==================== block 1
==> block_1/cell_classes.png <==
Bar = 50 microns. Fill, decap, tap and diode cells in grey.
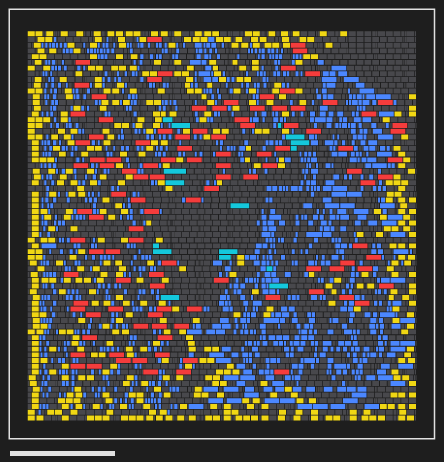

--- src/rtl/mul_share_pkg.sv ---
// Shared types and product-combine helpers for the shared 32x32 multiplier controller.
// The partial products come from four 16x16 multipliers; combine math lives here.
package mul_share_pkg;

    localparam int DATA_W = 32;
    localparam int PROD_W = 64;
    localparam int HALF_W = 16;

    typedef enum logic [2:0] {
        IDLE,
        ISSUE,
        COMBINE,
        COMBINE2,
        RESP
    } state_t;

    // Widen one 32-bit partial product to 64 bits, sign-extending when its factors were signed.
    function automatic logic [PROD_W-1:0] ext64(input logic [DATA_W-1:0] p, input logic s);
        return s ? {{DATA_W{p[DATA_W-1]}}, p} : {{DATA_W{1'b0}}, p};
    endfunction

    function automatic logic [PROD_W-1:0] mul_combine(
        input logic [DATA_W-1:0] p1,
        input logic [DATA_W-1:0] p2,
        input logic [DATA_W-1:0] p3,
        input logic [DATA_W-1:0] p4,
        input logic              s1,
        input logic              s2
    );
        return {{DATA_W{1'b0}}, p1}
             + (ext64(p2, s2) << HALF_W)
             + (ext64(p3, s1) << HALF_W)
             + (ext64(p4, s1 | s2) << DATA_W);
    endfunction

endpackage

--- src/rtl/mul_rr_arbiter.sv ---
// Combinational round-robin picker: first set request after i_last_grant, with wrap.
// The pointer register itself is owned by the parent.
module mul_rr_arbiter #(
    parameter int NUM_REQ = 4,
    parameter int IDX_W   = $clog2(NUM_REQ)
) (
    input  logic [NUM_REQ-1:0] i_req,
    input  logic               i_en,
    input  logic [IDX_W-1:0]   i_last_grant,
    output logic [NUM_REQ-1:0] o_grant,
    output logic [IDX_W-1:0]   o_grant_idx,
    output logic               o_valid
);

    int w_cand;

    always_comb begin
        o_grant     = '0;
        o_grant_idx = '0;
        o_valid     = 1'b0;
        w_cand      = 0;
        for (int k = 1; k <= NUM_REQ; k++) begin
            w_cand = int'(i_last_grant) + k;
            if (w_cand >= NUM_REQ) begin
                w_cand = w_cand - NUM_REQ;
            end
            if (i_en && !o_valid && i_req[w_cand[IDX_W-1:0]]) begin
                o_valid     = 1'b1;
                o_grant_idx = w_cand[IDX_W-1:0];
            end
        end
        if (o_valid) begin
            o_grant[o_grant_idx] = 1'b1;
        end
    end

endmodule

--- src/rtl/mul_share_arbiter.sv ---
// Time-shares one registered 32x32 multiplier cell between NUM_REQ requesters.
// Define MUL_SHARE_ARB_OUT_REG_EN to split the product combine over two cycles.
module mul_share_arbiter
    import mul_share_pkg::*;
#(
    parameter int NUM_REQ = 4,
    parameter int IDX_W   = $clog2(NUM_REQ)
) (
    input  logic                      i_clk,
    input  logic                      i_reset_n,
    input  logic [NUM_REQ-1:0]        i_req_valid,
    output logic [NUM_REQ-1:0]        o_req_ready,
    input  logic [NUM_REQ*DATA_W-1:0] i_req_src1,
    input  logic [NUM_REQ*DATA_W-1:0] i_req_src2,
    input  logic [NUM_REQ-1:0]        i_req_src1_signed,
    input  logic [NUM_REQ-1:0]        i_req_src2_signed,
    input  logic [NUM_REQ-1:0]        i_req_high,
    output logic [NUM_REQ-1:0]        o_rsp_valid,
    output logic [DATA_W-1:0]         o_rsp_data,
    output logic                      o_busy,
    output logic [DATA_W-1:0]         o_mc_src1,
    output logic [DATA_W-1:0]         o_mc_src2,
    output logic                      o_mc_src1_signed,
    output logic                      o_mc_src2_signed,
    output logic                      o_mc_en,
    input  logic [DATA_W-1:0]         i_mc_p1,
    input  logic [DATA_W-1:0]         i_mc_p2,
    input  logic [DATA_W-1:0]         i_mc_p3,
    input  logic [DATA_W-1:0]         i_mc_p4
);

    state_t               r_state;
    logic [IDX_W-1:0]     r_last_grant;
    logic [IDX_W-1:0]     r_gidx;
    logic                 r_high;
    logic [DATA_W-1:0]    r_mc_src1;
    logic [DATA_W-1:0]    r_mc_src2;
    logic                 r_mc_s1;
    logic                 r_mc_s2;
    logic                 r_mc_en;
    logic [NUM_REQ-1:0]   r_rsp_valid;
    logic [DATA_W-1:0]    r_rsp_data;
`ifdef MUL_SHARE_ARB_OUT_REG_EN
    logic [PROD_W-1:0]    r_mid_a;
    logic [PROD_W-1:0]    r_mid_b;
`endif

    logic [NUM_REQ-1:0]   w_grant;
    logic [IDX_W-1:0]     w_gidx;
    logic                 w_gvalid;
    logic [PROD_W-1:0]    w_final;
    logic [DATA_W-1:0]    w_word;
    logic [NUM_REQ-1:0]   w_onehot;

    mul_rr_arbiter #(
        .NUM_REQ (NUM_REQ),
        .IDX_W   (IDX_W)
    ) u_rr (
        .i_req        (i_req_valid),
        .i_en         (r_state == IDLE),
        .i_last_grant (r_last_grant),
        .o_grant      (w_grant),
        .o_grant_idx  (w_gidx),
        .o_valid      (w_gvalid)
    );

`ifdef MUL_SHARE_ARB_OUT_REG_EN
    assign w_final = r_mid_a + r_mid_b;
`else
    assign w_final = mul_combine(i_mc_p1, i_mc_p2, i_mc_p3, i_mc_p4, r_mc_s1, r_mc_s2);
`endif

    assign w_word   = r_high ? w_final[PROD_W-1:DATA_W] : w_final[DATA_W-1:0];
    assign w_onehot = NUM_REQ'(1) << r_gidx;

    assign o_req_ready      = w_grant;
    assign o_busy           = (r_state != IDLE);
    assign o_rsp_valid      = r_rsp_valid;
    assign o_rsp_data       = r_rsp_data;
    assign o_mc_src1        = r_mc_src1;
    assign o_mc_src2        = r_mc_src2;
    assign o_mc_src1_signed = r_mc_s1;
    assign o_mc_src2_signed = r_mc_s2;
    assign o_mc_en          = r_mc_en;

    always_ff @(posedge i_clk) begin
        if (!i_reset_n) begin
            r_state      <= IDLE;
            r_last_grant <= IDX_W'(NUM_REQ - 1);
            r_gidx       <= '0;
            r_high       <= 1'b0;
            r_mc_src1    <= '0;
            r_mc_src2    <= '0;
            r_mc_s1      <= 1'b0;
            r_mc_s2      <= 1'b0;
            r_mc_en      <= 1'b0;
            r_rsp_valid  <= '0;
            r_rsp_data   <= '0;
`ifdef MUL_SHARE_ARB_OUT_REG_EN
            r_mid_a      <= '0;
            r_mid_b      <= '0;
`endif
        end else begin
            case (r_state)
                IDLE: begin
                    if (w_gvalid) begin
                        r_mc_src1    <= i_req_src1[w_gidx*DATA_W +: DATA_W];
                        r_mc_src2    <= i_req_src2[w_gidx*DATA_W +: DATA_W];
                        r_mc_s1      <= i_req_src1_signed[w_gidx];
                        r_mc_s2      <= i_req_src2_signed[w_gidx];
                        r_high       <= i_req_high[w_gidx];
                        r_gidx       <= w_gidx;
                        r_last_grant <= w_gidx;
                        r_mc_en      <= 1'b1;
                        r_state      <= ISSUE;
                    end
                end
                ISSUE: begin
                    // The cell captures the operands at this edge and holds once M_en drops.
                    r_mc_en <= 1'b0;
                    r_state <= COMBINE;
                end
`ifdef MUL_SHARE_ARB_OUT_REG_EN
                COMBINE: begin
                    r_mid_a <= {{DATA_W{1'b0}}, i_mc_p1} + (ext64(i_mc_p2, r_mc_s2) << HALF_W);
                    r_mid_b <= (ext64(i_mc_p3, r_mc_s1) << HALF_W)
                             + (ext64(i_mc_p4, r_mc_s1 | r_mc_s2) << DATA_W);
                    r_state <= COMBINE2;
                end
                COMBINE2: begin
                    r_rsp_valid <= w_onehot;
                    r_rsp_data  <= w_word;
                    r_state     <= RESP;
                end
`else
                COMBINE: begin
                    r_rsp_valid <= w_onehot;
                    r_rsp_data  <= w_word;
                    r_state     <= RESP;
                end
`endif
                RESP: begin
                    r_rsp_valid <= '0;
                    r_state     <= IDLE;
                end
                default: r_state <= IDLE;
            endcase
        end
    end

endmodule
--- config.mk ---
export PLATFORM = sky130hd
export DESIGN_NAME = mul_share_arbiter
export DESIGN_NICKNAME = d
export VERILOG_FILES = /design/src/rtl/mul_share_pkg.sv /design/src/rtl/mul_rr_arbiter.sv /design/src/rtl/mul_share_arbiter.sv
export SDC_FILE = /design/constraint.sdc
export NUM_CORES = 1
export LEC_CHECK = 0
export CAP_MARGIN = 10
export CORE_AREA = 8 8 193 195
export DETAILED_ROUTE_END_ITERATION = 8
export DIE_AREA = 0 0 201 203
export PLACE_DENSITY_LB_ADDON = 0.1
export SYNTH_ARGS = -nofsm -noshare
export SYNTH_HDL_FRONTEND = slang
export SYNTH_SLANG_ARGS = --single-unit
export TNS_END_PERCENT = 10
--- constraint.sdc ---
create_clock -name i_clk -period 10.7 [get_ports i_clk]
set_input_delay 2.14 -clock i_clk [delete_from_list [all_inputs] [get_ports i_clk]]
set_output_delay 2.14 -clock i_clk [all_outputs]
set_load 0.02 [all_outputs]
==================== block 2
**src/rtl/program_loader_pkg.sv**
```systemverilog
// Shared types and constants for the program loader.
// Byte-lane field positions match the control unit's fetch.
package program_loader_pkg;

  typedef enum logic [2:0] {
    IDLE,
    WAIT,
    WR_LO,
    WR_HI,
    DONE,
    ERR
  } state_t;

  localparam logic MEM_CS_ON    = 1'b0;
  localparam logic MEM_CS_OFF   = 1'b1;
  localparam logic MEM_WR_WRITE = 1'b1;
  localparam logic MEM_WR_READ  = 1'b0;

  localparam int OPC_HI = 15;
  localparam int OPC_LO = 12;
  localparam int DST_HI = 11;
  localparam int DST_LO = 8;
  localparam int I_BIT  = 10;

endpackage

```
**src/rtl/program_loader_if.sv**
```systemverilog
// Instruction stream in, byte-wide memory write port out.
// slave = loader side, master = host/memory side.
interface program_loader_if #(
  parameter int ADDR_W = 8
);
  logic              in_valid;
  logic              in_ready;
  logic [15:0]       in_data;
  logic              in_last;
  logic [ADDR_W-1:0] mem_addr;
  logic [7:0]        mem_data;
  logic              mem_wr;
  logic              mem_cs;

  modport slave (
    input  in_valid, in_data, in_last,
    output in_ready,
    output mem_addr, mem_data, mem_wr, mem_cs
  );

  modport master (
    output in_valid, in_data, in_last,
    input  in_ready,
    input  mem_addr, mem_data, mem_wr, mem_cs
  );
endinterface

```
**src/rtl/program_loader.sv**
```systemverilog
// Streams 16-bit words into byte memory, low byte first.
// Raises cpu_release once the last word is written.
module program_loader
  import program_loader_pkg::*;
#(
  parameter int ADDR_W    = 8,
  parameter int MAX_WORDS = 128
) (
  input  logic              clk,
  input  logic              rst_n,
  input  logic              start,
  input  logic [ADDR_W-1:0] base_addr,
  program_loader_if.slave   bus,
  output logic              busy,
  output logic              done,
  output logic              cpu_release,
  output logic              error,
  output logic [ADDR_W-1:0] word_count
);

  localparam logic [ADDR_W:0] CAP = (ADDR_W+1)'(MAX_WORDS);

  state_t            state;
  logic [ADDR_W-1:0] ptr;
  logic [ADDR_W-1:0] wc;
  logic [7:0]        hi_byte;
  logic              last;
  logic              wrap;
  logic              stop;

  // A further word would overflow the cap or the address space
  assign stop = ({1'b0, wc} == CAP) || (&ptr) || wrap;

  assign bus.in_ready = (state == WAIT) && !stop;
  assign busy         = !((state == IDLE) || (state == ERR));
  assign word_count   = wc;

  // Load sequencer with registered memory-port outputs
  always_ff @(posedge clk or negedge rst_n) begin
    if (!rst_n) begin
      state        <= IDLE;
      ptr          <= '0;
      wc           <= '0;
      hi_byte      <= '0;
      last         <= 1'b0;
      wrap         <= 1'b0;
      done         <= 1'b0;
      cpu_release  <= 1'b0;
      error        <= 1'b0;
      bus.mem_addr <= '0;
      bus.mem_data <= '0;
      bus.mem_wr   <= MEM_WR_READ;
      bus.mem_cs   <= MEM_CS_OFF;
    end else begin
      done <= 1'b0;
      unique case (state)
        IDLE, ERR: begin
          if (start) begin
            ptr         <= base_addr;
            wc          <= '0;
            wrap        <= 1'b0;
            error       <= 1'b0;
            cpu_release <= 1'b0;
            state       <= WAIT;
          end
        end
        WAIT: begin
          if (stop) begin
            error <= 1'b1;
            state <= ERR;
          end else if (bus.in_valid) begin
            hi_byte      <= bus.in_data[OPC_HI:DST_LO];
            last         <= bus.in_last;
            bus.mem_addr <= ptr;
            bus.mem_data <= bus.in_data[7:0];
            bus.mem_cs   <= MEM_CS_ON;
            bus.mem_wr   <= MEM_WR_WRITE;
            state        <= WR_LO;
          end
        end
        WR_LO: begin
          ptr          <= ptr + 1'b1;
          bus.mem_addr <= ptr + 1'b1;
          bus.mem_data <= hi_byte;
          state        <= WR_HI;
        end
        WR_HI: begin
          ptr        <= ptr + 1'b1;
          wc         <= wc + 1'b1;
          bus.mem_cs <= MEM_CS_OFF;
          bus.mem_wr <= MEM_WR_READ;
          if (&ptr) wrap <= 1'b1;
          if (last) begin
            done        <= 1'b1;
            cpu_release <= 1'b1;
            state       <= DONE;
          end else begin
            state <= WAIT;
          end
        end
        DONE: state <= IDLE;
        default: state <= IDLE;
      endcase
    end
  end

endmodule

```
**src/flat_wrapper.sv**
```systemverilog
// flat-port wrapper written by rule: the top's interface ports become plain ports
module program_loader_flat import program_loader_pkg::*;
#(
  parameter int ADDR_W    = 8,
  parameter int MAX_WORDS = 128
)
  (clk, rst_n, start, base_addr, busy, done, cpu_release, error, word_count, bus_in_valid, bus_in_data, bus_in_last, bus_in_ready, bus_mem_addr, bus_mem_data, bus_mem_wr, bus_mem_cs);
  program_loader_if #(.ADDR_W(ADDR_W)) bus_i ();
  input  logic clk;
  input  logic rst_n;
  input  logic start;
  input  logic [ADDR_W-1:0] base_addr;
  output logic busy;
  output logic done;
  output logic cpu_release;
  output logic error;
  output logic [ADDR_W-1:0] word_count;
  input wire logic [$bits(bus_i.in_valid)-1:0] bus_in_valid;
  input wire logic [$bits(bus_i.in_data)-1:0] bus_in_data;
  input wire logic [$bits(bus_i.in_last)-1:0] bus_in_last;
  output wire logic [$bits(bus_i.in_ready)-1:0] bus_in_ready;
  output wire logic [$bits(bus_i.mem_addr)-1:0] bus_mem_addr;
  output wire logic [$bits(bus_i.mem_data)-1:0] bus_mem_data;
  output wire logic [$bits(bus_i.mem_wr)-1:0] bus_mem_wr;
  output wire logic [$bits(bus_i.mem_cs)-1:0] bus_mem_cs;
  assign bus_i.in_valid = bus_in_valid;
  assign bus_i.in_data = bus_in_data;
  assign bus_i.in_last = bus_in_last;
  assign bus_in_ready = bus_i.in_ready;
  assign bus_mem_addr = bus_i.mem_addr;
  assign bus_mem_data = bus_i.mem_data;
  assign bus_mem_wr = bus_i.mem_wr;
  assign bus_mem_cs = bus_i.mem_cs;
  program_loader #(.ADDR_W(ADDR_W), .MAX_WORDS(MAX_WORDS)) u_core (.clk(clk), .rst_n(rst_n), .start(start), .base_addr(base_addr), .bus(bus_i), .busy(busy), .done(done), .cpu_release(cpu_release), .error(error), .word_count(word_count));
endmodule
```
**config.mk**
```make
export PLATFORM = sky130hd
export DESIGN_NAME = program_loader_flat
export DESIGN_NICKNAME = d
export VERILOG_FILES = /design/src/rtl/program_loader_pkg.sv /design/src/rtl/program_loader_if.sv /design/src/rtl/program_loader.sv /design/src/flat_wrapper.sv
export SDC_FILE = /design/constraint.sdc
export NUM_CORES = 1
export LEC_CHECK = 0
export CORE_MARGIN = 4
export CORE_UTILIZATION = 35
export DETAILED_ROUTE_END_ITERATION = 10
export DONT_BUFFER_PORTS = 1
export GPL_ROUTABILITY_DRIVEN = 0
export GPL_TIMING_DRIVEN = 0
export SYNTH_ARGS = -nofsm -noshare
export SYNTH_HDL_FRONTEND = slang
export SYNTH_SLANG_ARGS = --single-unit
```
**constraint.sdc**
```tcl
create_clock -name clk -period 2.2 [get_ports clk]
set_input_delay 0.22 -clock clk [delete_from_list [all_inputs] [get_ports clk]]
set_output_delay 0.22 -clock clk [all_outputs]
set_load 0.01 [all_outputs]
```
==================== block 3
--- config.mk ---
export PLATFORM = sky130hd
export DESIGN_NAME = seq_detector_param
export DESIGN_NICKNAME = d
export VERILOG_FILES = /design/src/rtl/seq_det_pkg.sv /design/src/rtl/seq_det_match.sv /design/src/rtl/seq_detector_param.sv
export SDC_FILE = /design/constraint.sdc
export NUM_CORES = 1
export LEC_CHECK = 0
export ABC_AREA = 1
export CAP_MARGIN = 20
export CORE_MARGIN = 2
export CORE_UTILIZATION = 40
export DETAILED_ROUTE_END_ITERATION = 6
export PLACE_DENSITY_LB_ADDON = 0.2
export SLEW_MARGIN = 5
export SYNTH_ARGS = -nofsm -noshare
export SYNTH_HDL_FRONTEND = slang
export SYNTH_SLANG_ARGS = --single-unit
export TNS_END_PERCENT = 5
--- constraint.sdc ---
create_clock -name clk -period 1.6 [get_ports clk]
set_input_delay 0.24 -clock clk [delete_from_list [all_inputs] [get_ports clk]]
set_output_delay 0.24 -clock clk [all_outputs]
set_load 0.02 [all_outputs]
--- src/rtl/seq_det_pkg.sv ---
// Shared definitions for the parametrised serial-pattern detector:
// overlap-mode encodings, state-width helper and pattern-length legality check.
package seq_det_pkg;

    // Overlap-mode encodings as seen on cfg_ovl / ovl_q.
    localparam logic SEQ_OVL  = 1'b1;
    localparam logic SEQ_NOVL = 1'b0;

    localparam int PAT_W_MIN = 2;
    localparam int PAT_W_MAX = 16;

    typedef enum logic {
        MODE_NOVL = 1'b0,
        MODE_OVL  = 1'b1
    } seq_mode_e;

    // Ceiling log2, usable in constant expressions (port and parameter widths).
    function automatic int clog2(input int value);
        int r;
        r = 0;
        for (int i = 0; i < 31; i++) begin
            if ((1 << i) < value) begin
                r = i + 1;
            end
        end
        return r;
    endfunction

    function automatic bit pat_w_legal(input int w);
        return (w >= PAT_W_MIN) && (w <= PAT_W_MAX);
    endfunction

endpackage

--- src/rtl/seq_det_match.sv ---
// Combinational prefix/suffix matcher. For each candidate length j (1..PAT_W)
// a comparator checks whether the newest j bits of the window equal the first
// j bits of the pattern; a priority encoder picks the longest hit.
//
// A length j is only admissible when it does not exceed cur_len+1: the bits
// older than the current matched prefix are either already known not to help
// or are not real stream bits at all (history cleared by reset or cfg_load).
// This keeps an all-zero pattern from matching the cleared history.
module seq_det_match
    import seq_det_pkg::*;
#(
    parameter int PAT_W = 4,
    parameter int ST_W  = clog2(PAT_W + 1)
) (
    input  logic [PAT_W-1:0] window,       // newest bit (din) at bit 0
    input  logic [PAT_W-1:0] pat_q,        // pat_q[PAT_W-1] is the first bit expected
    input  logic [ST_W-1:0]  cur_len,
    input  logic             from_detect,
    input  logic             ovl,
    output logic [ST_W-1:0]  next_len
);

    logic [PAT_W-1:0] hit;
    logic             restart;

    // Leaving DETECT in non-overlapping mode: history is discarded, only din counts.
    assign restart = from_detect && (ovl == SEQ_NOVL);

    for (genvar j = 1; j <= PAT_W; j++) begin : g_cmp
        logic allowed;
        logic equal;

        assign allowed  = restart ? (j == 1) : ((int'(cur_len) + 1) >= j);
        assign equal    = (window[j-1:0] == pat_q[PAT_W-1 -: j]);
        assign hit[j-1] = allowed && equal;
    end

    // Priority encode: the longest admissible matching prefix wins.
    always_comb begin
        next_len = '0;
        for (int k = 0; k < PAT_W; k++) begin
            if (hit[k]) begin
                next_len = ST_W'(k + 1);
            end
        end
    end

endmodule

--- src/rtl/seq_detector_param.sv ---
// Parametrised Moore serial-pattern detector with runtime-programmable
// pattern and selectable overlapping / non-overlapping detection.
// Optional match counter enabled by defining SEQDET_CNT_EN; without it
// match_cnt is tied to zero and the port list is unchanged.
//
//   state       | meaning
//   ------------+-------------------------------------------------------
//   0           | no prefix of the pattern matched (also after cfg_load)
//   k (1..W-1)  | the k most recent valid bits equal the first k pattern bits
//   PAT_W       | DETECT: full pattern seen, dout = 1
module seq_detector_param
    import seq_det_pkg::*;
#(
    parameter int PAT_W = 4,
    parameter int CNT_W = 8
) (
    input  logic                         clk,
    input  logic                         rst_n,
    input  logic                         din_vld,
    input  logic                         din,
    input  logic                         cfg_load,
    input  logic [PAT_W-1:0]             cfg_pat,
    input  logic                         cfg_ovl,
    output logic                         dout,
    output logic [clog2(PAT_W+1)-1:0]    state,
    output logic [CNT_W-1:0]             match_cnt
);

    localparam int ST_W = clog2(PAT_W + 1);
    localparam logic [ST_W-1:0] S_IDLE   = '0;
    localparam logic [ST_W-1:0] S_DETECT = ST_W'(PAT_W);

    if (!pat_w_legal(PAT_W)) begin : g_bad_pat_w
        $error("seq_detector_param: PAT_W must be within 2..16");
    end

    // The oldest of PAT_W history bits is never compared (the window already
    // holds din plus PAT_W-1 older bits), so only PAT_W-1 bits are stored.
    logic [ST_W-1:0]  state_q, state_d;
    logic [PAT_W-2:0] hist_q, hist_d;
    logic [PAT_W-1:0] pat_q, pat_d;
    logic             ovl_q, ovl_d;

    logic [PAT_W-1:0] window;
    logic [ST_W-1:0]  next_len;

    assign window = {hist_q, din};

    seq_det_match #(
        .PAT_W (PAT_W),
        .ST_W  (ST_W)
    ) u_match (
        .window      (window),
        .pat_q       (pat_q),
        .cur_len     (state_q),
        .from_detect (state_q == S_DETECT),
        .ovl         (ovl_q),
        .next_len    (next_len)
    );

    // State, history and configuration registers.
    always_ff @(posedge clk or negedge rst_n) begin
        if (!rst_n) begin
            state_q <= S_IDLE;
            hist_q  <= '0;
            pat_q   <= '0;
            ovl_q   <= SEQ_NOVL;
        end else begin
            state_q <= state_d;
            hist_q  <= hist_d;
            pat_q   <= pat_d;
            ovl_q   <= ovl_d;
        end
    end

    // Next state: cfg_load restarts the search and wins over a valid bit.
    always_comb begin
        state_d = state_q;
        hist_d  = hist_q;
        pat_d   = pat_q;
        ovl_d   = ovl_q;
        if (cfg_load) begin
            pat_d   = cfg_pat;
            ovl_d   = cfg_ovl;
            state_d = S_IDLE;
            hist_d  = '0;
        end else if (din_vld) begin
            state_d = next_len;
            hist_d  = window[PAT_W-2:0];
        end
    end

    // Moore outputs decoded from the registered state only.
    always_comb begin
        dout  = (state_q == S_DETECT);
        state = state_q;
    end

`ifdef SEQDET_CNT_EN
    logic [CNT_W-1:0] cnt_q;
    logic             enter_detect;

    // Every valid bit that lands in DETECT is a new detection, including
    // DETECT -> DETECT in overlapping mode.
    assign enter_detect = !cfg_load && din_vld && (next_len == S_DETECT);

    // Saturating detection counter; unaffected by cfg_load.
    always_ff @(posedge clk or negedge rst_n) begin
        if (!rst_n) begin
            cnt_q <= '0;
        end else if (enter_detect && (cnt_q != {CNT_W{1'b1}})) begin
            cnt_q <= cnt_q + CNT_W'(1);
        end
    end

    assign match_cnt = cnt_q;
`else
    assign match_cnt = '0;
`endif

endmodule

==================== block 4
$ cat src/rtl/change_dispenser_if.sv
// Handshake/status bundle between the vending calculator and the change dispenser.
// The dispenser sits on the slave side; the calculator and top level sit on the master side.
interface change_dispenser_if #(
    parameter int kNumCoins  = 3,
    parameter int kTotalBits = 31
);
    logic                  i_trigger_return;
    logic                  i_activity;
    logic [kTotalBits-1:0] i_current_total;
    logic [kNumCoins-1:0]  o_return_coin;
    logic                  o_return_busy;
    logic                  o_return_done;
    logic [31:0]           o_wait_time;

    modport slave (
        input  i_trigger_return, i_activity, i_current_total,
        output o_return_coin, o_return_busy, o_return_done, o_wait_time
    );

    modport master (
        output i_trigger_return, i_activity, i_current_total,
        input  o_return_coin, o_return_busy, o_return_done, o_wait_time
    );
endinterface

$ cat src/rtl/change_dispenser.sv
// Sequences coin returns (largest denomination first, one per cycle) and runs the inactivity timer.
// First coin is visible one edge after the request is sampled; done pulses for one cycle at the end.
module change_dispenser #(
    parameter int kNumCoins  = 3,
    parameter int kTotalBits = 31,
    parameter int kWaitTime  = 10,
    parameter int COIN0      = 100,
    parameter int COIN1      = 500,
    parameter int COIN2      = 1000
) (
    input  logic                clk,
    input  logic                reset,
    change_dispenser_if.slave   bus
);
    typedef enum logic [1:0] {
        IDLE   = 2'd0,
        RETURN = 2'd1,
        DONE   = 2'd2
    } state_t;

    localparam logic [kTotalBits-1:0] kCoin0 = kTotalBits'(COIN0);
    localparam logic [kTotalBits-1:0] kCoin1 = kTotalBits'(COIN1);
    localparam logic [kTotalBits-1:0] kCoin2 = kTotalBits'(COIN2);
    localparam logic [kNumCoins-1:0]  kOh0   = kNumCoins'(1);
    localparam logic [kNumCoins-1:0]  kOh1   = kNumCoins'(2);
    localparam logic [kNumCoins-1:0]  kOh2   = kNumCoins'(4);
    localparam logic [31:0]           kWait  = 32'(kWaitTime);

    state_t                state_q, state_d;
    logic [kTotalBits-1:0] remaining_q, remaining_d;
    logic [kNumCoins-1:0]  coin_q, coin_d;
    logic                  done_q, done_d;
    logic [31:0]           wait_q, wait_d;

    always_comb begin
        state_d     = state_q;
        remaining_d = remaining_q;
        coin_d      = '0;
        wait_d      = wait_q;
        unique case (state_q)
            IDLE: begin
                if (bus.i_trigger_return) begin
                    state_d     = RETURN;
                    remaining_d = bus.i_current_total;
                end else if (bus.i_activity) begin
                    wait_d = kWait;
                end else if (wait_q == 32'd0 && bus.i_current_total != '0) begin
                    state_d     = RETURN;
                    remaining_d = bus.i_current_total;
                end else if (wait_q != 32'd0) begin
                    wait_d = wait_q - 32'd1;
                end
            end
            RETURN: begin
                // Residue below the smallest coin is abandoned on the way to DONE.
                if (remaining_q >= kCoin2) begin
                    coin_d      = kOh2;
                    remaining_d = remaining_q - kCoin2;
                end else if (remaining_q >= kCoin1) begin
                    coin_d      = kOh1;
                    remaining_d = remaining_q - kCoin1;
                end else if (remaining_q >= kCoin0) begin
                    coin_d      = kOh0;
                    remaining_d = remaining_q - kCoin0;
                end else begin
                    state_d = DONE;
                end
            end
            DONE: begin
                wait_d  = kWait;
                state_d = IDLE;
            end
            default: state_d = IDLE;
        endcase
        done_d = (state_d == DONE);
    end

    always_ff @(posedge clk) begin
        if (reset) begin
            state_q     <= IDLE;
            remaining_q <= '0;
            coin_q      <= '0;
            done_q      <= 1'b0;
            wait_q      <= kWait;
        end else begin
            state_q     <= state_d;
            remaining_q <= remaining_d;
            coin_q      <= coin_d;
            done_q      <= done_d;
            wait_q      <= wait_d;
        end
    end

    assign bus.o_return_coin = coin_q;
    assign bus.o_return_done = done_q;
    assign bus.o_wait_time   = wait_q;
    assign bus.o_return_busy = (state_q != IDLE);
endmodule

$ cat src/flat_wrapper.sv
// flat-port wrapper written by rule: the top's interface ports become plain ports
module change_dispenser_flat 
#(
    parameter int kNumCoins  = 3,
    parameter int kTotalBits = 31,
    parameter int kWaitTime  = 10,
    parameter int COIN0      = 100,
    parameter int COIN1      = 500,
    parameter int COIN2      = 1000
)
  (clk, reset, bus_i_trigger_return, bus_i_activity, bus_i_current_total, bus_o_return_coin, bus_o_return_busy, bus_o_return_done, bus_o_wait_time);
  change_dispenser_if #(.kNumCoins(kNumCoins), .kTotalBits(kTotalBits)) bus_i ();
  input  logic clk;
  input  logic reset;
  input wire logic [$bits(bus_i.i_trigger_return)-1:0] bus_i_trigger_return;
  input wire logic [$bits(bus_i.i_activity)-1:0] bus_i_activity;
  input wire logic [$bits(bus_i.i_current_total)-1:0] bus_i_current_total;
  output wire logic [$bits(bus_i.o_return_coin)-1:0] bus_o_return_coin;
  output wire logic [$bits(bus_i.o_return_busy)-1:0] bus_o_return_busy;
  output wire logic [$bits(bus_i.o_return_done)-1:0] bus_o_return_done;
  output wire logic [$bits(bus_i.o_wait_time)-1:0] bus_o_wait_time;
  assign bus_i.i_trigger_return = bus_i_trigger_return;
  assign bus_i.i_activity = bus_i_activity;
  assign bus_i.i_current_total = bus_i_current_total;
  assign bus_o_return_coin = bus_i.o_return_coin;
  assign bus_o_return_busy = bus_i.o_return_busy;
  assign bus_o_return_done = bus_i.o_return_done;
  assign bus_o_wait_time = bus_i.o_wait_time;
  change_dispenser #(.kNumCoins(kNumCoins), .kTotalBits(kTotalBits), .kWaitTime(kWaitTime), .COIN0(COIN0), .COIN1(COIN1), .COIN2(COIN2)) u_core (.clk(clk), .reset(reset), .bus(bus_i));
endmodule
$ cat config.mk
export PLATFORM = sky130hd
export DESIGN_NAME = change_dispenser_flat
export DESIGN_NICKNAME = d
export VERILOG_FILES = /design/src/rtl/change_dispenser_if.sv /design/src/rtl/change_dispenser.sv /design/src/flat_wrapper.sv
export SDC_FILE = /design/constraint.sdc
export NUM_CORES = 1
export LEC_CHECK = 0
export ABC_AREA = 1
export CAP_MARGIN = 30
export CORE_ASPECT_RATIO = 1.2
export CORE_UTILIZATION = 58
export CTS_BUF_LIST = sky130_fd_sc_hd__clkbuf_8
export DETAILED_ROUTE_END_ITERATION = 7
export PLACE_DENSITY = 0.84
export SETUP_SLACK_MARGIN = 0.15
export SLEW_MARGIN = 20
export SYNTH_ARGS = -nofsm -noshare
export SYNTH_HDL_FRONTEND = slang
export SYNTH_SLANG_ARGS = --single-unit
$ cat constraint.sdc
create_clock -name clk -period 2.25 [get_ports clk]
set_input_delay 0.5625 -clock clk [delete_from_list [all_inputs] [get_ports clk]]
set_output_delay 0.5625 -clock clk [all_outputs]
set_load 0.02 [all_outputs]
==> block_3/met1.png <==
Supply wires on this layer in grey.
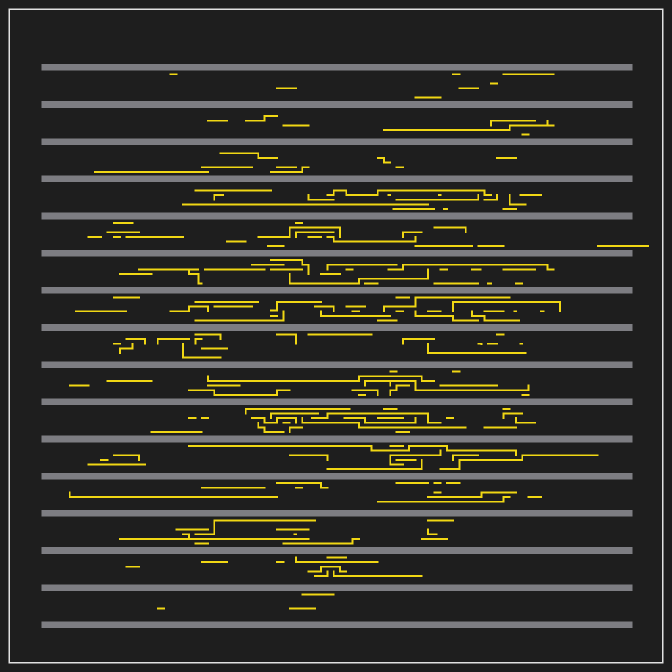
wire length on this layer: 623 microns
nets with wire on the layer: 113
share of all routed wire: 48%
longest straight run: 17.9 microns
routed via count: 605
Post-Route WL: 1.31 mm
met1 Usage GRT: 19.4%

==> flow_metrics.tcl, block 3 <==
# place-and-route summary
set metrics [dict create \
    p_clk_share_pct 29.2 \
    cts_setup_buffers 0 \
    yosysTopAreaCell "dfrtp_1" \
    hp-class "in2async" \
    diodes 0 \
    routed_via_density 4.14 \
    ys_top_cells_by_area "dfrtp_1 36%, nand2_1 18%, xnor2_1 8.0%" \
    combPwrFrac_pct 21.8 \
    layout.cells.non_filler 146 \
    ff_type "dfrtp_1" \
    outcome "completed" \
    ff_count 11 \
    die_area_sq_mm 0.00228 \
    ys_sh_xor_pct 9.17 \
    critPathMaxStageDelay_ns 0.62 \
    rsz0062_at_grt "yes" \
]
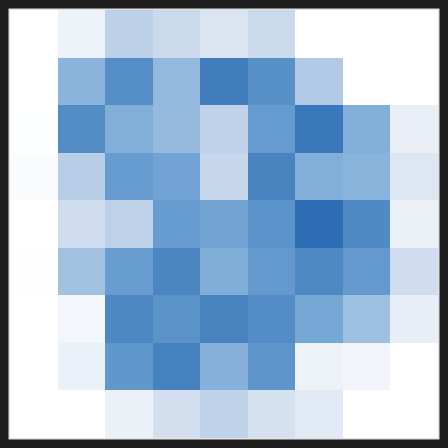
(block_2/density.png)
The die is cut into 9 by 9 equal tiles; white is low, dark blue is high, 0 to 100% covered.
mean over tiles: 32%
tiles over 75% full: 1.2%
fullest tile: 75%
nearly empty tiles: 21%
densest ninth of the die: centre
fin util: 41.8%
initial core utilization: 36.8%
Core Area: 0.00694 sq mm

==> block_2/cell_classes.png <==
Bar = 20 microns. Fill, decap, tap and diode cells in grey.
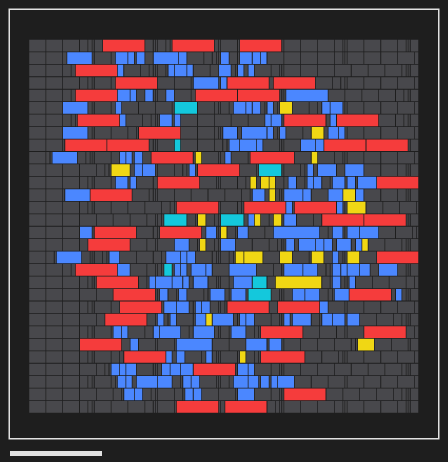
[cyan] clock drivers and dummy loads | cells: 8
[blue] all other logic | cells: 182
[red] flip-flops | cells: 50
[yellow] other buffers and delay cells | cells: 26

==> flow_metrics.tcl, block 2 <==
# place-and-route summary
set metrics [dict create \
    ys_sh_xor_pct 0.343 \
    layout.cells.non_filler 362 \
    postCtsHoldBufs 2 \
    cp_top_family "AND-OR/OR-AND gates" \
    outcome "completed" \
    syn2layout_area_growth_pct 13.6 \
    maxCapViolCount 0 \
    layout.nets 297 \
    required_ns 2.44 \
    synthAoiAreaFrac_pct 20.1 \
    crit_chain "ha_4, and4_1, buf_6, buf_4, a41oi_4, a21o_1, o221a_2" \
    fillers 686 \
    die_h_microns 93.5 \
    hold_viol 0 \
    wirelength_mm 6.64 \
    gr-usage-met1_pct 20.8 \
    reg2reg_depth 7 \
    grt_usage_pct 15.7 \
    ys_seq_share_pct 49.0 \
    cp_max_fo 8 \
    die_w_microns 93.5 \
    worstMarginPinSlew_ns 0.622 \
    grt_pass1_vias 1957 \
]
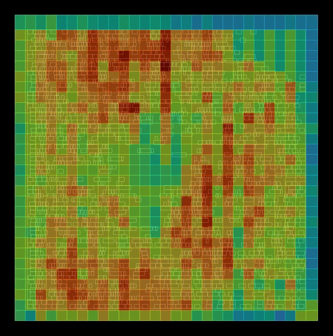
(block_1/final_congestion.png)
met1 Usage GRT: 26.9%
met2 Use GR: 44.0%
met3 Use GR: 5.61%
Top Usage Layer GRT: met2
drt wl/cell: 21.6 microns

==> block_1/density.png <==
The die is cut into 20 by 20 equal tiles; white is low, dark blue is high, 0 to 100% covered.
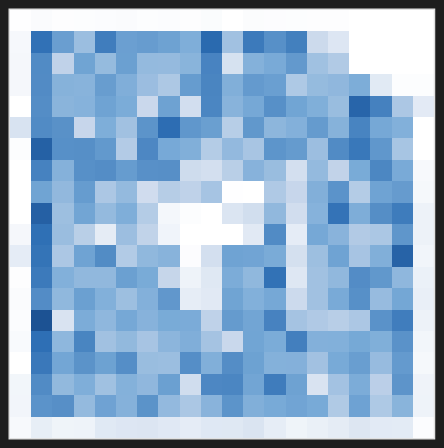
fullest tile: 87%
mean over tiles: 37%
nearly empty tiles: 12%
tiles over 75% full: 1.8%
fin util: 46.1%
Core Area: 0.0341 sq mm
initial core utilization: 29.4%

About block_1/cell_classes.png:
[red] flip-flops | cells: 111
[blue] all other logic | cells: 1236
[cyan] clock drivers and dummy loads | cells: 16
[yellow] other buffers and delay cells | cells: 523

==> flow_metrics.tcl, block 1 <==
# place-and-route summary
set metrics [dict create \
    outcome "completed" \
    taps 455 \
    worstSkewPairLatency_ns 0.37 \
    adder_share_pct 15.3 \
    synth_stat.cells 1451 \
    holdPathStages 2 \
    required_ns 8.56 \
    grt_pass1_vias 12000 \
    clockNetworkAreaShare_pct 2.01 \
    synthAoiAreaFrac_pct 20.3 \
    ys_top_cells_by_area "dfxtp_1 22%, nand2_1 15%, nand3_1 11%" \
    crit_chain "clkdlybuf4s50_1, nor2_1, o32ai_1, o21a_4, nor3_1, clkdlybuf4s50_1" \
    worstMarginPinSlew_ns 1.11 \
    synth_top_area_share_pct 22.2 \
    die_h_microns 203 \
    root_buffer "clkbuf_16" \
    ys_seq_share_pct 22.2 \
    pre_cts_slack_ns 3.76 \
    final_cell_mix "509 x clkdlybuf4s50_1, 388 x nand2_1, 222 x nand3_1, 153 x a21oi_1, 111 x dfxtp_1" \
    cp_max_fo 74 \
    crit_top_cell "clkdlybuf4s50_1" \
    drtIter0Drc 679 \
    ys_types 81 \
    hp-class "reg2reg" \
    wl_met1_mm 19.7 \
    fin_crit_ns 6.93 \
    yosys-stat-area_sq_mm 0.0100 \
    dp_hpwl_mm 40.8 \
]
==> block_4/density.png <==
The die is cut into 9 by 11 equal tiles; white is low, dark blue is high, 0 to 100% covered.
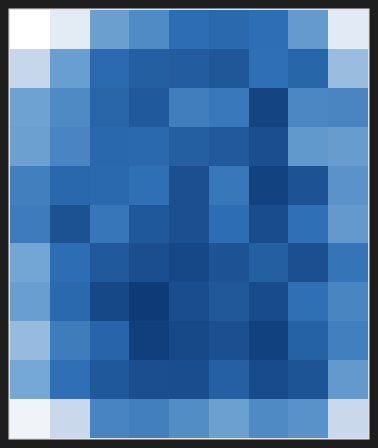
mean over tiles: 70%
nearly empty tiles: 1.0%
emptiest ninth of the die: north-west
fullest tile: 96%
tiles over 75% full: 52%
initial core utilization: 59.6%
fin util: 76.9%

==> flow_metrics.tcl, block 4 <==
# place-and-route summary
set metrics [dict create \
    outcome "completed" \
    top_usage_layer "met2" \
    setup_viol 0 \
    wl_met2_mm 7.98 \
    syn_area_sq_mm 0.00535 \
    cts_buffers 9 \
    tritoncts "built" \
    synth_top_area_share_pct 25.8 \
    yosysTopAreaCell "dfxtp_1" \
    grt_pass1_vias 5722 \
    pre_cts_slack_ns -0.135 \
    cts.sinks 69 \
    dp_hpwl_mm 12.2 \
    die_w_microns 89.7 \
    ys_sh_simple_pct 49.0 \
    wl_met3_microns 912 \
    cp_slowest_cell "clkdlybuf4s50_1" \
    logic_area_sq_mm 0.00355 \
    fin_crit_ns 2.05 \
    grt_max_degree 29 \
    place.gp.congestion 0.966 \
    combPwrFrac_pct 35.8 \
    slew_headroom_pct 59.4 \
    syn_inst 910 \
    drcViolationCount 0 \
    yosys_warnings 0 \
    taps 120 \
    p_clk_share_pct 27.6 \
    hold_viol 0 \
    synth_stat.cells 910 \
    seqCellArea_sq_mm 0.00138 \
    worst_setup_path_startpoint "bus_i_current_total[22]" \
    holdPathStages 1 \
    synth_flops 69 \
    cp-end-kind "register" \
    vdd_ir_drop_max_uv 393 \
    layout.cells.non_filler 1157 \
    cp.depth 13 \
    crit_type "in2reg" \
    syn2layout_area_growth_pct 29.0 \
    routed.top_layer "met4" \
    hold-worst-slack_ns 0.500 \
    fp_nets 953 \
    adder_share_pct 1.87 \
    pg_seq_w 0.00140 \
    overflow 0 \
    comb_share_pct 51.4 \
    top_logic_kind "simple AND/OR/NAND/NOR gates" \
    critPathBufInv 2 \
    ff_type "dfxtp_1" \
    min_from "u_core.bus.o_wait_time[4]" \
    portBuffers 71 \
    worstMarginPinSlew_ns 0.603 \
    grt_pass1_wl_mm 25.6 \
    n_all_buffers 140 \
    cp-start-kind "primary input" \
]

==================== block 5
==> block_5/cell_classes.png <==
Bar = 20 microns. Fill, decap, tap and diode cells in grey.
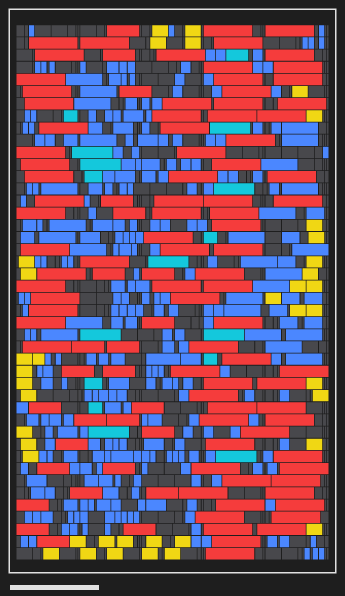

`src/rtl/rf_forest_ctrl_pkg.sv`:
```
// Shared sizing, state encoding and constants for the random-forest sequencing controller.
// Pure declarations: no latency or backpressure of its own.
package rf_pkg;
    localparam int NUM_FEATURES = 8;
    localparam int NUM_TREES    = 16;
    localparam int NUM_CLASSES  = 4;
    localparam int CLASS_W      = 2;
    localparam int TREE_ID_W    = 4;
    localparam int FEAT_IDX_W   = 3;
    // Sized so that a single class can collect every tree's vote
    localparam int VOTE_W       = $clog2(NUM_TREES + 1);

    localparam logic [7:0] ASCII_ZERO = 8'h30;

    typedef enum logic [2:0] {
        COLLECT,
        START,
        WAIT,
        ARGMAX,
        SEND
    } state_e;
endpackage

```
`src/rtl/rf_forest_ctrl_if.sv`:
```
// UART byte streams, tree-engine handshake and status bundle of the forest controller.
// master drives receive bytes, engine replies and tx_ready; slave is the controller.
interface rf_forest_ctrl_if import rf_pkg::*; ();
    logic                  rx_valid;
    logic [7:0]            rx_data;
    logic [FEAT_IDX_W-1:0] feat_idx;
    logic [7:0]            feat_data;
    logic                  eng_start;
    logic [TREE_ID_W-1:0]  eng_tree_id;
    logic                  eng_done;
    logic [CLASS_W-1:0]    eng_class;
    logic                  tx_valid;
    logic [7:0]            tx_data;
    logic                  tx_ready;
    logic [7:0]            result;
    logic                  busy;
    logic                  bad_class;

    modport master (
        output rx_valid, rx_data, feat_idx, eng_done, eng_class, tx_ready,
        input  feat_data, eng_start, eng_tree_id, tx_valid, tx_data, result, busy, bad_class
    );

    modport slave (
        input  rx_valid, rx_data, feat_idx, eng_done, eng_class, tx_ready,
        output feat_data, eng_start, eng_tree_id, tx_valid, tx_data, result, busy, bad_class
    );
endinterface

```
`src/rtl/rf_vote_tally.sv`:
```
// Per-class vote counters plus a one-class-per-cycle argmax; scan_done/winner appear
// N_CLASSES cycles after scan_start. No backpressure: the caller sequences clear/inc/scan.
module rf_vote_tally import rf_pkg::*; #(
    parameter int N_CLASSES = NUM_CLASSES
) (
    input  logic               clk,
    input  logic               rst,
    input  logic               clear,
    input  logic               inc,
    input  logic [CLASS_W-1:0] inc_class,
    input  logic               scan_start,
    output logic               scan_done,
    output logic [CLASS_W-1:0] winner
);
    localparam logic [CLASS_W-1:0] LAST_IDX = CLASS_W'(N_CLASSES - 1);

    logic [VOTE_W-1:0]  votes_q [N_CLASSES];
    logic               scanning_q;
    logic [CLASS_W-1:0] idx_q;
    logic [CLASS_W-1:0] best_q;
    logic [VOTE_W-1:0]  best_cnt_q;
    logic               take;

    always_ff @(posedge clk) begin
        if (rst || clear) begin
            for (int c = 0; c < N_CLASSES; c++) votes_q[c] <= '0;
        end else if (inc) begin
            votes_q[inc_class] <= votes_q[inc_class] + VOTE_W'(1);
        end
    end

    // Strictly-greater replacement keeps the lowest index on ties
    assign take      = votes_q[idx_q] > best_cnt_q;
    assign winner    = take ? idx_q : best_q;
    assign scan_done = scanning_q && (idx_q == LAST_IDX);

    always_ff @(posedge clk) begin
        if (rst) begin
            scanning_q <= 1'b0;
            idx_q      <= '0;
            best_q     <= '0;
            best_cnt_q <= '0;
        end else if (scan_start) begin
            scanning_q <= 1'b1;
            idx_q      <= '0;
            best_q     <= '0;
            best_cnt_q <= '0;
        end else if (scanning_q) begin
            if (take) begin
                best_q     <= idx_q;
                best_cnt_q <= votes_q[idx_q];
            end
            idx_q <= idx_q + CLASS_W'(1);
            if (scan_done) scanning_q <= 1'b0;
        end
    end
endmodule

```
`src/rtl/rf_forest_ctrl.sv`:
```
// Collects a feature vector, runs every tree on the shared engine, votes and sends one ASCII byte.
// First eng_start 1 cycle after the last byte; tx_valid is held until tx_ready, rx is dropped while busy.
module rf_forest_ctrl import rf_pkg::*; #(
    parameter int N_CLASSES = NUM_CLASSES
) (
    input  logic              clk,
    input  logic              rst,
    rf_forest_ctrl_if.slave   bus
);
    localparam logic [FEAT_IDX_W-1:0] LAST_BYTE = FEAT_IDX_W'(NUM_FEATURES - 1);
    localparam logic [TREE_ID_W-1:0]  LAST_TREE = TREE_ID_W'(NUM_TREES - 1);
    localparam logic [CLASS_W:0]      CLASS_LIM = (CLASS_W + 1)'(N_CLASSES);

    state_e                state_q, state_d;
    logic [FEAT_IDX_W-1:0] byte_cnt_q, byte_cnt_d;
    logic [TREE_ID_W-1:0]  tree_q, tree_d;
    logic                  tx_valid_q, tx_valid_d;
    logic [7:0]            tx_data_q, tx_data_d;
    logic [7:0]            result_q, result_d;
    logic                  bad_q, bad_d;
    logic [7:0]            feat_q [NUM_FEATURES];

    logic                  feat_we, vote_clr, vote_inc, scan_start, scan_done;
    logic [CLASS_W-1:0]    winner;
    logic                  class_ok;

    assign class_ok = {1'b0, bus.eng_class} < CLASS_LIM;

    always_comb begin
        state_d    = state_q;
        byte_cnt_d = byte_cnt_q;
        tree_d     = tree_q;
        tx_valid_d = tx_valid_q;
        tx_data_d  = tx_data_q;
        result_d   = result_q;
        bad_d      = bad_q;
        feat_we    = 1'b0;
        vote_clr   = 1'b0;
        vote_inc   = 1'b0;
        scan_start = 1'b0;
        case (state_q)
            COLLECT: if (bus.rx_valid) begin
                feat_we    = 1'b1;
                byte_cnt_d = byte_cnt_q + FEAT_IDX_W'(1);
                if (byte_cnt_q == LAST_BYTE) begin
                    byte_cnt_d = '0;
                    vote_clr   = 1'b1;
                    tree_d     = '0;
                    state_d    = START;
                end
            end
            START: state_d = WAIT;
            WAIT: if (bus.eng_done) begin
                if (class_ok) vote_inc = 1'b1;
                else          bad_d    = 1'b1;
                if (tree_q == LAST_TREE) begin
                    scan_start = 1'b1;
                    state_d    = ARGMAX;
                end else begin
                    tree_d  = tree_q + TREE_ID_W'(1);
                    state_d = START;
                end
            end
            ARGMAX: if (scan_done) begin
                result_d   = {{(8 - CLASS_W){1'b0}}, winner};
                tx_data_d  = ASCII_ZERO + {{(8 - CLASS_W){1'b0}}, winner};
                tx_valid_d = 1'b1;
                state_d    = SEND;
            end
            SEND: if (bus.tx_ready) begin
                tx_valid_d = 1'b0;
                state_d    = COLLECT;
            end
            default: state_d = COLLECT;
        endcase
    end

    always_ff @(posedge clk) begin
        if (rst) begin
            state_q    <= COLLECT;
            byte_cnt_q <= '0;
            tree_q     <= '0;
            tx_valid_q <= 1'b0;
            tx_data_q  <= '0;
            result_q   <= '0;
            bad_q      <= 1'b0;
            for (int f = 0; f < NUM_FEATURES; f++) feat_q[f] <= '0;
        end else begin
            state_q    <= state_d;
            byte_cnt_q <= byte_cnt_d;
            tree_q     <= tree_d;
            tx_valid_q <= tx_valid_d;
            tx_data_q  <= tx_data_d;
            result_q   <= result_d;
            bad_q      <= bad_d;
            if (feat_we) feat_q[byte_cnt_q] <= bus.rx_data;
        end
    end

    rf_vote_tally #(.N_CLASSES(N_CLASSES)) u_tally (
        .clk       (clk),
        .rst       (rst),
        .clear     (vote_clr),
        .inc       (vote_inc),
        .inc_class (bus.eng_class),
        .scan_start(scan_start),
        .scan_done (scan_done),
        .winner    (winner)
    );

    assign bus.feat_data   = feat_q[bus.feat_idx];
    assign bus.eng_start   = (state_q == START);
    assign bus.eng_tree_id = tree_q;
    assign bus.tx_valid    = tx_valid_q;
    assign bus.tx_data     = tx_data_q;
    assign bus.result      = result_q;
    assign bus.busy        = (state_q != COLLECT);
    assign bus.bad_class   = bad_q;
endmodule

```
`src/flat_wrapper.sv`:
```
// flat-port wrapper written by rule: the top's interface ports become plain ports
module rf_forest_ctrl_flat import rf_pkg::*;
#(
    parameter int N_CLASSES = NUM_CLASSES
)
  (clk, rst, bus_rx_valid, bus_rx_data, bus_feat_idx, bus_eng_done, bus_eng_class, bus_tx_ready, bus_feat_data, bus_eng_start, bus_eng_tree_id, bus_tx_valid, bus_tx_data, bus_result, bus_busy, bus_bad_class);
  rf_forest_ctrl_if bus_i ();
  input  logic clk;
  input  logic rst;
  input wire logic [$bits(bus_i.rx_valid)-1:0] bus_rx_valid;
  input wire logic [$bits(bus_i.rx_data)-1:0] bus_rx_data;
  input wire logic [$bits(bus_i.feat_idx)-1:0] bus_feat_idx;
  input wire logic [$bits(bus_i.eng_done)-1:0] bus_eng_done;
  input wire logic [$bits(bus_i.eng_class)-1:0] bus_eng_class;
  input wire logic [$bits(bus_i.tx_ready)-1:0] bus_tx_ready;
  output wire logic [$bits(bus_i.feat_data)-1:0] bus_feat_data;
  output wire logic [$bits(bus_i.eng_start)-1:0] bus_eng_start;
  output wire logic [$bits(bus_i.eng_tree_id)-1:0] bus_eng_tree_id;
  output wire logic [$bits(bus_i.tx_valid)-1:0] bus_tx_valid;
  output wire logic [$bits(bus_i.tx_data)-1:0] bus_tx_data;
  output wire logic [$bits(bus_i.result)-1:0] bus_result;
  output wire logic [$bits(bus_i.busy)-1:0] bus_busy;
  output wire logic [$bits(bus_i.bad_class)-1:0] bus_bad_class;
  assign bus_i.rx_valid = bus_rx_valid;
  assign bus_i.rx_data = bus_rx_data;
  assign bus_i.feat_idx = bus_feat_idx;
  assign bus_i.eng_done = bus_eng_done;
  assign bus_i.eng_class = bus_eng_class;
  assign bus_i.tx_ready = bus_tx_ready;
  assign bus_feat_data = bus_i.feat_data;
  assign bus_eng_start = bus_i.eng_start;
  assign bus_eng_tree_id = bus_i.eng_tree_id;
  assign bus_tx_valid = bus_i.tx_valid;
  assign bus_tx_data = bus_i.tx_data;
  assign bus_result = bus_i.result;
  assign bus_busy = bus_i.busy;
  assign bus_bad_class = bus_i.bad_class;
  rf_forest_ctrl #(.N_CLASSES(N_CLASSES)) u_core (.clk(clk), .rst(rst), .bus(bus_i));
endmodule
```
`config.mk`:
```
export PLATFORM = sky130hd
export DESIGN_NAME = rf_forest_ctrl_flat
export DESIGN_NICKNAME = d
export VERILOG_FILES = /design/src/rtl/rf_forest_ctrl_pkg.sv /design/src/rtl/rf_forest_ctrl_if.sv /design/src/rtl/rf_vote_tally.sv /design/src/rtl/rf_forest_ctrl.sv /design/src/flat_wrapper.sv
export SDC_FILE = /design/constraint.sdc
export NUM_CORES = 1
export LEC_CHECK = 0
export CAP_MARGIN = 20
export CORE_ASPECT_RATIO = 1.75
export CORE_MARGIN = 1
export CORE_UTILIZATION = 62
export DETAILED_ROUTE_END_ITERATION = 12
export GPL_ROUTABILITY_DRIVEN = 0
export HOLD_SLACK_MARGIN = 0.03
export PLACE_DENSITY_LB_ADDON = 0.05
export SLEW_MARGIN = 5
export SYNTH_ARGS = -nofsm -noshare
export SYNTH_HDL_FRONTEND = slang
export SYNTH_SLANG_ARGS = --single-unit
```
`constraint.sdc`:
```
create_clock -name clk -period 7.54 [get_ports clk]
set_input_delay 1.131 -clock clk [delete_from_list [all_inputs] [get_ports clk]]
set_output_delay 1.131 -clock clk [all_outputs]
set_load 0.05 [all_outputs]
```
==================== block 6
[config.mk]
export PLATFORM = sky130hd
export DESIGN_NAME = spi_cmd_slave_mc
export DESIGN_NICKNAME = d
export VERILOG_FILES = /design/src/rtl/spi_cmd_slave_mc.sv
export SDC_FILE = /design/constraint.sdc
export NUM_CORES = 1
export LEC_CHECK = 0
export ABC_CLOCK_PERIOD_IN_PS = 2600
export CAP_MARGIN = 30
export CORE_MARGIN = 2
export CORE_UTILIZATION = 53
export DETAILED_ROUTE_END_ITERATION = 8
export PLACE_DENSITY = 0.79
export SKIP_LAST_GASP = 1
export SYNTH_ARGS = -nofsm -noshare
export SYNTH_HDL_FRONTEND = slang
export SYNTH_SLANG_ARGS = --single-unit
[constraint.sdc]
create_clock -name clk -period 2.6 [get_ports clk]
set_input_delay 0.52 -clock clk [delete_from_list [all_inputs] [get_ports clk]]
set_output_delay 0.52 -clock clk [all_outputs]
set_load 0.01 [all_outputs]
[src/rtl/spi_cmd_slave_mc.sv]
// SPI mode-0 command slave for the motor controller: PWM set-points, QD count readback,
// LED, soft reset and status. Everything runs on clk; SPI pins are synchronised and edge-detected.
module spi_cmd_slave_mc #(
    parameter int NUM_CH         = 2,
    parameter int PWM_DATA_WIDTH = 16,
    parameter int QD_DATA_WIDTH  = 16,
    parameter int SYNC_STAGES    = 2
) (
    input  logic                                clk,
    input  logic                                rst,
    input  logic                                spi_sclk,
    input  logic                                spi_cs_n,
    input  logic                                spi_mosi,
    output logic                                spi_miso,
    input  logic [NUM_CH*QD_DATA_WIDTH-1:0]     qd_count,
    output logic [NUM_CH*PWM_DATA_WIDTH-1:0]    pwm_out,
    output logic [NUM_CH-1:0]                   pwm_update,
    output logic                                led,
    output logic                                soft_rst,
    output logic                                cmd_err
);
    localparam int DUTY_W     = PWM_DATA_WIDTH - 2;
    localparam int DUTY_BYTES = (DUTY_W + 7) / 8;
    localparam int QD_BYTES   = (QD_DATA_WIDTH + 7) / 8;
    localparam int TX_W       = (QD_BYTES * 8 > 8) ? QD_BYTES * 8 : 8;
    localparam int CNT_W      = $clog2(TX_W + 1);

    typedef enum logic [2:0] {S_IDLE, S_CMD, S_ARG, S_REPLY, S_DISCARD} state_t;

    logic [SYNC_STAGES-1:0]             r_sclk_sync, r_cs_sync, r_mosi_sync;
    logic                               r_sclk_d;
    state_t                             r_state;
    logic [2:0]                         r_bit_cnt;
    logic [6:0]                         r_shift;
    logic [7:0]                         r_byte_cnt;
    logic [3:0]                         r_ch;
    logic                               r_dir;
    logic [DUTY_W-1:0]                  r_duty;
    logic [TX_W-1:0]                    r_tx;
    logic [CNT_W-1:0]                   r_tx_cnt;
    logic                               r_status_rd;
    logic                               r_miso, r_led, r_soft_rst, r_cmd_err, r_abort;
    logic [NUM_CH*PWM_DATA_WIDTH-1:0]   r_pwm;
    logic [NUM_CH-1:0]                  r_pwm_update;

    logic                       w_sclk, w_cs_n, w_mosi, w_rise, w_fall, w_byte_done;
    logic [7:0]                 w_byte, w_status;
    logic                       w_ch_ok, w_cmd_ok;
    logic [DUTY_W-1:0]          w_duty_next;
    logic [PWM_DATA_WIDTH-1:0]  w_pwm_word;
    logic [QD_DATA_WIDTH-1:0]   w_qd_sel;

    always_ff @(posedge clk) begin
        if (rst) begin
            r_sclk_sync <= '0;
            r_cs_sync   <= '1;
            r_mosi_sync <= '0;
            r_sclk_d    <= 1'b0;
        end else begin
            r_sclk_sync <= {r_sclk_sync[SYNC_STAGES-2:0], spi_sclk};
            r_cs_sync   <= {r_cs_sync[SYNC_STAGES-2:0], spi_cs_n};
            r_mosi_sync <= {r_mosi_sync[SYNC_STAGES-2:0], spi_mosi};
            r_sclk_d    <= w_sclk;
        end
    end

    assign w_sclk      = r_sclk_sync[SYNC_STAGES-1];
    assign w_cs_n      = r_cs_sync[SYNC_STAGES-1];
    assign w_mosi      = r_mosi_sync[SYNC_STAGES-1];
    assign w_rise      = w_sclk & ~r_sclk_d & ~w_cs_n;
    assign w_fall      = ~w_sclk & r_sclk_d & ~w_cs_n;
    assign w_byte      = {r_shift, w_mosi};
    assign w_byte_done = w_rise && (r_bit_cnt == 3'd7);
    assign w_status    = {r_cmd_err, r_abort, 6'(NUM_CH)};
    assign w_ch_ok     = {1'b0, w_byte[3:0]} < 5'(NUM_CH);
    assign w_cmd_ok    = ((w_byte[7:4] == 4'h1 || w_byte[7:4] == 4'h2) && w_ch_ok)
                         || w_byte == 8'h31 || w_byte == 8'h40 || w_byte == 8'hFF;
    assign w_duty_next = DUTY_W'({r_duty, w_byte});
    assign w_pwm_word  = {1'b0, r_dir, w_duty_next};

    always_comb begin
        w_qd_sel = '0;
        for (int unsigned c = 0; c < NUM_CH; c++)
            if (w_byte[3:0] == 4'(c)) w_qd_sel = qd_count[c*QD_DATA_WIDTH +: QD_DATA_WIDTH];
    end

    always_ff @(posedge clk) begin
        if (rst) begin
            r_state <= S_IDLE;  r_bit_cnt <= '0;  r_shift <= '0;  r_byte_cnt <= '0;
            r_ch <= '0;  r_dir <= 1'b0;  r_duty <= '0;  r_tx <= '0;  r_tx_cnt <= '0;
            r_status_rd <= 1'b0;  r_miso <= 1'b0;  r_led <= 1'b1;  r_soft_rst <= 1'b0;
            r_cmd_err <= 1'b0;  r_abort <= 1'b0;  r_pwm <= '0;  r_pwm_update <= '0;
        end else begin
            r_soft_rst   <= 1'b0;
            r_pwm_update <= '0;
            // Flag clears on the last status bit sit before any set below so a set wins.
            if (w_fall) begin
                if (r_state == S_REPLY && r_tx_cnt != '0) begin
                    r_miso   <= r_tx[TX_W-1];
                    r_tx     <= r_tx << 1;
                    r_tx_cnt <= r_tx_cnt - CNT_W'(1);
                    if (r_tx_cnt == CNT_W'(1) && r_status_rd) begin
                        r_cmd_err <= 1'b0;
                        r_abort   <= 1'b0;
                    end
                end else begin
                    r_miso <= 1'b0;
                end
            end
            if (w_rise) begin
                r_shift   <= w_byte[6:0];
                r_bit_cnt <= r_bit_cnt + 3'd1;
            end
            case (r_state)
                S_IDLE: if (!w_cs_n) begin
                    r_state   <= S_CMD;
                    r_bit_cnt <= '0;
                end
                default: if (w_cs_n) begin
                    r_state    <= S_IDLE;
                    r_bit_cnt  <= '0;
                    r_byte_cnt <= '0;
                    r_tx_cnt   <= '0;
                    r_miso     <= 1'b0;
                    // A frame already flagged as an error ends cleanly in DISCARD on a byte boundary.
                    if (!((r_state == S_CMD || r_state == S_DISCARD) && r_bit_cnt == '0))
                        r_abort <= 1'b1;
                end else if (w_byte_done) begin
                    case (r_state)
                        S_CMD: begin
                            if (!w_cmd_ok) begin
                                r_cmd_err <= 1'b1;
                                r_state   <= S_DISCARD;
                            end else if (w_byte[7:4] == 4'h1) begin
                                r_ch       <= w_byte[3:0];
                                r_duty     <= '0;
                                r_byte_cnt <= 8'(1 + DUTY_BYTES);
                                r_state    <= S_ARG;
                            end else if (w_byte[7:4] == 4'h2) begin
                                r_tx        <= TX_W'(w_qd_sel);
                                r_tx_cnt    <= CNT_W'(QD_BYTES * 8);
                                r_byte_cnt  <= 8'(QD_BYTES);
                                r_status_rd <= 1'b0;
                                r_state     <= S_REPLY;
                            end else if (w_byte == 8'h40) begin
                                r_tx        <= TX_W'(w_status) << (TX_W - 8);
                                r_tx_cnt    <= CNT_W'(8);
                                r_byte_cnt  <= 8'd1;
                                r_status_rd <= 1'b1;
                                r_state     <= S_REPLY;
                            end else if (w_byte == 8'h31) begin
                                r_led <= ~r_led;
                            end else begin
                                r_soft_rst <= 1'b1;
                            end
                        end
                        S_ARG: begin
                            if (r_byte_cnt == 8'(1 + DUTY_BYTES)) r_dir  <= w_byte[0];
                            else                                  r_duty <= w_duty_next;
                            r_byte_cnt <= r_byte_cnt - 8'd1;
                            if (r_byte_cnt == 8'd1) begin
                                r_state <= S_CMD;
                                for (int unsigned c = 0; c < NUM_CH; c++)
                                    if (r_ch == 4'(c)) begin
                                        r_pwm[c*PWM_DATA_WIDTH +: PWM_DATA_WIDTH] <= w_pwm_word;
                                        r_pwm_update[c] <= 1'b1;
                                    end
                            end
                        end
                        S_REPLY: begin
                            r_byte_cnt <= r_byte_cnt - 8'd1;
                            if (r_byte_cnt == 8'd1) begin
                                r_state <= S_CMD;
                                r_miso  <= 1'b0;
                            end
                        end
                        default: ;
                    endcase
                end
            endcase
        end
    end

    assign spi_miso   = r_miso;
    assign pwm_out    = r_pwm;
    assign pwm_update = r_pwm_update;
    assign led        = r_led;
    assign soft_rst   = r_soft_rst;
    assign cmd_err    = r_cmd_err;
endmodule

==================== block 7
File: src/rtl/unidade_controle.sv
// Stack-machine control unit: fetch/decode/sequence PUSHI, DROP, NOP, ALU and HALT over an external stack datapath.
// Optional CTRL_CARRY_FLAG_EN adds a carry flag latched in EXEC and the JC (5'h18) conditional jump.
module unidade_controle (
  input  logic        clk,
  input  logic        rstn,
  input  logic        start,
  output logic [7:0]  pc,
  input  logic [12:0] instr,
  input  logic        empty,
  input  logic        full,
  input  logic [7:0]  s_ula,
  input  logic        carryout,
  output logic [7:0]  din,
  output logic        push,
  output logic        pop,
  output logic        load,
  output logic [4:0]  opcode,
  output logic        busy,
  output logic        halted,
  output logic        err
);

  localparam logic [3:0] S_IDLE   = 4'd0;
  localparam logic [3:0] S_FETCH  = 4'd1;
  localparam logic [3:0] S_DECODE = 4'd2;
  localparam logic [3:0] S_POP_A  = 4'd3;
  localparam logic [3:0] S_POP_B  = 4'd4;
  localparam logic [3:0] S_EXEC   = 4'd5;
  localparam logic [3:0] S_PUSH_R = 4'd6;
  localparam logic [3:0] S_DROP   = 4'd7;
  localparam logic [3:0] S_HALT   = 4'd8;
  localparam logic [3:0] S_ERROR  = 4'd9;

  localparam logic [4:0] OP_NOP   = 5'h00;
  localparam logic [4:0] OP_PUSHI = 5'h01;
  localparam logic [4:0] OP_DROP  = 5'h02;
  localparam logic [4:0] OP_HALT  = 5'h1F;

  logic [3:0] state;
  logic [4:0] op_q;
  logic [7:0] imm_q;
  logic [7:0] result;
  logic [4:0] dec_op;
  logic [7:0] dec_imm;
  logic       is_alu;

  assign dec_op  = instr[12:8];
  assign dec_imm = instr[7:0];
  assign is_alu  = (dec_op >= 5'h08) && (dec_op <= 5'h17);

`ifdef CTRL_CARRY_FLAG_EN
  localparam logic [4:0] OP_JC = 5'h18;
  logic carry_flag;

  always_ff @(posedge clk or negedge rstn) begin
    if (!rstn)
      carry_flag <= 1'b0;
    else if (state == S_EXEC)
      carry_flag <= carryout;
  end
`else
  logic unused_carry;
  assign unused_carry = carryout;
`endif

  always_ff @(posedge clk or negedge rstn) begin
    if (!rstn) begin
      state  <= S_IDLE;
      pc     <= 8'd0;
      op_q   <= 5'd0;
      imm_q  <= 8'd0;
      result <= 8'd0;
    end else begin
      case (state)
        S_IDLE, S_HALT: begin
          if (start) begin
            state <= S_FETCH;
            pc    <= 8'd0;
          end
        end
        S_FETCH: state <= S_DECODE;
        S_DECODE: begin
          op_q  <= dec_op;
          imm_q <= dec_imm;
          if (is_alu) begin
            state <= S_POP_A;
          end else begin
            case (dec_op)
              OP_NOP: begin
                pc    <= pc + 8'd1;
                state <= S_FETCH;
              end
              OP_PUSHI: state <= S_PUSH_R;
              OP_DROP:  state <= S_DROP;
              OP_HALT:  state <= S_HALT;
`ifdef CTRL_CARRY_FLAG_EN
              OP_JC: begin
                pc    <= carry_flag ? dec_imm : pc + 8'd1;
                state <= S_FETCH;
              end
`endif
              default:  state <= S_ERROR;
            endcase
          end
        end
        S_POP_A: state <= empty ? S_ERROR : S_POP_B;
        S_POP_B: state <= empty ? S_ERROR : S_EXEC;
        S_EXEC: begin
          result <= s_ula;
          state  <= S_PUSH_R;
        end
        S_PUSH_R, S_DROP: begin
          // Guard on the stack status that the current state would violate.
          if ((state == S_PUSH_R) ? full : empty) begin
            state <= S_ERROR;
          end else begin
            pc    <= pc + 8'd1;
            state <= S_FETCH;
          end
        end
        S_ERROR: state <= S_ERROR;
        default: state <= S_IDLE;
      endcase
    end
  end

  // Outputs decode from state so an asynchronous reset clears them immediately.
  always_comb begin
    busy   = !((state == S_IDLE) || (state == S_HALT) || (state == S_ERROR));
    halted = (state == S_HALT);
    err    = (state == S_ERROR);
    push   = (state == S_PUSH_R) && !full;
    load   = ((state == S_POP_A) || (state == S_POP_B)) && !empty;
    pop    = ((state == S_POP_A) || (state == S_POP_B) || (state == S_DROP)) && !empty;
    din    = 8'd0;
    if (state == S_PUSH_R)
      din = (op_q == OP_PUSHI) ? imm_q : result;
    case (state)
      S_DECODE:                                  opcode = dec_op;
      S_POP_A, S_POP_B, S_EXEC, S_PUSH_R, S_DROP: opcode = op_q;
      default:                                   opcode = 5'd0;
    endcase
  end

endmodule

File: config.mk
export PLATFORM = sky130hd
export DESIGN_NAME = unidade_controle
export DESIGN_NICKNAME = d
export VERILOG_FILES = /design/src/rtl/unidade_controle.sv
export SDC_FILE = /design/constraint.sdc
export NUM_CORES = 1
export LEC_CHECK = 0
export CAP_MARGIN = 30
export CORE_MARGIN = 4
export CORE_UTILIZATION = 43
export DETAILED_ROUTE_END_ITERATION = 8
export PLACE_DENSITY = 0.83
export SYNTH_ARGS = -nofsm -noshare
export SYNTH_HDL_FRONTEND = slang
export SYNTH_SLANG_ARGS = --single-unit
File: constraint.sdc
create_clock -name clk -period 1.8 [get_ports clk]
set_clock_uncertainty 0.2 [all_clocks]
set_input_delay 0.36 -clock clk [delete_from_list [all_inputs] [get_ports clk]]
set_output_delay 0.36 -clock clk [all_outputs]
set_load 0.01 [all_outputs]
==================== block 8
$ cat config.mk
export PLATFORM = sky130hd
export DESIGN_NAME = pwm_timebase_ctrl
export DESIGN_NICKNAME = d
export VERILOG_FILES = /design/src/rtl/pwm_timebase_ctrl.sv
export SDC_FILE = /design/constraint.sdc
export NUM_CORES = 1
export LEC_CHECK = 0
export CAP_MARGIN = 20
export CORE_MARGIN = 2
export CORE_UTILIZATION = 40
export CTS_CLUSTER_DIAMETER = 50
export DETAILED_ROUTE_END_ITERATION = 8
export GPL_TIMING_DRIVEN = 0
export HOLD_SLACK_MARGIN = 0.15
export PLACE_DENSITY_LB_ADDON = 0.1
export REMOVE_ABC_BUFFERS = 1
export SETUP_SLACK_MARGIN = 0.3
export SYNTH_ARGS = -nofsm -noshare
export SYNTH_HDL_FRONTEND = slang
export SYNTH_SLANG_ARGS = --single-unit
$ cat constraint.sdc
create_clock -name clk -period 2.7 [get_ports clk]
set_input_delay 0.27 -clock clk [delete_from_list [all_inputs] [get_ports clk]]
set_output_delay 0.27 -clock clk [all_outputs]
set_load 0.02 [all_outputs]
$ cat src/rtl/pwm_timebase_ctrl.sv
// PWM timebase sequencer: prescaler tick, counter enable, shadow ARR/PSC/mode,
// repetition counter, one-pulse stop and software-forced update.
//
// state   | meaning
// --------+-----------------------------------------------------------
// IDLE    | counter stopped, waiting for cfg_en to start a run
// RUN     | counter enabled, prescaler ticking
// RESTART | one cycle with pwm_en low so the counter and direction clear
// DONE    | one-pulse run finished; cfg_en must drop before re-arming
module pwm_timebase_ctrl #(
  parameter int WIDTH = 16,
  parameter int PSC_W = 16,
  parameter int RCR_W = 8
) (
  input  logic             clk,
  input  logic             rst,
  input  logic             cfg_en,
  input  logic             cfg_mode,
  input  logic             cfg_opm,
  input  logic             cfg_arpe,
  input  logic [WIDTH-1:0] cfg_arr,
  input  logic [PSC_W-1:0] cfg_psc,
  input  logic [RCR_W-1:0] cfg_rcr,
  input  logic             ug,
  input  logic             uif_clr,
  input  logic [WIDTH-1:0] cnt,
  output logic             tick,
  output logic             pwm_en,
  output logic             mode_act,
  output logic [WIDTH-1:0] arr_act,
  output logic             uev,
  output logic             uif,
  output logic             busy
);

  typedef enum logic [1:0] {
    ST_IDLE    = 2'd0,
    ST_RUN     = 2'd1,
    ST_RESTART = 2'd2,
    ST_DONE    = 2'd3
  } state_t;

  state_t           state;
  state_t           state_nxt;
  logic [PSC_W-1:0] psc_act;
  logic [PSC_W-1:0] psc_cnt;
  logic [RCR_W-1:0] rep_cnt;
  logic             ovf;
  logic             uev_set;
  logic             enter_run;

  // The >= compare lets a counter stranded above a shrunken ARR wrap on the next tick.
  assign tick      = (state == ST_RUN) && (psc_cnt == psc_act);
  assign ovf       = tick && pwm_en && (cnt >= arr_act);
  assign uev_set   = ug || (ovf && (rep_cnt == '0));
  assign enter_run = (state == ST_IDLE) && cfg_en;
  assign busy      = (state == ST_RUN) || (state == ST_RESTART);

  // Next-state decode; dropping cfg_en always returns to IDLE first.
  always_comb begin
    state_nxt = state;
    if (!cfg_en) begin
      state_nxt = ST_IDLE;
    end else begin
      unique case (state)
        ST_IDLE:    state_nxt = ST_RUN;
        ST_RUN: begin
          if (ug)
            state_nxt = ST_RESTART;
          else if (ovf && (rep_cnt == '0) && cfg_opm)
            state_nxt = ST_DONE;
        end
        ST_RESTART: state_nxt = ST_RUN;
        ST_DONE:    state_nxt = ST_DONE;
        default:    state_nxt = ST_IDLE;
      endcase
    end
  end

  // State register, counter enable, prescaler divider and update flags.
  always_ff @(posedge clk) begin
    if (rst) begin
      state   <= ST_IDLE;
      pwm_en  <= 1'b0;
      psc_cnt <= '0;
      uev     <= 1'b0;
      uif     <= 1'b0;
    end else begin
      state   <= state_nxt;
      pwm_en  <= (state_nxt == ST_RUN);
      psc_cnt <= ((state == ST_RUN) && (state_nxt == ST_RUN) && !tick) ?
                 psc_cnt + 1'b1 : '0;
      uev     <= uev_set;
      if (uev_set)
        uif <= 1'b1;
      else if (uif_clr)
        uif <= 1'b0;
    end
  end

  // Shadow registers: mode only at start of a run, ARR/PSC/RCR at start or update.
  always_ff @(posedge clk) begin
    if (rst) begin
      mode_act <= 1'b0;
      arr_act  <= '0;
      psc_act  <= '0;
      rep_cnt  <= '0;
    end else begin
      if (enter_run)
        mode_act <= cfg_mode;
      if (enter_run || !cfg_arpe || uev_set)
        arr_act <= cfg_arr;
      if (enter_run || uev_set) begin
        psc_act <= cfg_psc;
        rep_cnt <= cfg_rcr;
      end else if (ovf) begin
        rep_cnt <= rep_cnt - 1'b1;
      end
    end
  end

endmodule


==> screenshots <==
Cell density map.
(a)
The die is cut into 7 by 13 equal tiles; white is low, dark blue is high, 0 to 100% covered.
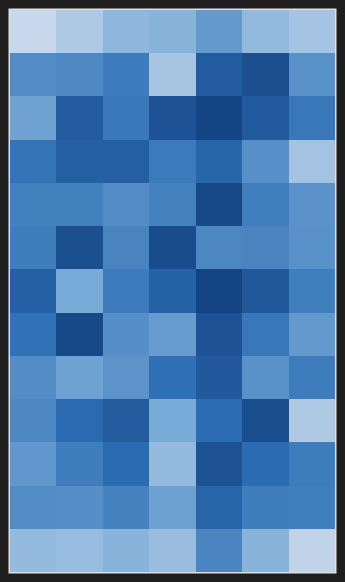
(b)
The die is cut into 10 by 10 equal tiles; white is low, dark blue is high, 0 to 100% covered.
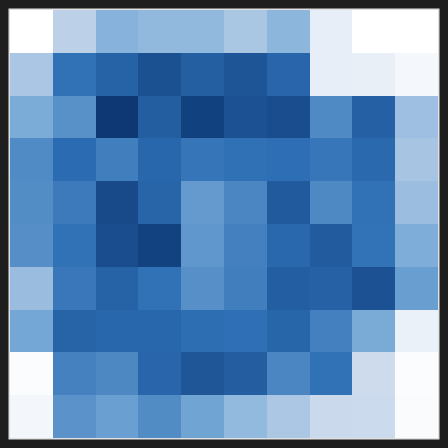
(c)
The die is cut into 9 by 9 equal tiles; white is low, dark blue is high, 0 to 100% covered.
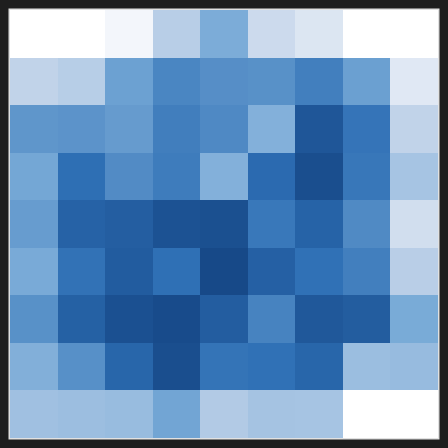
(d)
The die is cut into 7 by 7 equal tiles; white is low, dark blue is high, 0 to 100% covered.
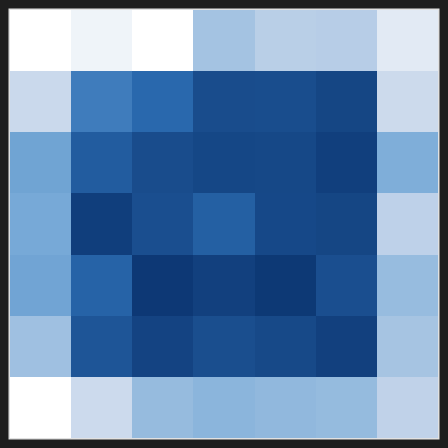
(d) -> block 7
(b) -> block 6
(c) -> block 8
(a) -> block 5

==> block_6/met4.png <==
Bar = 20 microns. Supply wires on this layer in grey.
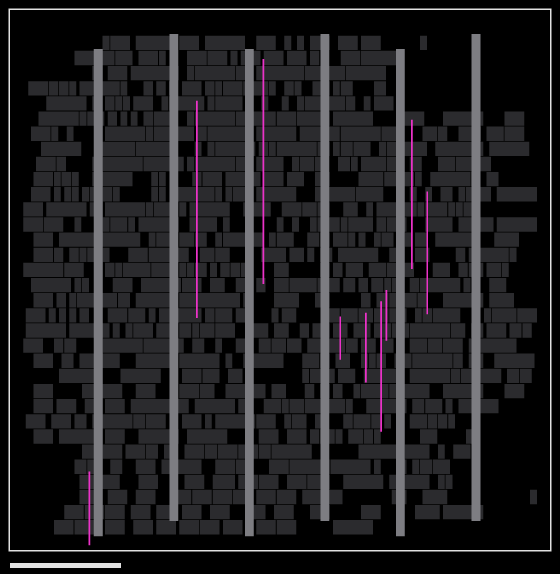
main direction: vertical
wire length on this layer: 192 microns
Post-Route WL: 11.1 mm
routed via count: 4035

==> flow_metrics.tcl, block 6 <==
# place-and-route summary
set metrics [dict create \
    synthTopCellsByCount "98 x dfxtp_1, 96 x nand2_1, 47 x mux2i_1, 39 x a21oi_1, 39 x nor2_1" \
    p_sw_share_pct 26.0 \
    diodes 0 \
    power_clock_w 0.00106 \
    fin_crit_ns 2.46 \
    pg_seq_w 0.00153 \
    critPathBufInv 0 \
    hp-class "in2reg" \
    largest_reg_flops 30 \
    n_all_buffers 94 \
    nClkBuffers 9 \
    critPathMaxStageDelay_ns 0.57 \
    seq_share_pct 34.7 \
    comb_cell_power_w 0.000245 \
    slew_headroom_pct 52.0 \
    cp-start-kind "register" \
    die_h_microns 97.0 \
    grt_max_degree 41 \
    timing.final.crit_share_pct 94.6 \
    wl_per_cell_microns 15.7 \
    drtIter0Drc 210 \
    dp_hpwl_mm 7.95 \
    drive_above_1_share_pct 10.8 \
    comb_cells 381 \
    cp_top_family "simple AND/OR/NAND/NOR gates" \
    layout.nets 644 \
    drcViolationCount 0 \
    edf_count 0 \
    ys_sh_simple_pct 21.9 \
    final_cell_area_sq_mm 0.00565 \
    cp_slowest_cell "or4_4" \
    yosys_warnings 0 \
    core_area_sq_mm 0.00830 \
    cp-end-kind "register" \
    layout.cells.non_filler 708 \
    wl_met3_microns 474 \
    fin_util_pct 68.1 \
    clockNetworkAreaShare_pct 3.83 \
    placed_cells 692 \
    reg2reg_depth 6 \
    pre_cts_slack_ns 0.114 \
    inv_count 14 \
    wl_met2_mm 5.38 \
    holdPathEnd "r_state[1]" \
    grt_pass1_vias 4001 \
    overflow 0 \
    synth_flops 98 \
    die_w_microns 97.0 \
    warning_count 31 \
    outcome "completed" \
    fin_skew_ns 0.0173 \
    syn_inst 527 \
    ff_count 98 \
    p_sw_w 0.000736 \
    setup_viol 0 \
    drv_slew 0 \
    worstPathArrival_ns 2.77 \
    tritoncts "built" \
]
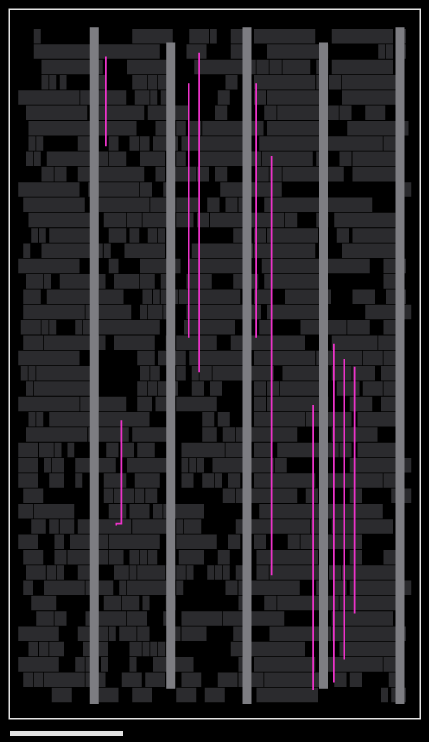
(block_5/met4.png)
Bar = 20 microns. Supply wires on this layer in grey.
longest straight run: 74.1 microns
main direction: vertical
nets with wire on the layer: 9
wire length on this layer: 462 microns

==> block_5/final_congestion.png <==
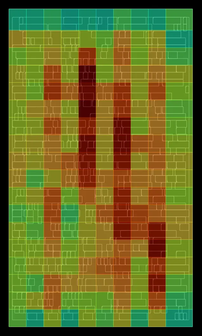
fin util: 72.9%
met3 Use GR: 3.68%

Notes on block_5/cell_classes.png above:
[yellow] other buffers and delay cells | cells: 39
[cyan] clock drivers and dummy loads | cells: 16
[red] flip-flops | cells: 110
[blue] all other logic | cells: 293

==> flow_metrics.tcl, block 5 <==
# place-and-route summary
set metrics [dict create \
    nClkBuffers 10 \
    final_cell_mix "84 x edfxtp_1, 66 x and2_1, 38 x clkdlybuf4s50_1, 34 x nor2_1" \
    synth_top_area_share_pct 46.5 \
    largest-register "u_core.feat_q" \
    worstMarginPinSlew_ns 0.989 \
    edf_count 84 \
    layout.nets 481 \
    die_w_microns 72.7 \
    htree_num_levels 3 \
    cp_slowest_cell "clkdlybuf4s50_1" \
    top_logic_kind "simple AND/OR/NAND/NOR gates" \
    layout.cells.non_filler 573 \
    grt_pass1_wl_mm 17.6 \
    synthAoiAreaFrac_pct 5.26 \
    ys_sh_xor_pct 0.646 \
    drcViolationCount 0 \
    root_buffer "clkbuf_16" \
    critPathCapture "bus_feat_data[1]" \
    power_clock_w 0.000469 \
    avgSynthCellArea_sq_um 12.8 \
    outcome "completed" \
    yosys-stat-area_sq_mm 0.00542 \
    syn_area_sq_mm 0.00542 \
    p_leak_nw 2.19 \
    seqPwrFrac_pct 50.9 \
    routed.top_layer "met4" \
    worst_setup_path_startpoint "bus_feat_idx[0]" \
    maxCapViolCount 0 \
    postCtsResizedCells 0 \
    cp-start-kind "primary input" \
    vdd_ir_drop_max_uv 276 \
    postCtsHoldBufs 0 \
    hold-worst-slack_ns 0.481 \
    wl_per_cell_microns 19.4 \
    dp_hpwl_mm 8.62 \
    cp-end-kind "output pin" \
    logic_area_sq_mm 0.00218 \
    top_cell "edfxtp_1" \
    cp_top_family "buffers and inverters" \
    worst_slack_ns 2.56 \
    placed_cells 557 \
    top_usage_layer "met2" \
    drv_slew 0 \
    cts_buffers 9 \
    postPlaceCellArea_sq_mm 0.00580 \
    holdPathEnd "u_core.bus.tx_valid" \
    syn2layout_area_growth_pct 12.5 \
    slew_headroom_pct 33.8 \
    drtIter0Drc 190 \
    layout.nonclk_buf_share_pct 6.36 \
    gr-usage-met1_pct 25.7 \
]
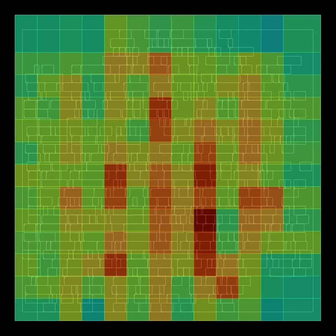
(block_8/final_congestion.png)
met1 Usage GRT: 24.3%
Total GRT Usage: 19.7%
met2 Use GR: 32.9%
drt wl/cell: 14.4 microns

==> flow_metrics.tcl, block 8 <==
# place-and-route summary
set metrics [dict create \
    outcome "completed" \
    cts_buffers 9 \
    fillers 663 \
    drcViolationCount 0 \
    die_area_sq_mm 0.00890 \
    comb_share_pct 42.4 \
    synthAoiAreaFrac_pct 11.5 \
    layout.nonclk_buf_share_pct 23.4 \
    wirelength_mm 8.60 \
    worst_setup_path_startpoint "cnt[10]" \
    io-pin-count 86 \
    holdPathStages 2 \
    clk_path_buf_depth 2 \
    syn_area_sq_mm 0.00326 \
    grt_max_degree 47 \
    maxCapViolCount 0 \
    place.gp.congestion 0.783 \
    core_area_sq_mm 0.00781 \
    p_int_w 0.00179 \
    critPathMaxStageDelay_ns 0.45 \
    postCtsResizedCells 29 \
    ff_count 62 \
    syn_inst 375 \
    final_cell_area_sq_mm 0.00501 \
    drtPass1Iterations 6 \
    yosys_warnings 0 \
    overflow 0 \
    power_clock_w 0.000929 \
    cp-start-kind "primary input" \
    cp.depth 10 \
    die_h_microns 94.3 \
    combPwrFrac_pct 20.2 \
    rsz0062_at_grt "yes" \
    seqCellArea_sq_mm 0.00126 \
    postCtsHoldBufs 0 \
    hp-class "reg2reg" \
    ys_sh_xor_pct 8.59 \
    clockNetworkAreaShare_pct 4.42 \
    pg_seq_w 0.00100 \
    seq_share_pct 25.0 \
    r2r_slack_ns 0.23 \
    n_all_buffers 119 \
    finalPower_w 0.00242 \
    syn2layout_area_growth_pct 53.6 \
]
==> block_7/cell_classes.png <==
Bar = 20 microns. Fill, decap, tap and diode cells in grey.
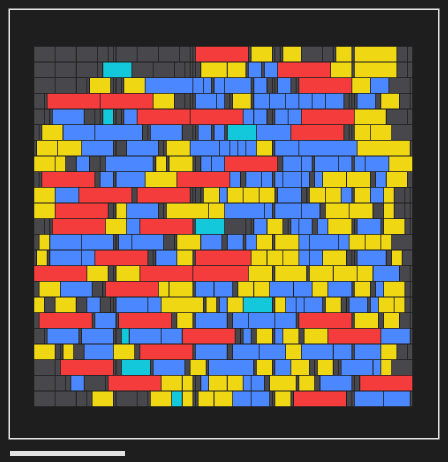
[yellow] other buffers and delay cells | cells: 118
[blue] all other logic | cells: 142
[red] flip-flops | cells: 33
[cyan] clock drivers and dummy loads | cells: 8

==> flow_metrics.tcl, block 7 <==
# place-and-route summary
set metrics [dict create \
    violations "setup timing" \
    yosys_warnings 0 \
    setup_viol 48 \
    ys_sh_xor_pct 0.463 \
    placed_cells 313 \
    synthTopCellsByCount "33 x dfrtp_1, 22 x mux2_2, 21 x nor2_1, 11 x a31oi_1" \
    worst_slack_ns -0.561 \
    num_vias 2099 \
    routed.top_layer "met4" \
    root_buffer "clkbuf_8" \
    synth_top_area_share_pct 43.7 \
    synth.area.mux_share_pct 17.9 \
    final_cell_area_sq_mm 0.00337 \
    maxCapViolCount 0 \
    final_common_cell "buf_4" \
    portBuffers 52 \
    wirelength_mm 7.16 \
    outcome "finished, violations left" \
    ys_types 39 \
    synth_stat.cells 183 \
    cp-end-kind "output pin" \
    edf_count 0 \
    synth_flops 33 \
    cp_slowest_cell "dfrtp_1" \
    p_sw_share_pct 38.1 \
    crit_top_cell "buf_12" \
    wl_met1_mm 2.70 \
    drive_above_1_share_pct 54.2 \
    drcViolationCount 0 \
    syn2layout_area_growth_pct 78.2 \
    worstPathArrival_ns 1.80 \
    cts_buffers 5 \
    cp_top_family "flip-flops" \
]


==> notes/layouts.md <==
Pictures saved along the way, in no particular order.

The metal 1 layer.
Supply wires on this layer in grey.
image #1
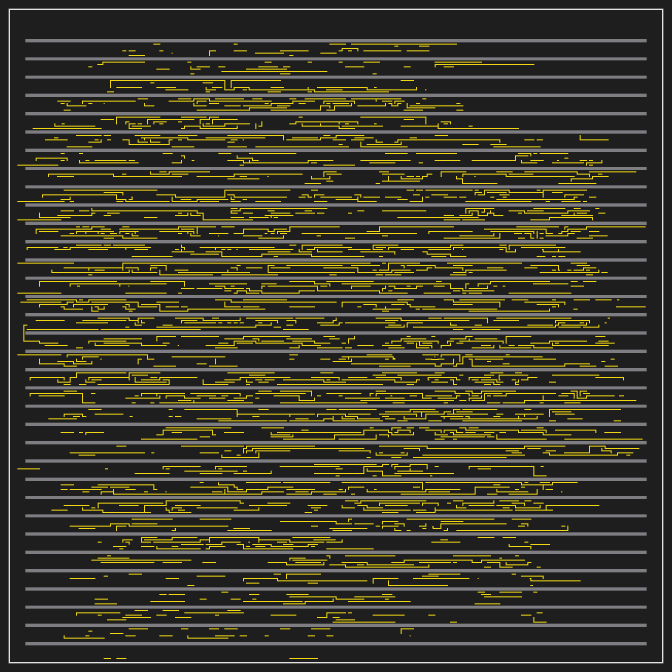
image #2
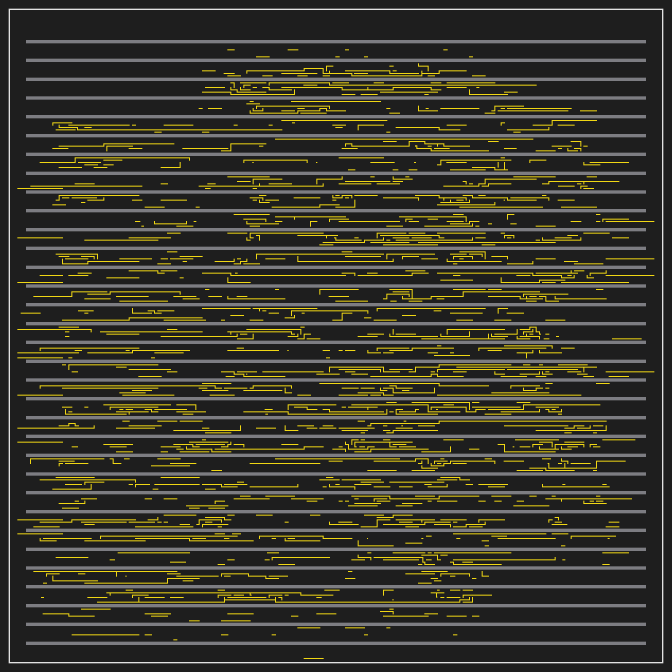
image #3
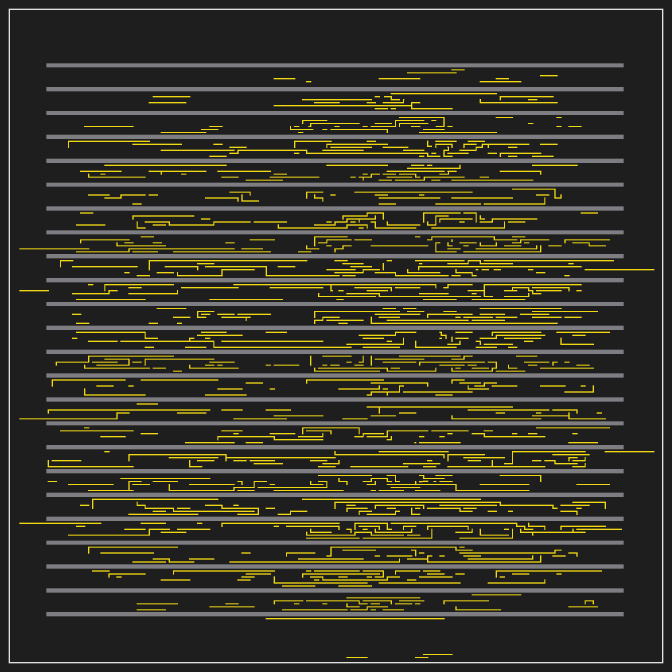
image #4
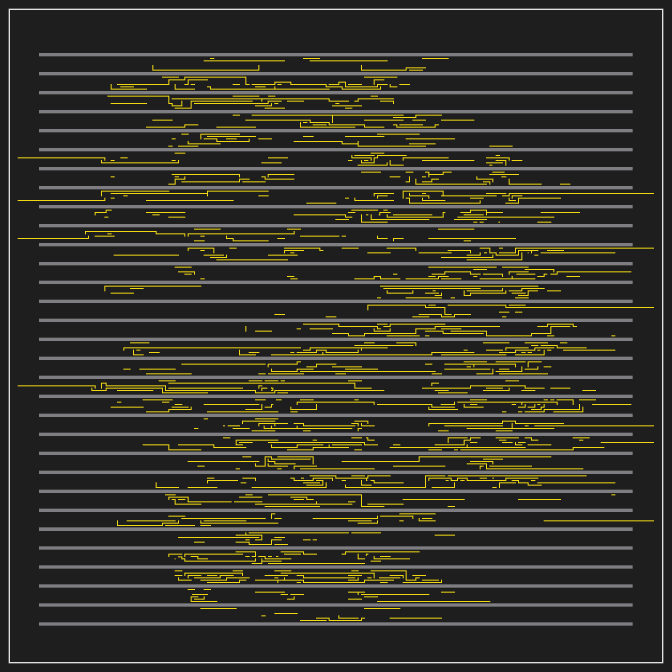
image #5
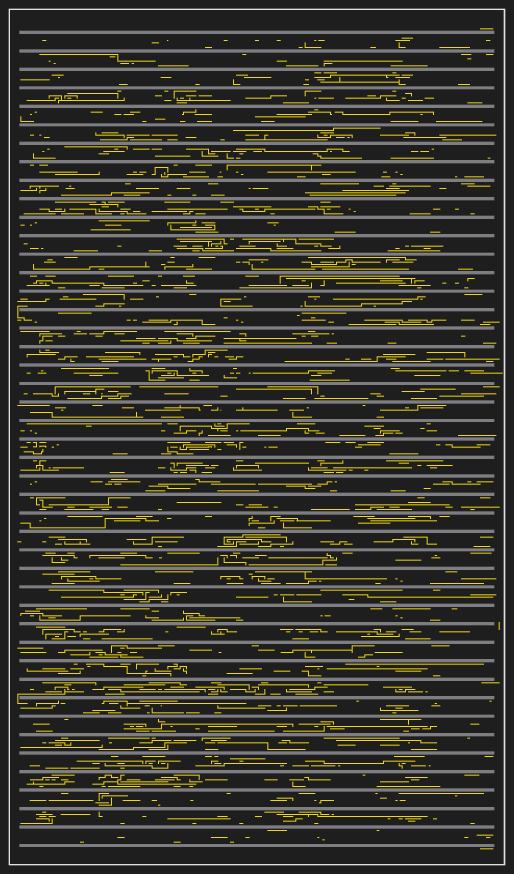
image #6
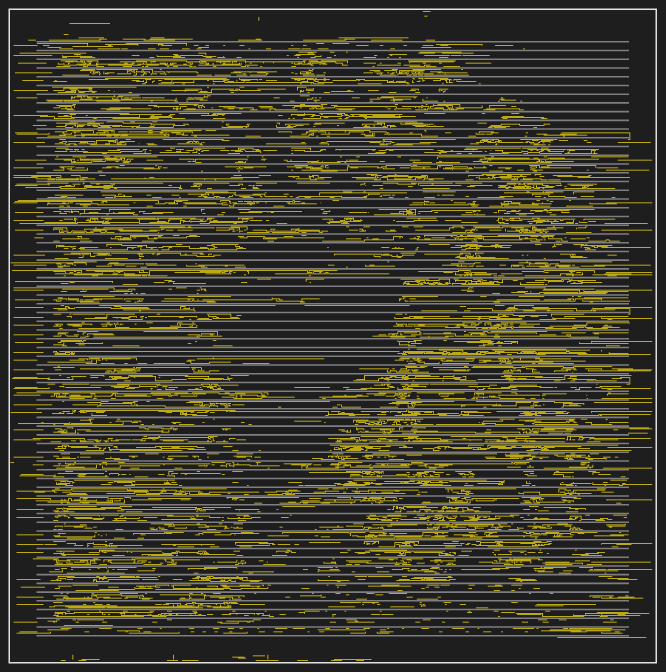
Image #4 comes from block 2.
Image #5 comes from block 5.
Image #6 comes from block 1.
Image #2 comes from block 8.
Image #1 comes from block 6.
Image #3 comes from block 7.

Key to image #3:
nets with wire on the layer: 297
wire length on this layer: 2700 microns


==> screenshots <==
M4 wires.
Plate I
Bar = 20 microns. Supply wires on this layer in grey.
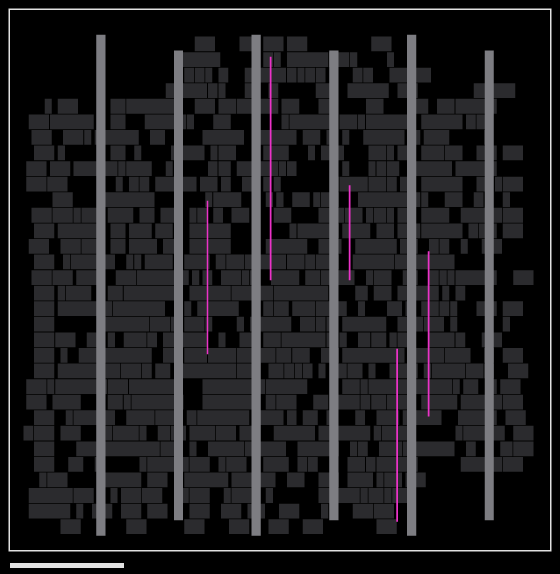
Plate II
Bar = 20 microns. Supply wires on this layer in grey.
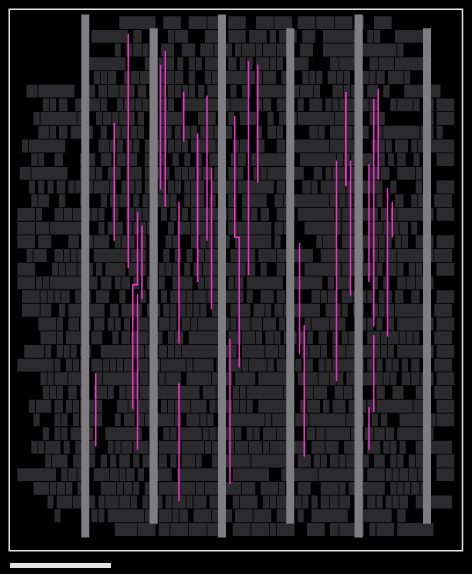
Plate III
Bar = 50 microns. Supply wires on this layer in grey.
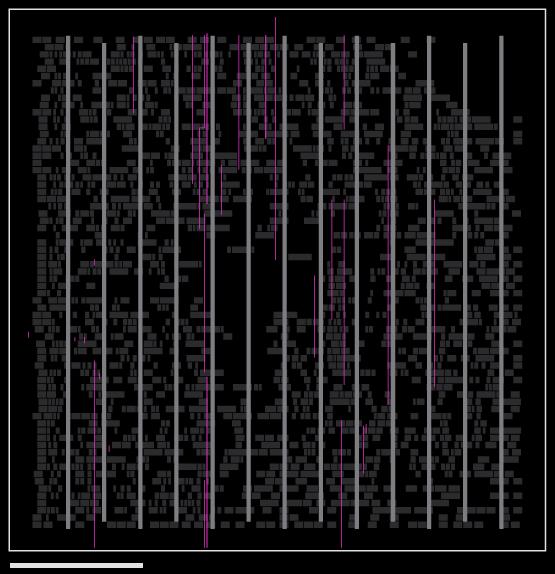
Plate IV
Bar = 20 microns. Supply wires on this layer in grey.
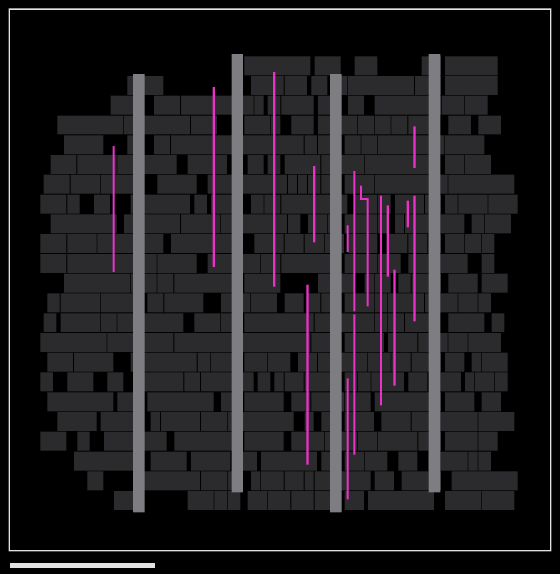
- largest die: Plate III
block 4: Plate II
block 8: Plate I
block 7: Plate IV
block 1: Plate III

Key to Plate III:
longest straight run: 97.2 microns
nets with wire on the layer: 24

